######## dmem_arbiter ########
### src/rtl/dmem_arbiter.sv
// dmem_arbiter: two-port round-robin front end for the single-port data memory
// Each grant takes one ACCESS cycle, then one RESP cycle carries rvalid, rdata and err.
module dmem_arbiter #(
    parameter int MEM_BYTES = 101,
    parameter int ADDR_W    = 32,
    parameter int DATA_W    = 32
) (
    input  logic              clock,
    input  logic              reset,
    input  logic              r0_req,
    input  logic              r0_we,
    input  logic [2:0]        r0_size,
    input  logic [ADDR_W-1:0] r0_addr,
    input  logic [DATA_W-1:0] r0_wdata,
    output logic              r0_gnt,
    output logic              r0_rvalid,
    output logic [DATA_W-1:0] r0_rdata,
    output logic              r0_err,
    input  logic              r1_req,
    input  logic              r1_we,
    input  logic [2:0]        r1_size,
    input  logic [ADDR_W-1:0] r1_addr,
    input  logic [DATA_W-1:0] r1_wdata,
    output logic              r1_gnt,
    output logic              r1_rvalid,
    output logic [DATA_W-1:0] r1_rdata,
    output logic              r1_err,
    output logic [ADDR_W-1:0] mem_addr,
    output logic [DATA_W-1:0] mem_wdata,
    output logic [2:0]        mem_rd_wr,
    output logic              mem_wr,
    input  logic [DATA_W-1:0] mem_rdata
);
    localparam logic [2:0] LB_SB = 3'b000, LH_SH = 3'b001, LW_SW = 3'b010, LBU = 3'b100, LHU = 3'b101;
    localparam int AW1 = ADDR_W + 1;

    typedef enum logic [1:0] {IDLE, ACCESS, RESP} state_t;

    state_t         state;
    logic           last_grant, port, we;
    logic           access, win1, arb, half, word, size_ok, align_ok, range_ok, legal;
    logic [2:0]     nbytes;
    logic [AW1-1:0] last_byte;

    always_comb begin
        access    = state == ACCESS;
        win1      = r1_req && (!r0_req || !last_grant);
        arb       = !access && (r0_req || r1_req);
        r0_gnt    = arb && !win1;
        r1_gnt    = arb && win1;
        half      = mem_rd_wr[1:0] == 2'b01;
        word      = mem_rd_wr[1:0] == 2'b10;
        nbytes    = word ? 3'd4 : half ? 3'd2 : 3'd1;
        size_ok   = mem_rd_wr inside {LB_SB, LH_SH, LW_SW, LBU, LHU};
        align_ok  = !(half && mem_addr[0]) && !(word && mem_addr[1:0] != 2'b00);
        // one extra bit so an access near the top of the address space cannot wrap
        last_byte = {1'b0, mem_addr} + AW1'(nbytes - 3'd1);
        range_ok  = last_byte < AW1'(MEM_BYTES);
        legal     = size_ok && align_ok && range_ok && !(we && mem_addr == '0);
        mem_wr    = access && we && legal;
    end

    always_ff @(posedge clock) begin
        if (!reset) begin
            state      <= IDLE;
            last_grant <= 1'b1;
            port       <= 1'b0;
            we         <= 1'b0;
            mem_addr   <= '0;
            mem_wdata  <= '0;
            mem_rd_wr  <= LB_SB;
            r0_rvalid  <= 1'b0;
            r0_err     <= 1'b0;
            r0_rdata   <= '0;
            r1_rvalid  <= 1'b0;
            r1_err     <= 1'b0;
            r1_rdata   <= '0;
        end else begin
            r0_rvalid <= access && !port;
            r1_rvalid <= access && port;
            r0_err    <= access && !port && !legal;
            r1_err    <= access && port && !legal;
            r0_rdata  <= (access && !port && legal && !we) ? mem_rdata : '0;
            r1_rdata  <= (access && port && legal && !we) ? mem_rdata : '0;
            if (arb) begin
                state      <= ACCESS;
                port       <= win1;
                last_grant <= win1;
                we         <= win1 ? r1_we : r0_we;
                mem_addr   <= win1 ? r1_addr : r0_addr;
                mem_wdata  <= win1 ? r1_wdata : r0_wdata;
                mem_rd_wr  <= win1 ? r1_size : r0_size;
            end else begin
                state <= access ? RESP : IDLE;
            end
        end
    end
endmodule

### config.mk
export PLATFORM = sky130hd
export DESIGN_NAME = dmem_arbiter
export DESIGN_NICKNAME = d
export VERILOG_FILES = /design/src/rtl/dmem_arbiter.sv
export SDC_FILE = /design/constraint.sdc
export NUM_CORES = 1
export LEC_CHECK = 0
export ABC_AREA = 1
export CORE_MARGIN = 2
export CORE_UTILIZATION = 45
export CTS_CLUSTER_SIZE = 12
export DETAILED_ROUTE_END_ITERATION = 6
export PLACE_DENSITY = 0.79
export SYNTH_ARGS = -nofsm -noshare
export SYNTH_HDL_FRONTEND = slang
export SYNTH_SLANG_ARGS = --single-unit
### constraint.sdc
create_clock -name clock -period 3.6 [get_ports clock]
set_clock_uncertainty 0.1 [all_clocks]
set_input_delay 0.72 -clock clock [delete_from_list [all_inputs] [get_ports clock]]
set_output_delay 0.72 -clock clock [all_outputs]
set_load 0.02 [all_outputs]
######## fpga_spram_arb ########
File: config.mk
export PLATFORM = sky130hd
export DESIGN_NAME = fpga_spram_arb
export DESIGN_NICKNAME = d
export VERILOG_FILES = /design/src/rtl/fpga_spram_arb.sv
export SDC_FILE = /design/constraint.sdc
export NUM_CORES = 1
export LEC_CHECK = 0
export CAP_MARGIN = 30
export CORE_MARGIN = 2
export CORE_UTILIZATION = 35
export DETAILED_ROUTE_END_ITERATION = 7
export PLACE_DENSITY = 0.77
export SLEW_MARGIN = 20
export SYNTH_ARGS = -nofsm -noshare
export SYNTH_HDL_FRONTEND = slang
export SYNTH_SLANG_ARGS = --single-unit
File: constraint.sdc
create_clock -name clka -period 7.45 [get_ports clka]
set_clock_uncertainty 0.2 [all_clocks]
set_input_delay 0.745 -clock clka [delete_from_list [all_inputs] [get_ports clka]]
set_output_delay 0.745 -clock clka [all_outputs]
set_load 0.005 [all_outputs]
File: src/rtl/fpga_spram_arb.sv
// fpga_spram_arb: round-robin arbiter for two requesters sharing one
// single-port RAM, plus a full-RAM clear sweep after reset or on command.
module fpga_spram_arb #(
  parameter int                    ADDR_WIDTH = 6,
  parameter int                    DATA_WIDTH = 32,
  parameter bit                    INIT_CLEAR = 1'b1,
  parameter logic [DATA_WIDTH-1:0] CLR_VALUE  = '0
) (
  input  logic                  clka,
  input  logic                  rsta,
  input  logic                  clr_start,
  output logic                  clr_busy,
  input  logic                  r0_req,
  input  logic                  r0_we,
  input  logic [ADDR_WIDTH-1:0] r0_addr,
  input  logic [DATA_WIDTH-1:0] r0_wdata,
  output logic                  r0_gnt,
  output logic                  r0_rvalid,
  output logic [DATA_WIDTH-1:0] r0_rdata,
  input  logic                  r1_req,
  input  logic                  r1_we,
  input  logic [ADDR_WIDTH-1:0] r1_addr,
  input  logic [DATA_WIDTH-1:0] r1_wdata,
  output logic                  r1_gnt,
  output logic                  r1_rvalid,
  output logic [DATA_WIDTH-1:0] r1_rdata,
  output logic                  mem_en,
  output logic                  mem_we,
  output logic [ADDR_WIDTH-1:0] mem_addr,
  output logic [DATA_WIDTH-1:0] mem_din,
  input  logic [DATA_WIDTH-1:0] mem_dout
);

  typedef enum logic {S_CLEAR, S_ARB} state_t;

  localparam state_t RST_STATE =
    state_t'(INIT_CLEAR ? S_CLEAR : S_ARB);
  localparam logic [ADDR_WIDTH-1:0] LAST_ADDR = '1;

  state_t                  state_q, state_d;
  logic [ADDR_WIDTH-1:0]   clr_cnt_q, clr_cnt_d;
  logic                    last_q, last_d;
  logic                    rv0_q, rv0_d;
  logic                    rv1_q, rv1_d;
  logic [DATA_WIDTH-1:0]   rd0_q, rd0_d;
  logic [DATA_WIDTH-1:0]   rd1_q, rd1_d;

  always_ff @(posedge clka or posedge rsta) begin
    if (rsta) begin
      state_q   <= RST_STATE;
      clr_cnt_q <= '0;
      last_q    <= 1'b1;
      rv0_q     <= 1'b0;
      rv1_q     <= 1'b0;
      rd0_q     <= '0;
      rd1_q     <= '0;
    end else begin
      state_q   <= state_d;
      clr_cnt_q <= clr_cnt_d;
      last_q    <= last_d;
      rv0_q     <= rv0_d;
      rv1_q     <= rv1_d;
      rd0_q     <= rd0_d;
      rd1_q     <= rd1_d;
    end
  end

  always_comb begin
    state_d   = state_q;
    clr_cnt_d = '0;
    case (state_q)
      S_CLEAR: begin
        clr_cnt_d = clr_cnt_q + 1'b1;
        if (clr_cnt_q == LAST_ADDR) state_d = S_ARB;
      end
      S_ARB: begin
        if (clr_start) state_d = S_CLEAR;
      end
    endcase
  end

  // Outputs are gated by rsta so the RAM sees no access while in reset.
  always_comb begin
    r0_gnt   = 1'b0;
    r1_gnt   = 1'b0;
    mem_en   = 1'b0;
    mem_we   = 1'b0;
    mem_addr = r0_addr;
    mem_din  = r0_wdata;
    if (!rsta) begin
      case (state_q)
        S_CLEAR: begin
          mem_en   = 1'b1;
          mem_we   = 1'b1;
          mem_addr = clr_cnt_q;
          mem_din  = CLR_VALUE;
        end
        S_ARB: begin
          r0_gnt = r0_req && (!r1_req || last_q);
          r1_gnt = r1_req && !r0_gnt;
          unique case (1'b1)
            r0_gnt: begin
              mem_en = 1'b1;
              mem_we = r0_we;
            end
            r1_gnt: begin
              mem_en   = 1'b1;
              mem_we   = r1_we;
              mem_addr = r1_addr;
              mem_din  = r1_wdata;
            end
            default: ;
          endcase
        end
      endcase
    end
  end

  always_comb begin
    last_d = last_q;
    if (r1_gnt)      last_d = 1'b1;
    else if (r0_gnt) last_d = 1'b0;
    rv0_d = r0_gnt && !r0_we;
    rv1_d = r1_gnt && !r1_we;
    rd0_d = rv0_d ? mem_dout : rd0_q;
    rd1_d = rv1_d ? mem_dout : rd1_q;
  end

  assign clr_busy  = (state_q == S_CLEAR);
  assign r0_rvalid = rv0_q;
  assign r1_rvalid = rv1_q;
  assign r0_rdata  = rd0_q;
  assign r1_rdata  = rd1_q;

endmodule

######## pipelined_ripple_subtractor ########
<file path="config.mk">
export PLATFORM = sky130hd
export DESIGN_NAME = pipelined_ripple_subtractor
export DESIGN_NICKNAME = d
export VERILOG_FILES = /design/src/rtl/pipelined_ripple_subtractor.sv
export SDC_FILE = /design/constraint.sdc
export NUM_CORES = 1
export LEC_CHECK = 0
export ABC_AREA = 1
export ABC_CLOCK_PERIOD_IN_PS = 6150
export CORE_MARGIN = 10
export CORE_UTILIZATION = 57
export CTS_BUF_LIST = sky130_fd_sc_hd__clkbuf_16
export DETAILED_ROUTE_END_ITERATION = 7
export GPL_ROUTABILITY_DRIVEN = 0
export PLACE_DENSITY = 0.87
export SYNTH_ARGS = -nofsm -noshare
export SYNTH_HDL_FRONTEND = slang
export SYNTH_SLANG_ARGS = --single-unit
</file>
<file path="constraint.sdc">
create_clock -name clk -period 6.15 [get_ports clk]
set_input_delay 0.615 -clock clk [delete_from_list [all_inputs] [get_ports clk]]
set_output_delay 0.615 -clock clk [all_outputs]
set_load 0.02 [all_outputs]
</file>
<file path="src/rtl/pipelined_ripple_subtractor.sv">
// Pipelined SIZE-bit ripple-borrow subtractor: d = a - b - bin, with borrow-out.
// One register stage per CHUNK-bit slice; borrow ripples stage to stage.
// Ports: clk, rst (sync, active-high), in_valid/in_ready, a, b, bin,
//        out_valid/out_ready, d, bout, ovf (only with OVERFLOW_FLAG_EN).
// Optional feature macro: OVERFLOW_FLAG_EN (adds registered signed-overflow ovf).
// Requires SIZE to be a multiple of CHUNK and SIZE/CHUNK >= 2.
module pipelined_ripple_subtractor #(
    parameter int SIZE  = 16,
    parameter int CHUNK = 4
) (
    input  logic            clk,
    input  logic            rst,
    input  logic            in_valid,
    output logic            in_ready,
    input  logic [SIZE-1:0] a,
    input  logic [SIZE-1:0] b,
    input  logic            bin,
    output logic            out_valid,
    input  logic            out_ready,
    output logic [SIZE-1:0] d,
    output logic            bout
`ifdef OVERFLOW_FLAG_EN
    ,
    output logic            ovf
`endif
);

    localparam int STAGES = SIZE / CHUNK;

    // Returns {borrow_out, difference} for one slice, bit-serial.
    function automatic logic [CHUNK:0] sub_slice(
        input logic [CHUNK-1:0] x,
        input logic [CHUNK-1:0] y,
        input logic             br_in
    );
        logic [CHUNK-1:0] dd;
        logic             br;
        br = br_in;
        for (int i = 0; i < CHUNK; i++) begin
            dd[i] = x[i] ^ y[i] ^ br;
            br    = (~x[i] & y[i]) | (~(x[i] ^ y[i]) & br);
        end
        return {br, dd};
    endfunction

    logic adv;
    assign adv      = !out_valid | out_ready;
    assign in_ready = adv;

    // Stages 0..STAGES-2. w_q holds finished low slices plus untouched a
    // slices above; b_q holds only the b slices not yet consumed, right
    // aligned so the next stage always reads its slice at bit 0.
    for (genvar k = 0; k < STAGES - 1; k++) begin : g_stg
        localparam int PBW = SIZE - k * CHUNK;
        localparam int BW  = PBW - CHUNK;

        logic            pv;
        logic [SIZE-1:0] pw;
        logic [PBW-1:0]  pb;
        logic            pbr;

        logic            v_d, v_q;
        logic [SIZE-1:0] w_d, w_q;
        logic [BW-1:0]   b_d, b_q;
        logic            br_d, br_q;

        if (k == 0) begin : g_in
            assign pv  = in_valid;
            assign pw  = a;
            assign pb  = b;
            assign pbr = bin;
        end else begin : g_prev
            assign pv  = g_stg[k-1].v_q;
            assign pw  = g_stg[k-1].w_q;
            assign pb  = g_stg[k-1].b_q;
            assign pbr = g_stg[k-1].br_q;
        end

        always_comb begin
            logic [CHUNK:0] r;
            r    = sub_slice(pw[k*CHUNK +: CHUNK], pb[CHUNK-1:0], pbr);
            v_d  = v_q;
            w_d  = w_q;
            b_d  = b_q;
            br_d = br_q;
            if (adv) begin
                v_d                  = pv;
                w_d                  = pw;
                w_d[k*CHUNK +: CHUNK] = r[CHUNK-1:0];
                b_d                  = pb[PBW-1:CHUNK];
                br_d                 = r[CHUNK];
            end
        end

        always_ff @(posedge clk) begin
            if (rst) begin
                v_q  <= 1'b0;
                w_q  <= '0;
                b_q  <= '0;
                br_q <= 1'b0;
            end else begin
                v_q  <= v_d;
                w_q  <= w_d;
                b_q  <= b_d;
                br_q <= br_d;
            end
        end
    end

    // Final stage resolves the top slice and forms the output register.
    localparam int LK = STAGES - 1;

    logic             lv;
    logic [SIZE-1:0]  lw;
    logic [CHUNK-1:0] lb;
    logic             lbr;

    assign lv  = g_stg[LK-1].v_q;
    assign lw  = g_stg[LK-1].w_q;
    assign lb  = g_stg[LK-1].b_q;
    assign lbr = g_stg[LK-1].br_q;

    logic            out_v_d, out_v_q;
    logic [SIZE-1:0] d_d, d_q;
    logic            bout_d, bout_q;
`ifdef OVERFLOW_FLAG_EN
    logic            ovf_d, ovf_q;
`endif

    always_comb begin
        logic [CHUNK:0] r;
        r       = sub_slice(lw[LK*CHUNK +: CHUNK], lb, lbr);
        out_v_d = out_v_q;
        d_d     = d_q;
        bout_d  = bout_q;
`ifdef OVERFLOW_FLAG_EN
        ovf_d   = ovf_q;
`endif
        if (adv) begin
            out_v_d                = lv;
            d_d                    = lw;
            d_d[LK*CHUNK +: CHUNK] = r[CHUNK-1:0];
            bout_d                 = r[CHUNK];
`ifdef OVERFLOW_FLAG_EN
            // lw[SIZE-1] is still the original a sign bit here.
            ovf_d = (lw[SIZE-1] ^ lb[CHUNK-1]) & (lw[SIZE-1] ^ r[CHUNK-1]);
`endif
        end
    end

    always_ff @(posedge clk) begin
        if (rst) begin
            out_v_q <= 1'b0;
            d_q     <= '0;
            bout_q  <= 1'b0;
`ifdef OVERFLOW_FLAG_EN
            ovf_q   <= 1'b0;
`endif
        end else begin
            out_v_q <= out_v_d;
            d_q     <= d_d;
            bout_q  <= bout_d;
`ifdef OVERFLOW_FLAG_EN
            ovf_q   <= ovf_d;
`endif
        end
    end

    assign out_valid = out_v_q;
    assign d         = d_q;
    assign bout      = bout_q;
`ifdef OVERFLOW_FLAG_EN
    assign ovf       = ovf_q;
`endif

endmodule

</file>
######## wb_cmd_initiator ########
**config.mk**
```make
export PLATFORM = sky130hd
export DESIGN_NAME = wb_cmd_initiator
export DESIGN_NICKNAME = d
export VERILOG_FILES = /design/src/rtl/wb_initiator_pkg.sv /design/src/rtl/wb_cmd_fifo.sv /design/src/rtl/wb_cmd_initiator.sv
export SDC_FILE = /design/constraint.sdc
export NUM_CORES = 1
export LEC_CHECK = 0
export CAP_MARGIN = 20
export CORE_MARGIN = 8
export CORE_UTILIZATION = 53
export CTS_CLUSTER_SIZE = 16
export DETAILED_ROUTE_END_ITERATION = 7
export PLACE_DENSITY = 0.78
export SYNTH_ARGS = -nofsm -noshare
export SYNTH_HDL_FRONTEND = slang
export SYNTH_HIERARCHICAL = 1
export SYNTH_SLANG_ARGS = --single-unit
```
**constraint.sdc**
```tcl
create_clock -name wb_clk_i -period 11.1 [get_ports wb_clk_i]
set_input_delay 1.11 -clock wb_clk_i [delete_from_list [all_inputs] [get_ports wb_clk_i]]
set_output_delay 1.11 -clock wb_clk_i [all_outputs]
set_load 0.005 [all_outputs]
```
**src/rtl/wb_initiator_pkg.sv**
```systemverilog
// Shared types for the Wishbone command initiator: bus widths, FSM states
// and the packed command word carried through the command FIFO.
package wb_initiator_pkg;

  localparam int WB_AW = 32;
  localparam int WB_DW = 32;
  localparam int WB_SW = 4;

  typedef enum logic [1:0] {
    IDLE = 2'd0,
    REQ  = 2'd1,
    RSP  = 2'd2
  } state_e;

  // 69-bit command word: {we, sel, adr, dat}
  typedef struct packed {
    logic             we;
    logic [WB_SW-1:0] sel;
    logic [WB_AW-1:0] adr;
    logic [WB_DW-1:0] dat;
  } wb_cmd_t;

  localparam int WB_CMD_W = $bits(wb_cmd_t);

endpackage

```
**src/rtl/wb_cmd_fifo.sv**
```systemverilog
// Command FIFO for the Wishbone initiator. Pointers carry one extra wrap
// bit so that full and empty can be told apart when the indices match.
module wb_cmd_fifo #(
  parameter int DEPTH = 4,
  parameter int WIDTH = 69
) (
  input  logic             clk,
  input  logic             rst_n,
  input  logic             push,
  input  logic [WIDTH-1:0] push_data,
  input  logic             pop,
  output logic             full,
  output logic             empty,
  output logic [WIDTH-1:0] head
);

  localparam int AW = $clog2(DEPTH);

  logic [AW:0]      wr_ptr;
  logic [AW:0]      rd_ptr;
  logic [WIDTH-1:0] mem [DEPTH];
  logic             do_push;
  logic             do_pop;

  // A pop frees a slot in the same cycle, so a push alongside a pop is
  // accepted even when full; the occupancy is unchanged in that case.
  assign do_pop  = pop & ~empty;
  assign do_push = push & (~full | do_pop);

  assign empty = (wr_ptr == rd_ptr);
  assign full  = (wr_ptr[AW] != rd_ptr[AW]) &&
                 (wr_ptr[AW-1:0] == rd_ptr[AW-1:0]);
  assign head  = mem[rd_ptr[AW-1:0]];

  // Pointer update; the extra MSB toggles on each wrap.
  always_ff @(posedge clk or negedge rst_n) begin
    // NOTE: non-blocking assignments in clocked blocks, so every flop samples
    // the pre-edge value of every other flop regardless of statement order.
    if (!rst_n) begin
      wr_ptr <= '0;
      rd_ptr <= '0;
    end else begin
      if (do_push) wr_ptr <= wr_ptr + 1'b1;
      if (do_pop)  rd_ptr <= rd_ptr + 1'b1;
    end
  end

  // Storage write.
  // NOTE: the array has no reset; empty/full come from the pointers, so a
  // stale entry is never observed and the RAM stays free of reset fan-out.
  always_ff @(posedge clk) begin
    if (do_push) mem[wr_ptr[AW-1:0]] <= push_data;
  end

endmodule

```
**src/rtl/wb_cmd_initiator.sv**
```systemverilog
// Wishbone classic single-transfer initiator. Commands queue in a small FIFO,
// each becomes one cyc/stb transfer that ends on ack or on a bus timeout, and
// each produces exactly one response on a valid/ready port, in command order.
module wb_cmd_initiator
  import wb_initiator_pkg::*;
#(
  parameter int CMD_DEPTH      = 4,
  parameter int TIMEOUT_CYCLES = 255
) (
  input  logic             wb_clk_i,
  input  logic             wb_rst_ni,
  input  logic             cmd_valid_i,
  output logic             cmd_ready_o,
  input  logic             cmd_we_i,
  input  logic [WB_AW-1:0] cmd_adr_i,
  input  logic [WB_DW-1:0] cmd_dat_i,
  input  logic [WB_SW-1:0] cmd_sel_i,
  output logic             rsp_valid_o,
  input  logic             rsp_ready_i,
  output logic [WB_DW-1:0] rsp_dat_o,
  output logic             rsp_err_o,
  output logic             rsp_we_o,
  output logic             wbm_cyc_o,
  output logic             wbm_stb_o,
  output logic             wbm_we_o,
  output logic [WB_SW-1:0] wbm_sel_o,
  output logic [WB_AW-1:0] wbm_adr_o,
  output logic [WB_DW-1:0] wbm_dat_o,
  input  logic [WB_DW-1:0] wbm_dat_i,
  input  logic             wbm_ack_i,
  output logic             busy_o
);

  localparam int             CW      = $clog2(TIMEOUT_CYCLES);
  localparam logic [CW-1:0]  TO_LAST = CW'(TIMEOUT_CYCLES - 1);

  state_e        state;
  logic [CW-1:0] to_cnt;
  logic          cyc;
  wb_cmd_t       cmd_in;
  wb_cmd_t       cmd_head;
  logic          fifo_full;
  logic          fifo_empty;
  logic          push;
  logic          pop;
  logic          rsp_done;

  assign cmd_in = '{we: cmd_we_i, sel: cmd_sel_i, adr: cmd_adr_i, dat: cmd_dat_i};

  // Ready is held low while reset is asserted, not just while full.
  assign cmd_ready_o = wb_rst_ni & ~fifo_full;
  assign push        = cmd_valid_i & cmd_ready_o;
  assign rsp_done    = rsp_valid_o & rsp_ready_i;

  // The head leaves the FIFO whenever the FSM can start a transfer: from IDLE,
  // or straight out of RSP on the edge the pending response is consumed.
  assign pop = ~fifo_empty & ((state == IDLE) | ((state == RSP) & rsp_done));

  assign wbm_cyc_o = cyc;
  assign wbm_stb_o = cyc;
  assign busy_o    = ~fifo_empty | (state != IDLE);

  wb_cmd_fifo #(
    .DEPTH (CMD_DEPTH),
    .WIDTH (WB_CMD_W)
  ) u_fifo (
    .clk       (wb_clk_i),
    .rst_n     (wb_rst_ni),
    .push      (push),
    .push_data (cmd_in),
    .pop       (pop),
    .full      (fifo_full),
    .empty     (fifo_empty),
    .head      (cmd_head)
  );

  // Transfer FSM: bus request, timeout counting and response capture.
  always_ff @(posedge wb_clk_i or negedge wb_rst_ni) begin
    if (!wb_rst_ni) begin
      state       <= IDLE;
      to_cnt      <= '0;
      cyc         <= 1'b0;
      wbm_we_o    <= 1'b0;
      wbm_sel_o   <= '0;
      wbm_adr_o   <= '0;
      wbm_dat_o   <= '0;
      rsp_valid_o <= 1'b0;
      rsp_err_o   <= 1'b0;
      rsp_dat_o   <= '0;
      rsp_we_o    <= 1'b0;
    end else begin
      case (state)
        IDLE: ;
        REQ: begin
          // Ack is checked first so that an ack on the final cycle wins.
          if (wbm_ack_i) begin
            cyc         <= 1'b0;
            rsp_valid_o <= 1'b1;
            rsp_err_o   <= 1'b0;
            rsp_dat_o   <= wbm_we_o ? '0 : wbm_dat_i;
            rsp_we_o    <= wbm_we_o;
            state       <= RSP;
          end else if (to_cnt == TO_LAST) begin
            cyc         <= 1'b0;
            rsp_valid_o <= 1'b1;
            rsp_err_o   <= 1'b1;
            rsp_dat_o   <= '0;
            rsp_we_o    <= wbm_we_o;
            state       <= RSP;
          end else begin
            to_cnt <= to_cnt + 1'b1;
          end
        end
        RSP: begin
          if (rsp_done) begin
            rsp_valid_o <= 1'b0;
            rsp_err_o   <= 1'b0;
            rsp_dat_o   <= '0;
            rsp_we_o    <= 1'b0;
            state       <= IDLE;
          end
        end
        default: state <= IDLE;
      endcase

      // Starting a transfer overrides the IDLE assignment made above when
      // RSP hands over directly to the next queued command.
      if (pop) begin
        state     <= REQ;
        cyc       <= 1'b1;
        to_cnt    <= '0;
        wbm_we_o  <= cmd_head.we;
        wbm_sel_o <= cmd_head.sel;
        wbm_adr_o <= cmd_head.adr;
        wbm_dat_o <= cmd_head.dat;
      end
    end
  end

endmodule

```
### Placed standard cells, fpga_spram_arb

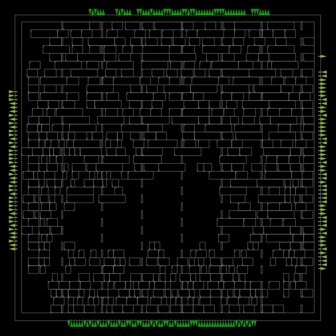
Seq area share: 30.3%
final non-filler cell total: 676
Well Taps: 136

==> flow_metrics.py, fpga_spram_arb <==
# Synthesis and PnR figures
metrics = {
    "outcome": {
        "outcome": "finished, final reports clean",
    },
    "critical_path": {
        "cp.depth": 5,
        "timing.critical_path.buf_inv": 2,
        "cp-startpoint": "r0_req",
        "max_stage_delay_ns": 0.69,
        "r2r_slack_ns": 5.17,
    },
    "worst_hold_path": {
        "holdPathStages": 1,
        "min_from": "r1_rdata[2]",
    },
    "cells_and_area": {
        "drive_above_1_share_pct": 15.9,
        "antennaDiodeCount": 0,
    },
    "yosys": {
        "top_area_share_pct": 50.4,
        "synthTopLogicFamily": "multiplexers",
        "synth_stat.cells": 324,
        "postSynthSeqShare_pct": 51.1,
        "ys_sh_simple_pct": 9.32,
        "synth-async-reset-ratio_pct": 100,
        "synth.most_common_cell": "dfrtp_1",
        "synth_cell_types": 33,
        "avgSynthCellArea_sq_um": 11.2,
    },
    "route": {
        "post_drt_wl_per_cell_um": 17.1,
    },
    "placement": {
        "dp_slack_ns": 3.37,
        "placed_cells": 660,
    },
    "global_routing": {
        "grt_use_total_pct": 20.5,
    },
    "clock_network": {
        "clkTransAtPathRegs_ns": 0.09,
        "hold_buffers": 0,
    },
    "pwr": {
        "seq-power_uw": 502,
        "combPwrFrac_pct": 31.7,
        "p_leak_uw": 0.00264,
    },
    "final_timing": {
        "hold_viol_final": 0,
        "setup_tns_ns": 0,
        "worst_pin_slew_ns": 0.702,
        "max_freq_mhz": 247,
    },
}
==> fpga_spram_arb: layout by cell type (no fill, tap or decap), drive strengths merged, types with 3 or more instances in the layout <==
cell,netlist,final
clkdlybuf4s50,0,223
dfrtp,73,73
mux2,64,64
nand3,37,37
a21oi,36,36
o21ai,33,33
inv,10,14
clkbuf,12,9
o22ai,7,7
nor3,7,7
a211oi,6,6
nor2,6,6
buf,15,4
clkinvlp,0,3
==> fpga_spram_arb: layer usage <==
layer	routed length [um]	track usage [%]
met5	0	0
met4	249	7.33
met3	704	5.57
met2	5820	34.9
met1	4800	25.1
==> fpga_spram_arb: cell type report <==
type / instances / area [sq um]
Timing Repair Buffer: 227 / 2280
Tap cell: 136 / 170
Fill cell: 875 / 4080
Clock inverter: 7 / 60.1
Inverter: 10 / 40.0
Sequential cell: 74 / 1850
Multi-Input combinational cell: 213 / 1580
Clock buffer: 9 / 124
==> fpga_spram_arb: state kept, by name, summed over array words and instances (netlist names) <==
signal,count
r1_rdata,32
r0_rdata,32
state_q,1
r1_rvalid,1
last_q,1
clr_cnt_q,6
r0_rvalid,1
### Sequential cells colored by instance or generate block, pipelined_ripple_subtractor

The bar under the picture is 20 um long. Other sequential cells in the stronger gray, the rest of the logic in the fainter gray.
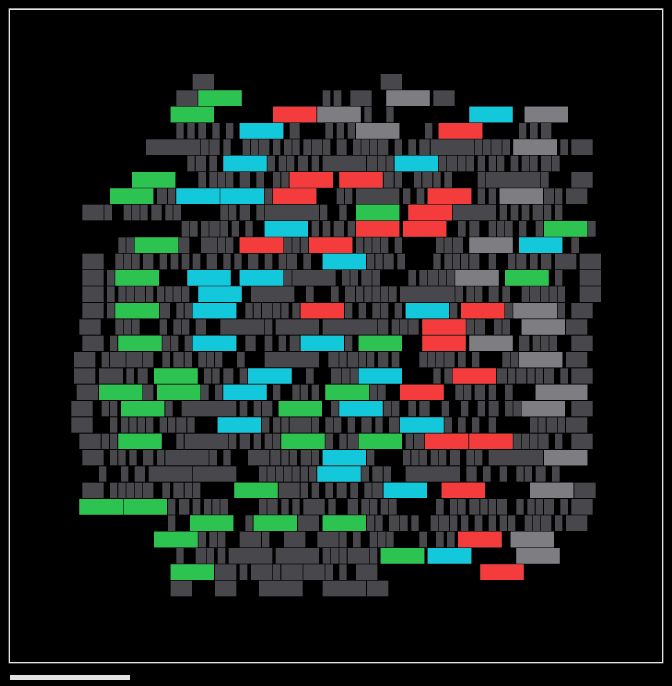
legend:
  red:
    scope: g_stg[2]
    flops: 22
  green:
    scope: g_stg[0]
    flops: 30
  cyan:
    scope: g_stg[1]
    flops: 26
not colored: 18

### Metal 3, pipelined_ripple_subtractor

The bar under the picture is 20 um long.
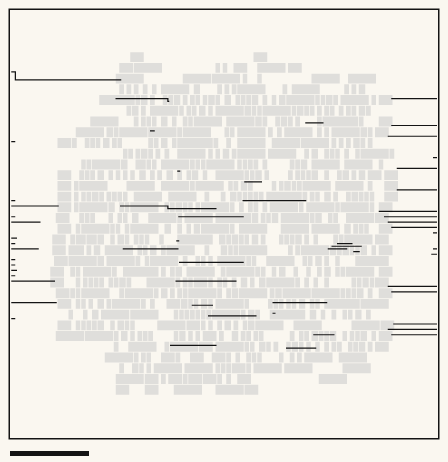
share of all routed wire: 5.1%
wire length on this layer: 449 um
main direction: horizontal
longest straight run: 26.7 um
nets with wire on the layer: 43

==> flow_metrics.py, pipelined_ripple_subtractor <==
# Synthesis and PnR figures
metrics = {
    "route": {
        "post_drt_wl_per_cell_um": 11.1,
        "firstDrtPassIters": 4,
        "wl_met3_um": 449,
    },
    "pwr": {
        "p_sw_uw": 364,
        "p_comb_uw": 229,
        "ir_drop_uv": 140,
        "p_clk_share_pct": 33.5,
        "combPwrFrac_pct": 16.3,
    },
    "yosys": {
        "synthTopLogicFamily": "simple AND/OR/NAND/NOR gates",
        "ys_sh_simple_pct": 34.9,
        "syn-num-nets": 712,
        "synth_stat.cells": 659,
        "syn_area_sq_um": 4470,
        "synth-async-reset-ratio_pct": 0,
        "avgSynthCellArea_sq_um": 6.78,
        "synth_cell_types": 13,
        "postSynthSeqShare_pct": 43.0,
    },
    "cells_and_area": {
        "antennaDiodeCount": 0,
        "instances_no_fill": 792,
    },
    "die": {
        "die_w_um": 109,
        "fp_util_pct": 58.1,
    },
    "final_timing": {
        "setup_slack_ns": 2.87,
        "rsz0062_at_grt": "false",
        "min_period_ns": 3.28,
        "clock_skew_ns": 0.00533,
        "hold_viol_final": 0,
    },
    "critical_path": {
        "endpoint_kind": "output port",
        "cp_slowest_cell": "buf_4",
        "required_ns": 5.53,
        "cp.depth": 5,
        "critPathArrivalTime_ns": 2.66,
        "critPathTopFamily": "buffers and inverters",
    },
    "outcome": {
        "outcome": "finished, final reports clean",
    },
    "global_routing": {
        "grt_use_met3_pct": 4.05,
        "grt_start_max_net_pins": 99,
    },
    "clock_network": {
        "clk_latency_ns": 0.34,
        "clkTransAtPathRegs_ns": 0.06,
        "postCtsResizedCells": 0,
        "cts_root_buffer": "clkbuf_16",
    },
    "placement": {
        "port_buffers": 55,
    },
}
-- pipelined_ripple_subtractor: metrics by stage --
stage / area, sq um / power (uW) / utilization [%]
6_report: 5220 / 1410 / 67.9
4_1_cts: 5220 / 1420 / 67.9
3_5_place_dp: 4970 / 946 / 64.7
2_1_floorplan: 4470 / 868 / -
3_3_place_gp: 4970 / 937 / 64.7
5_1_grt: 5220 / 1480 / 67.9
-- pipelined_ripple_subtractor: final timing paths --
check                      to  slack, ns
max reg2reg  g_stg[0].b_q[10]       3.79
min           g_stg[2].w_q[0]       0.48
max                  in_ready       2.87
min reg2reg   g_stg[2].w_q[0]       0.48
-- pipelined_ripple_subtractor: area by class of cell --
| cell class | instances | area share, % |
|---|---|---|
| well taps | 102 | 2.45 |
| clock inverters | 5 | 0.384 |
| inverters | 123 | 8.85 |
| repair buffers | 58 | 11.0 |
| clock buffers | 9 | 4.32 |
| multi-input cells | 399 | 36.1 |
| flip-flops and latches | 96 | 36.9 |
-- pipelined_ripple_subtractor: placed cells by master, fill, tap and decap left out, drive strengths merged --
cell / n
clkinv: 3
clkdlybuf4s50: 55
dfxtp: 96
clkbuf: 9
fa: 16
nand2: 96
a21oi: 1
nor2: 191
inv: 125
buf: 3
nand3: 95
### Metal 3, dmem_arbiter

The bar under the picture is 50 um long.
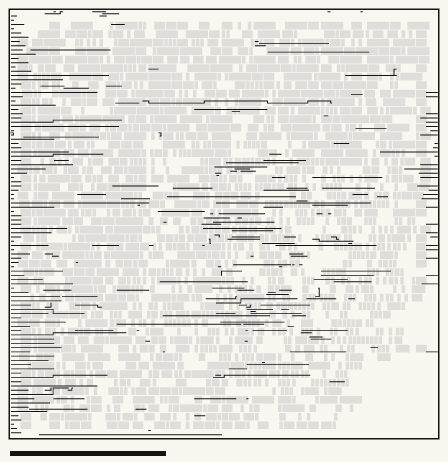
wire length on this layer: 2,470 um
longest straight run: 58.2 um
main direction: horizontal
nets with wire on the layer: 238
met3 Track Usage GR: 8.96%
Routed WL: 29,400 um
vias: 9,173

### Metal 2, dmem_arbiter

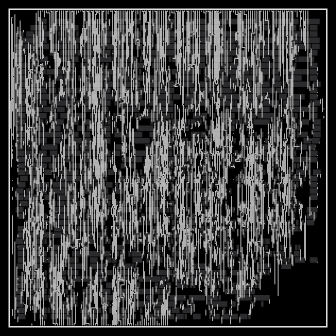
wire length on this layer: 14,300 um
nets with wire on the layer: 1,452
share of all routed wire: 49%
main direction: vertical

==> flow_metrics.py, dmem_arbiter <==
# Synthesis and PnR figures
metrics = {
    "outcome": {
        "outcome": "finished, violations left",
        "violations": "setup timing",
    },
    "yosys": {
        "syn_area_sq_um": 7950,
        "aoi_share_pct": 7.56,
        "ys_sh_simple_pct": 40.0,
        "yosysTopAreaCell": "dfxtp_1",
        "yosys.area_share.adder_pct": 5.61,
        "synth.most_common_cell": "nand2_1",
        "top_area_share_pct": 35.3,
    },
    "final_timing": {
        "setup_viol": 1,
        "worst_pin_slew_ns": 0.746,
        "setup_slack_ns": -0.298,
    },
    "global_routing": {
        "antenna_found_initial": 0,
    },
    "pwr": {
        "combPwrFrac_pct": 27.3,
    },
    "critical_path": {
        "critPathArrivalTime_ns": 3.08,
        "crit_end": "mem_wr",
        "critPathTopFamily": "simple AND/OR/NAND/NOR gates",
    },
    "die": {
        "core_sq_um": 17300,
    },
}
[dmem_arbiter: registers in the layout (all words and copies together), names as in the netlist]
name / cells
r1_err: 1
r0_rvalid: 1
last_grant: 1
r0_rdata: 32
mem_addr: 32
port: 1
r1_rdata: 32
state: 2
r1_rvalid: 1
r0_err: 1
mem_rd_wr: 3
mem_wdata: 32
we: 1
[dmem_arbiter: worst min-delay path by stage]
| stage | slack (ns) | to |
|---|---|---|
| detailed placement | 0.35 | last_grant |
| global placement | 0.34 | last_grant |
| global route | 0.40 | mem_wdata[16] |
| CTS | 0.36 | last_grant |
| floorplan | 0.33 | last_grant |
| finish | 0.36 | last_grant |
[dmem_arbiter: layer usage]
layer	wire length, um	share of wire [%]	GRT usage, %	vias up
met5	0	0	0	-
met4	861	2.9	11.6	0
met3	2470	8.4	8.96	65
met2	14300	49	52.6	395
met1	11800	40	37.4	4110
li1	-	-	-	4603
[dmem_arbiter: final cells by class]
cell class                 count  area [sq um]
tap                          225           282
sequential                   140          2810
timing repair buffer         371          3590
clock inverter                15           165
multi-input combinational    901          4550
fill                        1418          4750
inverter                     193           727
clock buffer                  17           425
### Placed standard cells, wb_cmd_initiator

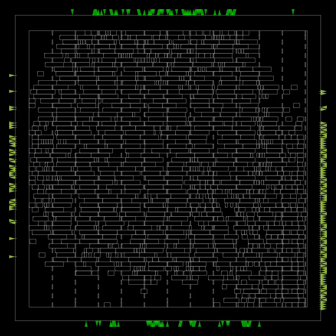
Seq area share: 61.0%
final non-filler cell total: 1,470
Well Taps: 378
Layout Utilization: 67.0%
Seq cells: 397

==> flow_metrics.py, wb_cmd_initiator <==
# Synthesis and PnR figures
metrics = {
    "final_timing": {
        "min_period_ns": 5.29,
        "setup_slack_ns": 5.81,
        "rsz0062_at_grt": "false",
    },
    "outcome": {
        "outcome": "finished, final reports clean",
    },
    "route": {
        "num_vias": 8121,
        "drt_first_iter_violations": 567,
        "viasPerCell": 5.52,
        "drtAntennaViolNets": 0,
    },
    "cells_and_area": {
        "fin_nets": 1171,
        "seq_area_sq_um": 11300,
        "multi_input_comb_cells": 396,
        "fillers": 1810,
        "bufAreaShareNonClock_pct": 11.8,
        "comb_area_sq_um": 3320,
        "largestClassByArea": "sequential cells",
        "drive_above_1_share_pct": 13.6,
        "buffers": 219,
        "lay_top_count": "edfxtp_1",
    },
    "global_routing": {
        "gr-total-overflow": 0,
        "grt-busiest-layer": "met2",
    },
    "critical_path": {
        "crit_type": "flip-flop to flip-flop",
        "required_ns": 11.23,
        "crit_end": "u_fifo/mem[0][62]",
        "cp-startpoint": "u_fifo/rd_ptr[1]",
        "endpoint_kind": "flip-flop",
    },
    "pwr": {
        "p_comb_uw": 1610,
        "p_leak_uw": 0.00695,
    },
    "clock_network": {
        "tritoncts.num_buffers": 39,
        "ctsHtreeMaxLevel": 2,
        "cts_setup_buffers": 0,
        "clkTransAtPathRegs_ns": 0.06,
    },
    "placement": {
        "dpl.hpwl_um": 19000,
        "placed_cells": 1394,
    },
    "yosys": {
        "netlist_top_cells_count": "edfxtp_1, nand2_1, dfrtp_1",
        "postSynthSeqShare_pct": 76.2,
    },
    "die": {
        "io_pins": 214,
        "die_w_um": 183,
        "die_y_um": 183,
        "dieArea_sq_um": 33600,
        "core_sq_um": 27700,
        "fp_util_pct": 53.6,
    },
    "flow_run": {
        "drv_cap": 0,
    },
}
## wb_cmd_initiator: flip-flops by register name (all words and copies together) (netlist names)
register       flops
u_fifo/mem       276
rsp_dat_o         32
wbm_adr_o         32
wbm_dat_o         32
to_cnt             8
wbm_sel_o          4
u_fifo/rd_ptr      3
u_fifo/wr_ptr      3
state              2
rsp_err_o          1
rsp_valid_o        1
rsp_we_o           1
wbm_cyc_o          1
wbm_we_o           1
## wb_cmd_initiator: cell families (layout without fill, tap and decap cells)
kind of cell / Yosys count / in the layout / share of synthesized area (%)
flops: 397 / 397 / 76.2
simple gates: 251 / 251 / 7.06
mux: 72 / 72 / 10.7
compound gates: 61 / 61 / 3.54
buf+inv: 45 / 296 / 1.53
fa+ha+maj: 7 / 7 / 0.590
xor+xnor: 5 / 5 / 0.346
other cells: 0 / 3 / 0
## wb_cmd_initiator: per-stage QoR
| step | utilization [%] | power [uW] | hold slack (ns) |
|---|---|---|---|
| final | 67.0 | 5060 | 0.475 |
| after detailed placement | 62.5 | 3810 | 0.463 |
| after global routing | 67.0 | 5330 | 0.499 |
| after global placement | 62.5 | 3760 | 0.459 |
| after CTS | 66.9 | 5110 | 0.478 |
| after floorplan | - | 3090 | 0.470 |

######## button_event_scheduler ########
File: src/rtl/btn_evt_pkg.sv
// Shared types and helpers for the button event scheduler.
//   evt_type_e   : gesture event code carried on the event stream
//   gest_state_e : per-button gesture FSM state
//   cnt_width()  : hold counter width wide enough for both terminal counts
//   id_width()   : button index width, never below one bit
package btn_evt_pkg;

  typedef enum logic [1:0] {
    EVT_NONE   = 2'd0,
    EVT_SHORT  = 2'd1,
    EVT_LONG   = 2'd2,
    EVT_REPEAT = 2'd3
  } evt_type_e;

  typedef enum logic [1:0] {
    IDLE   = 2'd0,
    HELD   = 2'd1,
    REPEAT = 2'd2
  } gest_state_e;

  function automatic int cnt_width(input int long_cycles, input int repeat_cycles);
    int max_c;
    max_c = (long_cycles > repeat_cycles) ? long_cycles : repeat_cycles;
    return $clog2(max_c + 1);
  endfunction

  function automatic int id_width(input int n);
    return (n > 1) ? $clog2(n) : 1;
  endfunction

endpackage

File: src/rtl/button_gesture_fsm.sv
// One button's gesture recogniser: IDLE -> HELD -> REPEAT with a hold counter.
// Ports:
//   clk, arst_n : clock, asynchronous active-low reset
//   down_i      : one-cycle press pulse
//   up_i        : one-cycle release pulse
//   evt_o       : event emitted this cycle (EVT_NONE when nothing happens);
//                 combinational so the pending slot captures it at the next edge
module button_gesture_fsm
  import btn_evt_pkg::*;
#(
  parameter int LONG_CYCLES   = 50000000,
  parameter int REPEAT_CYCLES = 12500000
) (
  input  logic      clk,
  input  logic      arst_n,
  input  logic      down_i,
  input  logic      up_i,
  output evt_type_e evt_o
);

  localparam int CNT_WIDTH = cnt_width(LONG_CYCLES, REPEAT_CYCLES);
  localparam logic [CNT_WIDTH-1:0] LONG_TC   = CNT_WIDTH'(LONG_CYCLES - 1);
  localparam logic [CNT_WIDTH-1:0] REPEAT_TC = CNT_WIDTH'(REPEAT_CYCLES - 1);

  gest_state_e          state_q, state_d;
  logic [CNT_WIDTH-1:0] cnt_q, cnt_d;

  // Release is tested before the terminal count so it wins a collision.
  always_comb begin
    state_d = state_q;
    cnt_d   = cnt_q;
    evt_o   = EVT_NONE;
    case (state_q)
      IDLE: begin
        if (down_i) begin
          state_d = HELD;
          cnt_d   = '0;
        end
      end
      HELD: begin
        if (up_i) begin
          evt_o   = EVT_SHORT;
          state_d = IDLE;
          cnt_d   = '0;
        end else if (cnt_q == LONG_TC) begin
          evt_o   = EVT_LONG;
          state_d = REPEAT;
          cnt_d   = '0;
        end else begin
          cnt_d = cnt_q + 1'b1;
        end
      end
      REPEAT: begin
        if (up_i) begin
          state_d = IDLE;
          cnt_d   = '0;
        end else if (cnt_q == REPEAT_TC) begin
          evt_o = EVT_REPEAT;
          cnt_d = '0;
        end else begin
          cnt_d = cnt_q + 1'b1;
        end
      end
      default: begin
        state_d = IDLE;
        cnt_d   = '0;
      end
    endcase
  end

  always_ff @(posedge clk or negedge arst_n) begin
    if (!arst_n) begin
      state_q <= IDLE;
      cnt_q   <= '0;
    end else begin
      state_q <= state_d;
      cnt_q   <= cnt_d;
    end
  end

endmodule

File: src/rtl/button_event_scheduler.sv
// Turns per-button press/release pulses into SHORT/LONG/REPEAT events, keeps
// one pending event per button and drains them round-robin onto one stream.
// Ports:
//   clk, arst_n       : clock, asynchronous active-low reset
//   btn_down_i/up_i   : per-button one-cycle press/release pulses
//   evt_valid_o/ready : event stream handshake. An event transfers on a clk
//                       edge where valid && ready; while valid && !ready the
//                       id/type hold steady, and valid never drops without
//                       a transfer.
//   evt_id_o/type_o   : button index and event type of the presented event
//   ovf_o             : sticky per-button "pending event overwritten" flags
//   ovf_clr_i         : synchronous clear of ovf_o (a same-cycle set wins)
module button_event_scheduler
  import btn_evt_pkg::*;
#(
  parameter int N_BTN         = 4,
  parameter int LONG_CYCLES   = 50000000,
  parameter int REPEAT_CYCLES = 12500000
) (
  input  logic                          clk,
  input  logic                          arst_n,
  input  logic [N_BTN-1:0]              btn_down_i,
  input  logic [N_BTN-1:0]              btn_up_i,
  output logic                          evt_valid_o,
  input  logic                          evt_ready_i,
  output logic [id_width(N_BTN)-1:0]    evt_id_o,
  output logic [1:0]                    evt_type_o,
  output logic [N_BTN-1:0]              ovf_o,
  input  logic                          ovf_clr_i
);

  localparam int ID_W = id_width(N_BTN);

  evt_type_e btn_evt [N_BTN];

  for (genvar g = 0; g < N_BTN; g++) begin : g_btn
    button_gesture_fsm #(
      .LONG_CYCLES  (LONG_CYCLES),
      .REPEAT_CYCLES(REPEAT_CYCLES)
    ) u_fsm (
      .clk   (clk),
      .arst_n(arst_n),
      .down_i(btn_down_i[g]),
      .up_i  (btn_up_i[g]),
      .evt_o (btn_evt[g])
    );
  end

  logic [N_BTN-1:0] slot_full_q, slot_full_d;
  evt_type_e        slot_type_q [N_BTN];
  evt_type_e        slot_type_d [N_BTN];
  logic [N_BTN-1:0] ovf_q, ovf_d, ovf_set;
  logic [ID_W-1:0]  rr_q, rr_d;
  logic             valid_q, valid_d;
  logic [ID_W-1:0]  id_q, id_d;
  evt_type_e        type_q, type_d;

  logic             load;
  logic             grant_vld;
  logic [ID_W-1:0]  grant_idx;
  logic [ID_W-1:0]  cand;

  // Output register accepts a new event when empty or when its event leaves.
  assign load = !valid_q || evt_ready_i;

  // First full slot at or after rr_q, wrapping modulo N_BTN.
  always_comb begin
    grant_vld = 1'b0;
    grant_idx = '0;
    cand      = '0;
    for (int k = 0; k < N_BTN; k++) begin
      cand = ID_W'((int'(rr_q) + k) % N_BTN);
      if (!grant_vld && slot_full_q[cand]) begin
        grant_vld = 1'b1;
        grant_idx = cand;
      end
    end
  end

  // A slot granted this cycle is free, so a new event refilling it is not
  // an overflow.
  always_comb begin
    slot_full_d = slot_full_q;
    slot_type_d = slot_type_q;
    ovf_set     = '0;
    for (int i = 0; i < N_BTN; i++) begin
      if (btn_evt[i] != EVT_NONE) begin
        if (slot_full_q[i] && !(load && grant_vld && (grant_idx == ID_W'(i))))
          ovf_set[i] = 1'b1;
        slot_full_d[i] = 1'b1;
        slot_type_d[i] = btn_evt[i];
      end else if (load && grant_vld && (grant_idx == ID_W'(i))) begin
        slot_full_d[i] = 1'b0;
      end
    end
    ovf_d = (ovf_clr_i ? '0 : ovf_q) | ovf_set;
  end

  always_comb begin
    valid_d = valid_q;
    id_d    = id_q;
    type_d  = type_q;
    rr_d    = rr_q;
    if (load) begin
      valid_d = grant_vld;
      if (grant_vld) begin
        id_d   = grant_idx;
        type_d = slot_type_q[grant_idx];
        if (grant_idx == ID_W'(N_BTN - 1)) rr_d = '0;
        else                               rr_d = grant_idx + 1'b1;
      end
    end
  end

  always_ff @(posedge clk or negedge arst_n) begin
    if (!arst_n) begin
      slot_full_q <= '0;
      for (int i = 0; i < N_BTN; i++) slot_type_q[i] <= EVT_NONE;
      ovf_q   <= '0;
      rr_q    <= '0;
      valid_q <= 1'b0;
      id_q    <= '0;
      type_q  <= EVT_NONE;
    end else begin
      slot_full_q <= slot_full_d;
      slot_type_q <= slot_type_d;
      ovf_q       <= ovf_d;
      rr_q        <= rr_d;
      valid_q     <= valid_d;
      id_q        <= id_d;
      type_q      <= type_d;
    end
  end

  assign evt_valid_o = valid_q;
  assign evt_id_o    = id_q;
  assign evt_type_o  = type_q;
  assign ovf_o       = ovf_q;

endmodule

File: config.mk
export PLATFORM = sky130hd
export DESIGN_NAME = button_event_scheduler
export DESIGN_NICKNAME = d
export VERILOG_FILES = /design/src/rtl/btn_evt_pkg.sv /design/src/rtl/button_gesture_fsm.sv /design/src/rtl/button_event_scheduler.sv
export SDC_FILE = /design/constraint.sdc
export NUM_CORES = 1
export LEC_CHECK = 0
export ABC_AREA = 0
export CORE_UTILIZATION = 55
export DETAILED_ROUTE_END_ITERATION = 8
export PLACE_DENSITY = 0.7
export SETUP_SLACK_MARGIN = 0.5
export SYNTH_ARGS = -nofsm -noshare
export SYNTH_HDL_FRONTEND = slang
export SYNTH_SLANG_ARGS = --single-unit
File: constraint.sdc
create_clock -name clk -period 4.1 [get_ports clk]
set_input_delay 0.41 -clock clk [delete_from_list [all_inputs] [get_ports clk]]
set_output_delay 0.41 -clock clk [all_outputs]
set_load 0.02 [all_outputs]
######## conv_tile_sched ########
[src/rtl/conv_pkg.sv]
// Shared FSM state type and default tile geometry for the convolution tile scheduler.
package conv_pkg;

  localparam int unsigned DefWidthIn  = 10;
  localparam int unsigned DefWidthOut = DefWidthIn - 2;
  localparam int unsigned DefTilesX   = 4;
  localparam int unsigned DefTilesY   = 4;

  typedef enum logic [2:0] {
    StIdle,
    StFetch,
    StWait,
    StSettle,
    StCapture,
    StWrite,
    StNext,
    StDone
  } state_e;

endpackage

[src/rtl/conv_tile_sched.sv]
// Walks a TILES_X x TILES_Y grid of overlapping tiles: fetches each input tile row by row,
// hands it to an external combinational datapath, then writes the result tile back row by row.
module conv_tile_sched
  import conv_pkg::*;
#(
  parameter int unsigned WIDTH_IN  = DefWidthIn,
  parameter int unsigned WIDTH_OUT = WIDTH_IN - (DefWidthIn - DefWidthOut),
  parameter int unsigned TILES_X   = DefTilesX,
  parameter int unsigned TILES_Y   = DefTilesY
) (
  input  logic                           clk,
  input  logic                           reset_n,
  input  logic                           start,
  input  logic                           abort,
  output logic                           busy,
  output logic                           done,
  input  logic                           cfg_we,
  input  logic [8:0][15:0]               cfg_mask,
  input  logic [15:0]                    cfg_bias,
  output logic                           rd_req,
  output logic [15:0]                    rd_row,
  output logic [15:0]                    rd_col,
  input  logic                           rd_ready,
  input  logic                           rd_valid,
  input  logic [WIDTH_IN-1:0]            rd_data,
  output logic [WIDTH_IN*WIDTH_IN-1:0]   conv_pixels_in,
  output logic [8:0][15:0]               conv_mask,
  output logic [15:0]                    conv_bias,
  input  logic [WIDTH_OUT*WIDTH_OUT-1:0] conv_pixels_out,
  output logic                           wr_valid,
  output logic [15:0]                    wr_row,
  output logic [15:0]                    wr_col,
  output logic [WIDTH_OUT-1:0]           wr_data,
  input  logic                           wr_ready
);

  state_e state_q, state_d;

  logic [15:0] tx_q, tx_d, ty_q, ty_d, r_q, r_d;
  logic [WIDTH_IN*WIDTH_IN-1:0]   tile_q, tile_d;
  logic [WIDTH_OUT*WIDTH_OUT-1:0] res_q, res_d;
  logic [8:0][15:0]               mask_q, mask_d;
  logic [15:0]                    bias_q, bias_d;

  logic last_rd_row, last_wr_row, last_tx, last_tile;

  assign last_rd_row = (r_q == 16'(WIDTH_IN - 1));
  assign last_wr_row = (r_q == 16'(WIDTH_OUT - 1));
  assign last_tx     = (tx_q == 16'(TILES_X - 1));
  assign last_tile   = last_tx && (ty_q == 16'(TILES_Y - 1));

  always_ff @(posedge clk or negedge reset_n) begin
    if (!reset_n) begin
      state_q <= StIdle;
    end else begin
      state_q <= state_d;
    end
  end

  always_comb begin
    state_d = state_q;
    if (abort && (state_q != StIdle)) begin
      state_d = StIdle;
    end else begin
      unique case (state_q)
        StIdle:    if (start) state_d = StFetch;
        StFetch:   if (rd_ready) state_d = StWait;
        StWait: begin
          if (rd_valid) state_d = last_rd_row ? StSettle : StFetch;
        end
        StSettle:  state_d = StCapture;
        StCapture: state_d = StWrite;
        StWrite:   if (wr_ready && last_wr_row) state_d = StNext;
        StNext:    state_d = last_tile ? StDone : StFetch;
        StDone:    state_d = StIdle;
        default:   state_d = StIdle;
      endcase
    end
  end

  always_comb begin
    busy     = (state_q != StIdle);
    done     = (state_q == StDone);
    rd_req   = (state_q == StFetch);
    wr_valid = (state_q == StWrite);
    rd_row   = '0;
    rd_col   = '0;
    wr_row   = '0;
    wr_col   = '0;
    wr_data  = '0;
    if (rd_req) begin
      rd_row = 16'(32'(ty_q) * WIDTH_OUT + 32'(r_q));
      rd_col = 16'(32'(tx_q) * WIDTH_OUT);
    end
    if (wr_valid) begin
      wr_row = 16'(32'(ty_q) * WIDTH_OUT + 32'(r_q));
      wr_col = 16'(32'(tx_q) * WIDTH_OUT);
      for (int unsigned i = 0; i < WIDTH_OUT; i++) begin
        if (r_q == 16'(i)) wr_data = res_q[i*WIDTH_OUT +: WIDTH_OUT];
      end
    end
  end

  // Tile is only written in StWait, so it is frozen through SETTLE and CAPTURE.
  always_comb begin
    tx_d   = tx_q;
    ty_d   = ty_q;
    r_d    = r_q;
    tile_d = tile_q;
    res_d  = res_q;
    mask_d = mask_q;
    bias_d = bias_q;
    if (state_q == StIdle) begin
      if (cfg_we) begin
        mask_d = cfg_mask;
        bias_d = cfg_bias;
      end
      if (start) begin
        tx_d = '0;
        ty_d = '0;
        r_d  = '0;
      end
    end else if (!abort) begin
      unique case (state_q)
        StWait: begin
          if (rd_valid) begin
            for (int unsigned i = 0; i < WIDTH_IN; i++) begin
              if (r_q == 16'(i)) tile_d[i*WIDTH_IN +: WIDTH_IN] = rd_data;
            end
            if (!last_rd_row) r_d = r_q + 16'd1;
          end
        end
        StCapture: begin
          res_d = conv_pixels_out;
          r_d   = '0;
        end
        StWrite: begin
          if (wr_ready) r_d = r_q + 16'd1;
        end
        StNext: begin
          r_d = '0;
          if (last_tx) begin
            tx_d = '0;
            ty_d = ty_q + 16'd1;
          end else begin
            tx_d = tx_q + 16'd1;
          end
        end
        default: ;
      endcase
    end
  end

  always_ff @(posedge clk or negedge reset_n) begin
    if (!reset_n) begin
      tx_q   <= '0;
      ty_q   <= '0;
      r_q    <= '0;
      tile_q <= '0;
      res_q  <= '0;
      mask_q <= '0;
      bias_q <= '0;
    end else begin
      tx_q   <= tx_d;
      ty_q   <= ty_d;
      r_q    <= r_d;
      tile_q <= tile_d;
      res_q  <= res_d;
      mask_q <= mask_d;
      bias_q <= bias_d;
    end
  end

  assign conv_pixels_in = tile_q;
  assign conv_mask      = mask_q;
  assign conv_bias      = bias_q;

endmodule

[config.mk]
export PLATFORM = sky130hd
export DESIGN_NAME = conv_tile_sched
export DESIGN_NICKNAME = d
export VERILOG_FILES = /design/src/rtl/conv_pkg.sv /design/src/rtl/conv_tile_sched.sv
export SDC_FILE = /design/constraint.sdc
export NUM_CORES = 1
export LEC_CHECK = 0
export CORE_AREA = 2 2 225 227
export DETAILED_ROUTE_END_ITERATION = 10
export DIE_AREA = 0 0 227 229
export HOLD_SLACK_MARGIN = 0.1
export PLACE_DENSITY_LB_ADDON = 0.25
export SETUP_SLACK_MARGIN = 0.5
export SYNTH_ARGS = -nofsm -noshare
export SYNTH_HDL_FRONTEND = slang
export SYNTH_SLANG_ARGS = --single-unit
[constraint.sdc]
create_clock -name clk -period 2.9 [get_ports clk]
set_clock_uncertainty 0.2 [all_clocks]
set_input_delay 0.29 -clock clk [delete_from_list [all_inputs] [get_ports clk]]
set_output_delay 0.29 -clock clk [all_outputs]
set_load 0.05 [all_outputs]
######## fifo_packet_reader_flat ########
[src/rtl/fifo_packet_reader_if.sv]
// Read-side FIFO port plus downstream packet port of the packet reader.
// master is the reader itself; slave is whatever sits around it.
interface fifo_packet_reader_if #(
  parameter int DATA_WIDTH = 8,
  parameter int PKT_LEN    = 10,
  parameter int CNT_WIDTH  = 16
);
  logic                          EMPTY;
  logic [DATA_WIDTH-1:0]         RD_DATA;
  logic                          R_INC;
  logic [DATA_WIDTH*PKT_LEN-1:0] PKT_DATA;
  logic                          PKT_VALID;
  logic                          PKT_READY;
  logic                          PKT_CHK_OK;
  logic                          PKT_ERR;
  logic [CNT_WIDTH-1:0]          PKT_COUNT;

  modport master (
    input  EMPTY, RD_DATA, PKT_READY,
    output R_INC, PKT_DATA, PKT_VALID, PKT_CHK_OK, PKT_ERR, PKT_COUNT
  );

  modport slave (
    output EMPTY, RD_DATA, PKT_READY,
    input  R_INC, PKT_DATA, PKT_VALID, PKT_CHK_OK, PKT_ERR, PKT_COUNT
  );
endinterface

[src/rtl/fifo_packet_reader.sv]
// Pops bytes from the async FIFO read port, assembles fixed-length packets with
// a trailing XOR checksum, and hands them downstream on a valid/ready port.
module fifo_packet_reader #(
  parameter int DATA_WIDTH = 8,
  parameter int PKT_LEN    = 10,
  parameter int IDX_WIDTH  = 4,
  parameter int TIMEOUT    = 16,
  parameter int CNT_WIDTH  = 16
) (
  input logic                 R_CLK,
  input logic                 R_RST,
  fifo_packet_reader_if.master bus
);

  localparam int TO_WIDTH = $clog2(TIMEOUT + 1);
  localparam int PKT_W    = DATA_WIDTH * PKT_LEN;

  localparam logic [0:0] ST_COLLECT = 1'b0;
  localparam logic [0:0] ST_PRESENT = 1'b1;

  localparam logic [IDX_WIDTH-1:0] LAST_IDX = IDX_WIDTH'(PKT_LEN - 1);
  localparam logic [TO_WIDTH-1:0]  TO_LAST  = TO_WIDTH'(TIMEOUT - 1);

  logic [0:0]            state_q,   state_d;
  logic [IDX_WIDTH-1:0]  idx_q,     idx_d;
  logic [TO_WIDTH-1:0]   to_cnt_q,  to_cnt_d;
  logic [DATA_WIDTH-1:0] xor_q,     xor_d;
  logic [PKT_W-1:0]      pkt_q,     pkt_d;
  logic                  valid_q,   valid_d;
  logic                  chk_ok_q,  chk_ok_d;
  logic                  err_q,     err_d;
  logic [CNT_WIDTH-1:0]  count_q,   count_d;
  logic                  pop;

  // Reset gates the pop so the FIFO is never drained while we are held in reset.
  assign pop = (state_q == ST_COLLECT) && !bus.EMPTY && R_RST;

  always_comb begin
    state_d  = state_q;
    idx_d    = idx_q;
    to_cnt_d = to_cnt_q;
    xor_d    = xor_q;
    pkt_d    = pkt_q;
    valid_d  = valid_q;
    chk_ok_d = chk_ok_q;
    err_d    = 1'b0;
    count_d  = count_q;

    case (state_q)
      ST_COLLECT: begin
        if (pop) begin
          to_cnt_d = '0;
          for (int k = 0; k < PKT_LEN; k++) begin
            if (idx_q == IDX_WIDTH'(k)) begin
              pkt_d[k*DATA_WIDTH +: DATA_WIDTH] = bus.RD_DATA;
            end
          end
          if (idx_q == LAST_IDX) begin
            // Final byte is the checksum: compare, don't fold.
            chk_ok_d = (xor_q == bus.RD_DATA);
            valid_d  = 1'b1;
            idx_d    = '0;
            xor_d    = '0;
            state_d  = ST_PRESENT;
          end else begin
            xor_d = xor_q ^ bus.RD_DATA;
            idx_d = idx_q + IDX_WIDTH'(1);
          end
        end else if (idx_q != '0) begin
          // Starved mid-packet; idle gaps between packets never count.
          if (to_cnt_q == TO_LAST) begin
            idx_d    = '0;
            xor_d    = '0;
            to_cnt_d = '0;
            err_d    = 1'b1;
          end else begin
            to_cnt_d = to_cnt_q + TO_WIDTH'(1);
          end
        end
      end
      ST_PRESENT: begin
        if (bus.PKT_READY) begin
          valid_d = 1'b0;
          count_d = count_q + CNT_WIDTH'(1);
          state_d = ST_COLLECT;
        end
      end
      default: state_d = ST_COLLECT;
    endcase
  end

  always_ff @(posedge R_CLK or negedge R_RST) begin
    if (!R_RST) begin
      state_q  <= ST_COLLECT;
      idx_q    <= '0;
      to_cnt_q <= '0;
      xor_q    <= '0;
      pkt_q    <= '0;
      valid_q  <= 1'b0;
      chk_ok_q <= 1'b0;
      err_q    <= 1'b0;
      count_q  <= '0;
    end else begin
      state_q  <= state_d;
      idx_q    <= idx_d;
      to_cnt_q <= to_cnt_d;
      xor_q    <= xor_d;
      pkt_q    <= pkt_d;
      valid_q  <= valid_d;
      chk_ok_q <= chk_ok_d;
      err_q    <= err_d;
      count_q  <= count_d;
    end
  end

  assign bus.R_INC      = pop;
  assign bus.PKT_DATA   = pkt_q;
  assign bus.PKT_VALID  = valid_q;
  assign bus.PKT_CHK_OK = chk_ok_q;
  assign bus.PKT_ERR    = err_q;
  assign bus.PKT_COUNT  = count_q;

endmodule
[src/flat_wrapper.sv]
// flat-port wrapper written by rule: the top's interface ports become plain ports
module fifo_packet_reader_flat 
#(
  parameter int DATA_WIDTH = 8,
  parameter int PKT_LEN    = 10,
  parameter int IDX_WIDTH  = 4,
  parameter int TIMEOUT    = 16,
  parameter int CNT_WIDTH  = 16
)
  (R_CLK, R_RST, bus_EMPTY, bus_RD_DATA, bus_PKT_READY, bus_R_INC, bus_PKT_DATA, bus_PKT_VALID, bus_PKT_CHK_OK, bus_PKT_ERR, bus_PKT_COUNT);
  fifo_packet_reader_if #(.DATA_WIDTH(DATA_WIDTH), .PKT_LEN(PKT_LEN), .CNT_WIDTH(CNT_WIDTH)) bus_i ();
  input logic R_CLK;
  input logic R_RST;
  input wire logic [$bits(bus_i.EMPTY)-1:0] bus_EMPTY;
  input wire logic [$bits(bus_i.RD_DATA)-1:0] bus_RD_DATA;
  input wire logic [$bits(bus_i.PKT_READY)-1:0] bus_PKT_READY;
  output wire logic [$bits(bus_i.R_INC)-1:0] bus_R_INC;
  output wire logic [$bits(bus_i.PKT_DATA)-1:0] bus_PKT_DATA;
  output wire logic [$bits(bus_i.PKT_VALID)-1:0] bus_PKT_VALID;
  output wire logic [$bits(bus_i.PKT_CHK_OK)-1:0] bus_PKT_CHK_OK;
  output wire logic [$bits(bus_i.PKT_ERR)-1:0] bus_PKT_ERR;
  output wire logic [$bits(bus_i.PKT_COUNT)-1:0] bus_PKT_COUNT;
  assign bus_i.EMPTY = bus_EMPTY;
  assign bus_i.RD_DATA = bus_RD_DATA;
  assign bus_i.PKT_READY = bus_PKT_READY;
  assign bus_R_INC = bus_i.R_INC;
  assign bus_PKT_DATA = bus_i.PKT_DATA;
  assign bus_PKT_VALID = bus_i.PKT_VALID;
  assign bus_PKT_CHK_OK = bus_i.PKT_CHK_OK;
  assign bus_PKT_ERR = bus_i.PKT_ERR;
  assign bus_PKT_COUNT = bus_i.PKT_COUNT;
  fifo_packet_reader #(.DATA_WIDTH(DATA_WIDTH), .PKT_LEN(PKT_LEN), .IDX_WIDTH(IDX_WIDTH), .TIMEOUT(TIMEOUT), .CNT_WIDTH(CNT_WIDTH)) u_core (.R_CLK(R_CLK), .R_RST(R_RST), .bus(bus_i));
endmodule
[config.mk]
export PLATFORM = sky130hd
export DESIGN_NAME = fifo_packet_reader_flat
export DESIGN_NICKNAME = d
export VERILOG_FILES = /design/src/rtl/fifo_packet_reader_if.sv /design/src/rtl/fifo_packet_reader.sv /design/src/flat_wrapper.sv
export SDC_FILE = /design/constraint.sdc
export NUM_CORES = 1
export LEC_CHECK = 0
export CORE_MARGIN = 4
export CORE_UTILIZATION = 50
export CTS_CLUSTER_DIAMETER = 150
export DETAILED_ROUTE_END_ITERATION = 8
export GPL_ROUTABILITY_DRIVEN = 0
export PLACE_DENSITY = 0.78
export SYNTH_ARGS = -nofsm -noshare
export SYNTH_HDL_FRONTEND = slang
export SYNTH_SLANG_ARGS = --single-unit
[constraint.sdc]
create_clock -name R_CLK -period 4.3 [get_ports R_CLK]
set_clock_uncertainty 0.1 [all_clocks]
set_input_delay 0.43 -clock R_CLK [delete_from_list [all_inputs] [get_ports R_CLK]]
set_output_delay 0.43 -clock R_CLK [all_outputs]
set_load 0.01 [all_outputs]
### Met1 routing, button_event_scheduler

The bar under the picture is 20 um long.
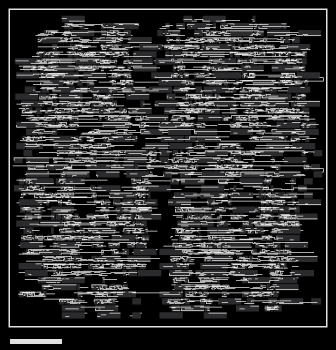
nets with wire on the layer: 886
longest straight run: 30.4 um
share of all routed wire: 46%
wire length on this layer: 8,580 um
met1 global-route usage: 36.8%
Routed WL: 18,700 um
vias: 7,135

==> flow_metrics.py, button_event_scheduler <==
# Synthesis and PnR figures
metrics = {
    "outcome": {
        "outcome": "finished, final reports clean",
    },
    "pwr": {
        "seq-power_uw": 1540,
        "ir_drop_uv": 334,
        "swShare_pct": 32.3,
    },
    "placement": {
        "gp_congestion": 0.857,
    },
    "yosys": {
        "postSynthSeqShare_pct": 42.8,
        "syn-num-nets": 942,
        "aoi_share_pct": 22.3,
        "syn_area_sq_um": 7890,
        "synth.most_common_cell": "dfrtp_1",
    },
    "critical_path": {
        "max_stage_delay_ns": 0.94,
        "cp.depth": 6,
        "r2r_slack_ns": 1.02,
    },
    "clock_network": {
        "hold_buffers": 0,
    },
    "global_routing": {
        "gr-usage-met2_pct": 43.1,
        "grt_use_met3_pct": 5.38,
        "antenna_found_initial": 0,
    },
    "cells_and_area": {
        "lay_top_count": "dfrtp_1",
        "multi_input_comb_cells": 689,
        "top_regs": "g_btn.u_fsm.cnt_q (104), g_btn.u_fsm.state_q (8), slot_type_q (8)",
        "bufAreaShareNonClock_pct": 2.80,
        "seq_area_sq_um": 3380,
        "drive_above_1_share_pct": 6.24,
    },
    "final_timing": {
        "rsz0062_at_grt": "false",
        "clock_skew_ns": 0.00582,
    },
    "die": {
        "rows": 43,
        "dieArea_sq_um": 14800,
    },
    "route": {
        "wl_met3_um": 938,
    },
    "worst_hold_path": {
        "min_path_type": "input pin to asynchronous set/reset pin",
    },
}
==> button_event_scheduler: worst max path at each step <==
stage | start | end | slack (ns)
3_3_place_gp | g_btn[0].u_fsm.cnt_q[8] | g_btn[0].u_fsm.cnt_q[3] | 1.21
2_1_floorplan | g_btn[2].u_fsm.cnt_q[5] | g_btn[2].u_fsm.cnt_q[9] | 1.62
3_5_place_dp | g_btn[0].u_fsm.cnt_q[8] | g_btn[0].u_fsm.cnt_q[3] | 1.10
6_report | g_btn[0].u_fsm.cnt_q[8] | g_btn[0].u_fsm.cnt_q[3] | 1.02
5_1_grt | g_btn[0].u_fsm.cnt_q[10] | g_btn[0].u_fsm.cnt_q[2] | 0.85
4_1_cts | g_btn[0].u_fsm.cnt_q[8] | g_btn[0].u_fsm.cnt_q[3] | 1.05
==> button_event_scheduler: stage by stage <==
| step | power (uW) | worst slack (ns) | cells |
|---|---|---|---|
| global placement | 2550 | 1.21 | 1078 |
| global route | 4430 | 0.845 | 1109 |
| floorplan | 2310 | 1.62 | 910 |
| detailed placement | 2610 | 1.10 | 1078 |
| finish | 4210 | 1.02 | 1109 |
| CTS | 4220 | 1.05 | 1109 |
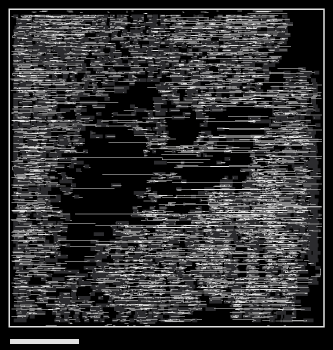
*Met1 routing, conv_tile_sched*
The bar under the picture is 50 um long.
main direction: horizontal
nets with wire on the layer: 2,113
share of all routed wire: 39%

==> flow_metrics.py, conv_tile_sched <==
# Synthesis and PnR figures
metrics = {
    "outcome": {
        "outcome": "finished, violations left",
        "violations": "setup timing",
    },
    "global_routing": {
        "grt_use_total_pct": 22.9,
        "antenna_found_initial": 8,
    },
    "cells_and_area": {
        "clkCellAreaFrac_pct": 5.12,
        "area_delta_synth_final_pct": 73.7,
        "utilization_pct": 58.6,
        "fillers": 4045,
    },
    "critical_path": {
        "rr_endpoint": "conv_pixels_in[88]",
        "setup.worst_path.start_class": "flip-flop",
    },
    "die": {
        "io_pins": 578,
    },
    "final_timing": {
        "setup_slack_ns": -0.362,
        "setup_viol": 26,
    },
    "placement": {
        "dpl.hpwl_um": 43100,
    },
    "clock_network": {
        "ctsHtreeMaxLevel": 2,
    },
    "pwr": {
        "combPwrFrac_pct": 53.6,
    },
}
-- conv_tile_sched: kinds of logic after synthesis --
family | after synthesis
AND-OR/OR-AND | 181
XOR/XNOR | 25
adder cells (fa/ha/maj) | 19
buffers and inverters | 114
flip-flops | 375
multiplexers | 320
other | 1
AND/OR/NAND/NOR | 296
-- conv_tile_sched: flip-flops by register name (all words and copies together) (netlist names) --
| name | flops |
|---|---|
| conv_mask | 144 |
| res_q | 64 |
| state_q | 3 |
| conv_bias | 16 |
| r_q | 16 |
| conv_pixels_in | 100 |
| tx_q | 16 |
| ty_q | 16 |
-- conv_tile_sched: power by group through the flow --
stage | registers [uW] | logic [uW] | clock network, uW
after global routing | 8570 | 16900 | 6140
final | 8320 | 16200 | 5750
after floorplan | 13100 | 4330 | 0
after global placement | 8260 | 14400 | 0
after detailed placement | 8350 | 14500 | 0
after CTS | 8280 | 15300 | 5900
-- conv_tile_sched: repair_timing --
item / in CTS / in global routing
setup endpoints to repair: 321 / 317
hold endpoints to repair: 457 / 0
buffers inserted: 36 / 42
pin swaps: 46 / 39
cloned: 7 / 6
hold buffers: 85 / 0
resized: 224 / 182
### Sequential cells colored by netlist name, fifo_packet_reader_flat

Other sequential cells in the stronger gray, the rest of the logic in the fainter gray.
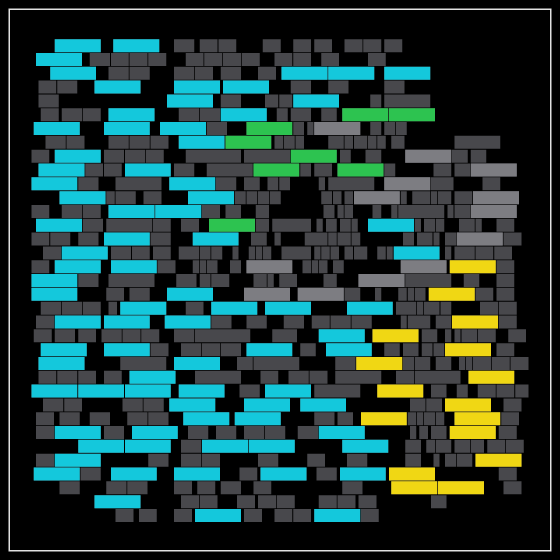
legend:
  yellow:
    name_in_the_netlist: u_core.bus.PKT_COUNT
    flops: 16
  green:
    name_in_the_netlist: u_core.xor_q
    flops: 8
    where: north
  cyan:
    name_in_the_netlist: u_core.bus.PKT_DATA
    flops: 80
not colored: 13

==> flow_metrics.py, fifo_packet_reader_flat <==
# Synthesis and PnR figures
metrics = {
    "cells_and_area": {
        "area_delta_synth_final_pct": 36.7,
        "utilization_pct": 70.8,
        "instances_no_fill": 612,
        "nFlopsAndLatches": 117,
        "fillers": 660,
    },
    "yosys": {
        "syn_area_sq_um": 4830,
        "avgSynthCellArea_sq_um": 13.6,
        "area_leaders": "dfrtp_1, mux2_2, xnor2_1",
    },
    "clock_network": {
        "cts.sinks": 117,
    },
    "die": {
        "io_pins": 112,
        "core_sq_um": 9330,
    },
    "route": {
        "drt_first_iter_violations": 141,
    },
    "critical_path": {
        "cp.depth": 5,
    },
    "pwr": {
        "p_leak_uw": 0.00298,
        "swShare_pct": 29.5,
    },
    "outcome": {
        "outcome": "finished, final reports clean",
    },
    "placement": {
        "dp_slack_ns": 1.57,
    },
    "global_routing": {
        "grt_start_max_net_pins": 83,
    },
}
-- fifo_packet_reader_flat: placed cells by master, fill, tap and decap left out, types with 2 or more instances in the layout --
master,count
dfrtp_1,117
clkdlybuf4s50_1,110
mux2_2,78
nand2_1,20
clkbuf_16,16
xnor2_1,12
nand2b_1,11
nor2_1,10
nor2b_1,8
o21ai_0,8
nand4_1,7
a21oi_1,7
nand3_1,6
a21o_1,5
and3_1,4
xor2_1,4
inv_6,4
clkinv_4,4
inv_1,3
nand2_2,3
and4_1,3
o21bai_1,3
clkinv_2,3
and2_1,2
nor3_1,2
a22o_1,2
a41oi_1,2
mux2i_1,2
ha_1,2
bufinv_16,2
buf_4,2
-- fifo_packet_reader_flat: logic make-up after synthesis --
kind of cell,share of synthesized area (%)
buffers and inverters,1.99
and+or+nand+nor,10.6
AOI/OAI and AO/OA,4.56
DFF,60.6
adders and majority gates,0.518
muxes,18.8
xor gates and xnor gates,2.90
-- fifo_packet_reader_flat: metal layers --
metal,vias to the layer above,wire (um),GRT usage [%]
li1,1486,-,-
met1,1644,4790,26.6
met2,105,5340,33.0
met3,7,1000,10.9
met4,0,71,5.46
met5,-,0,0

==> layout pictures side by side <==
Placed standard cells.
picture 1
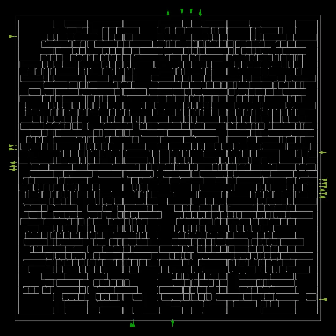
picture 2
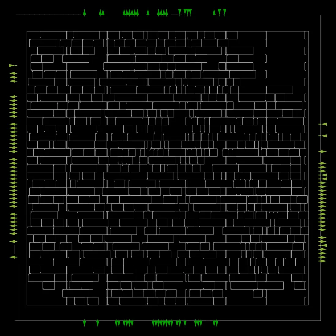
picture 3
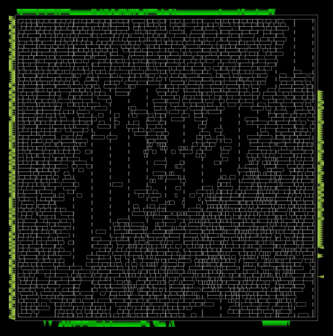
Of these, most cells: picture 3
Of these, most sequential cells: picture 3
Picture 2 comes from fifo_packet_reader_flat.
Picture 1 comes from button_event_scheduler.
Picture 3 comes from conv_tile_sched.



==> screenshots <==
Sequential cells colored by netlist name.
Other sequential cells in the stronger gray, the rest of the logic in the fainter gray.
shot_01.png
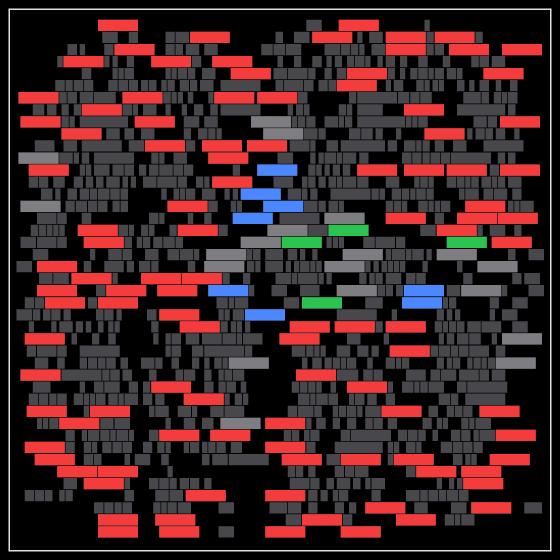
shot_02.png
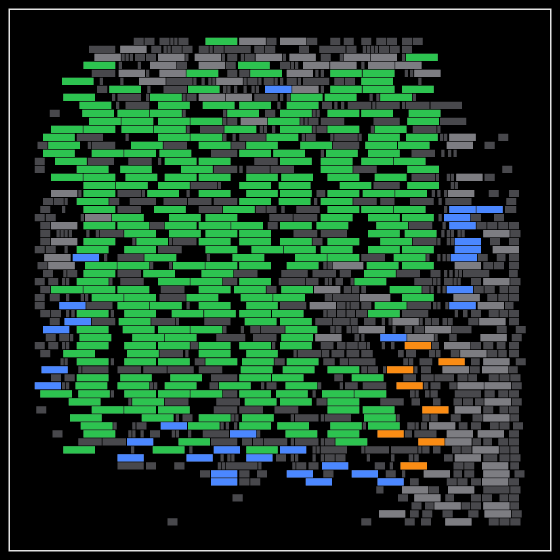
shot_03.png
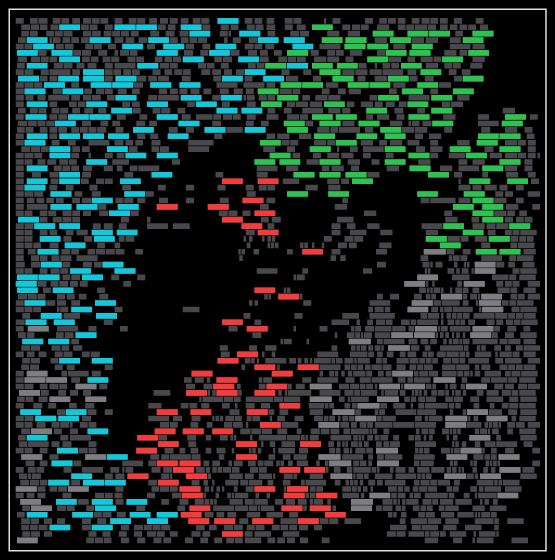
shot_04.png
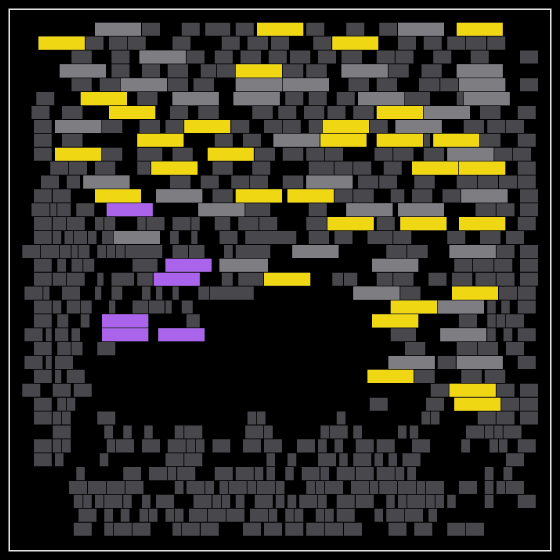
shot_05.png
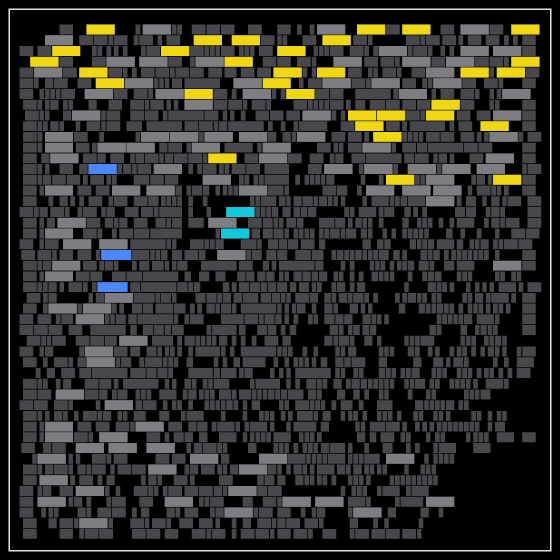
shot_03.png -> conv_tile_sched
shot_01.png -> button_event_scheduler
shot_02.png -> wb_cmd_initiator
shot_04.png -> fpga_spram_arb
shot_05.png -> dmem_arbiter
Of these, most cells: shot_03.png
Of these, fewest cells: shot_04.png


==> layout pictures side by side <==
Metal 3.
(a)
The bar under the picture is 20 um long.
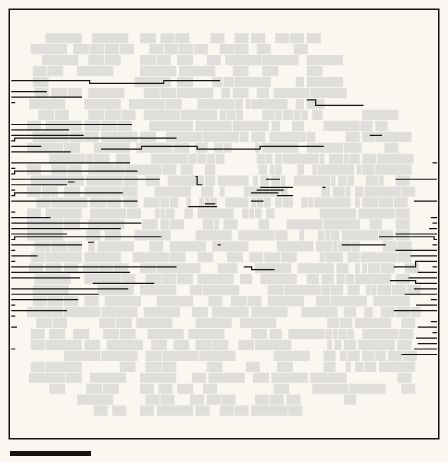
(b)
The bar under the picture is 20 um long.
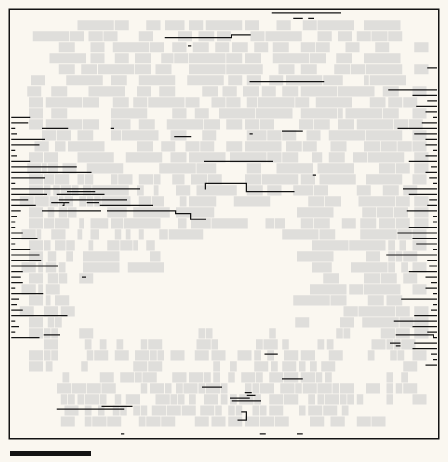
(c)
The bar under the picture is 20 um long.
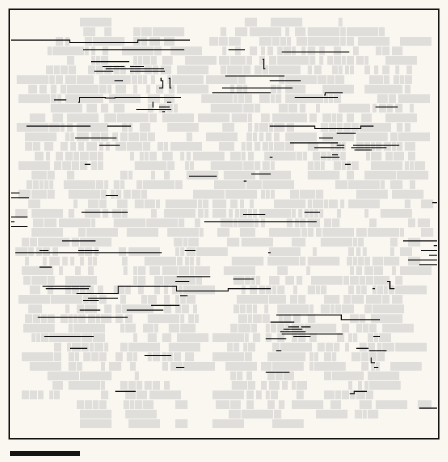
(d)
The bar under the picture is 50 um long.
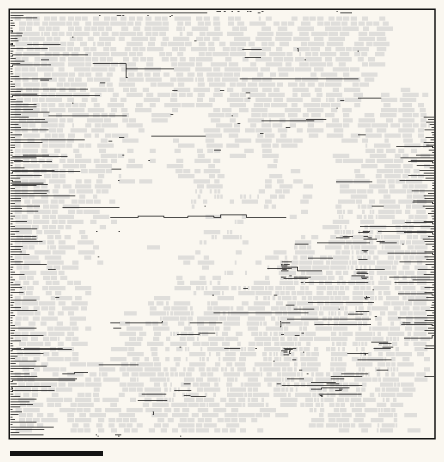
(e)
The bar under the picture is 50 um long.
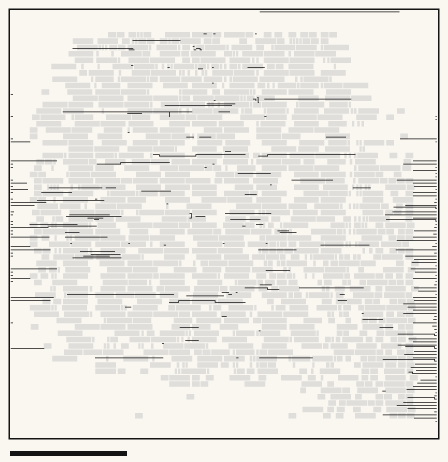
fpga_spram_arb -> (b)
conv_tile_sched -> (d)
button_event_scheduler -> (c)
wb_cmd_initiator -> (e)
fifo_packet_reader_flat -> (a)
Of these, largest die: (d)

Power is estimated from default activity; no workload was simulated.
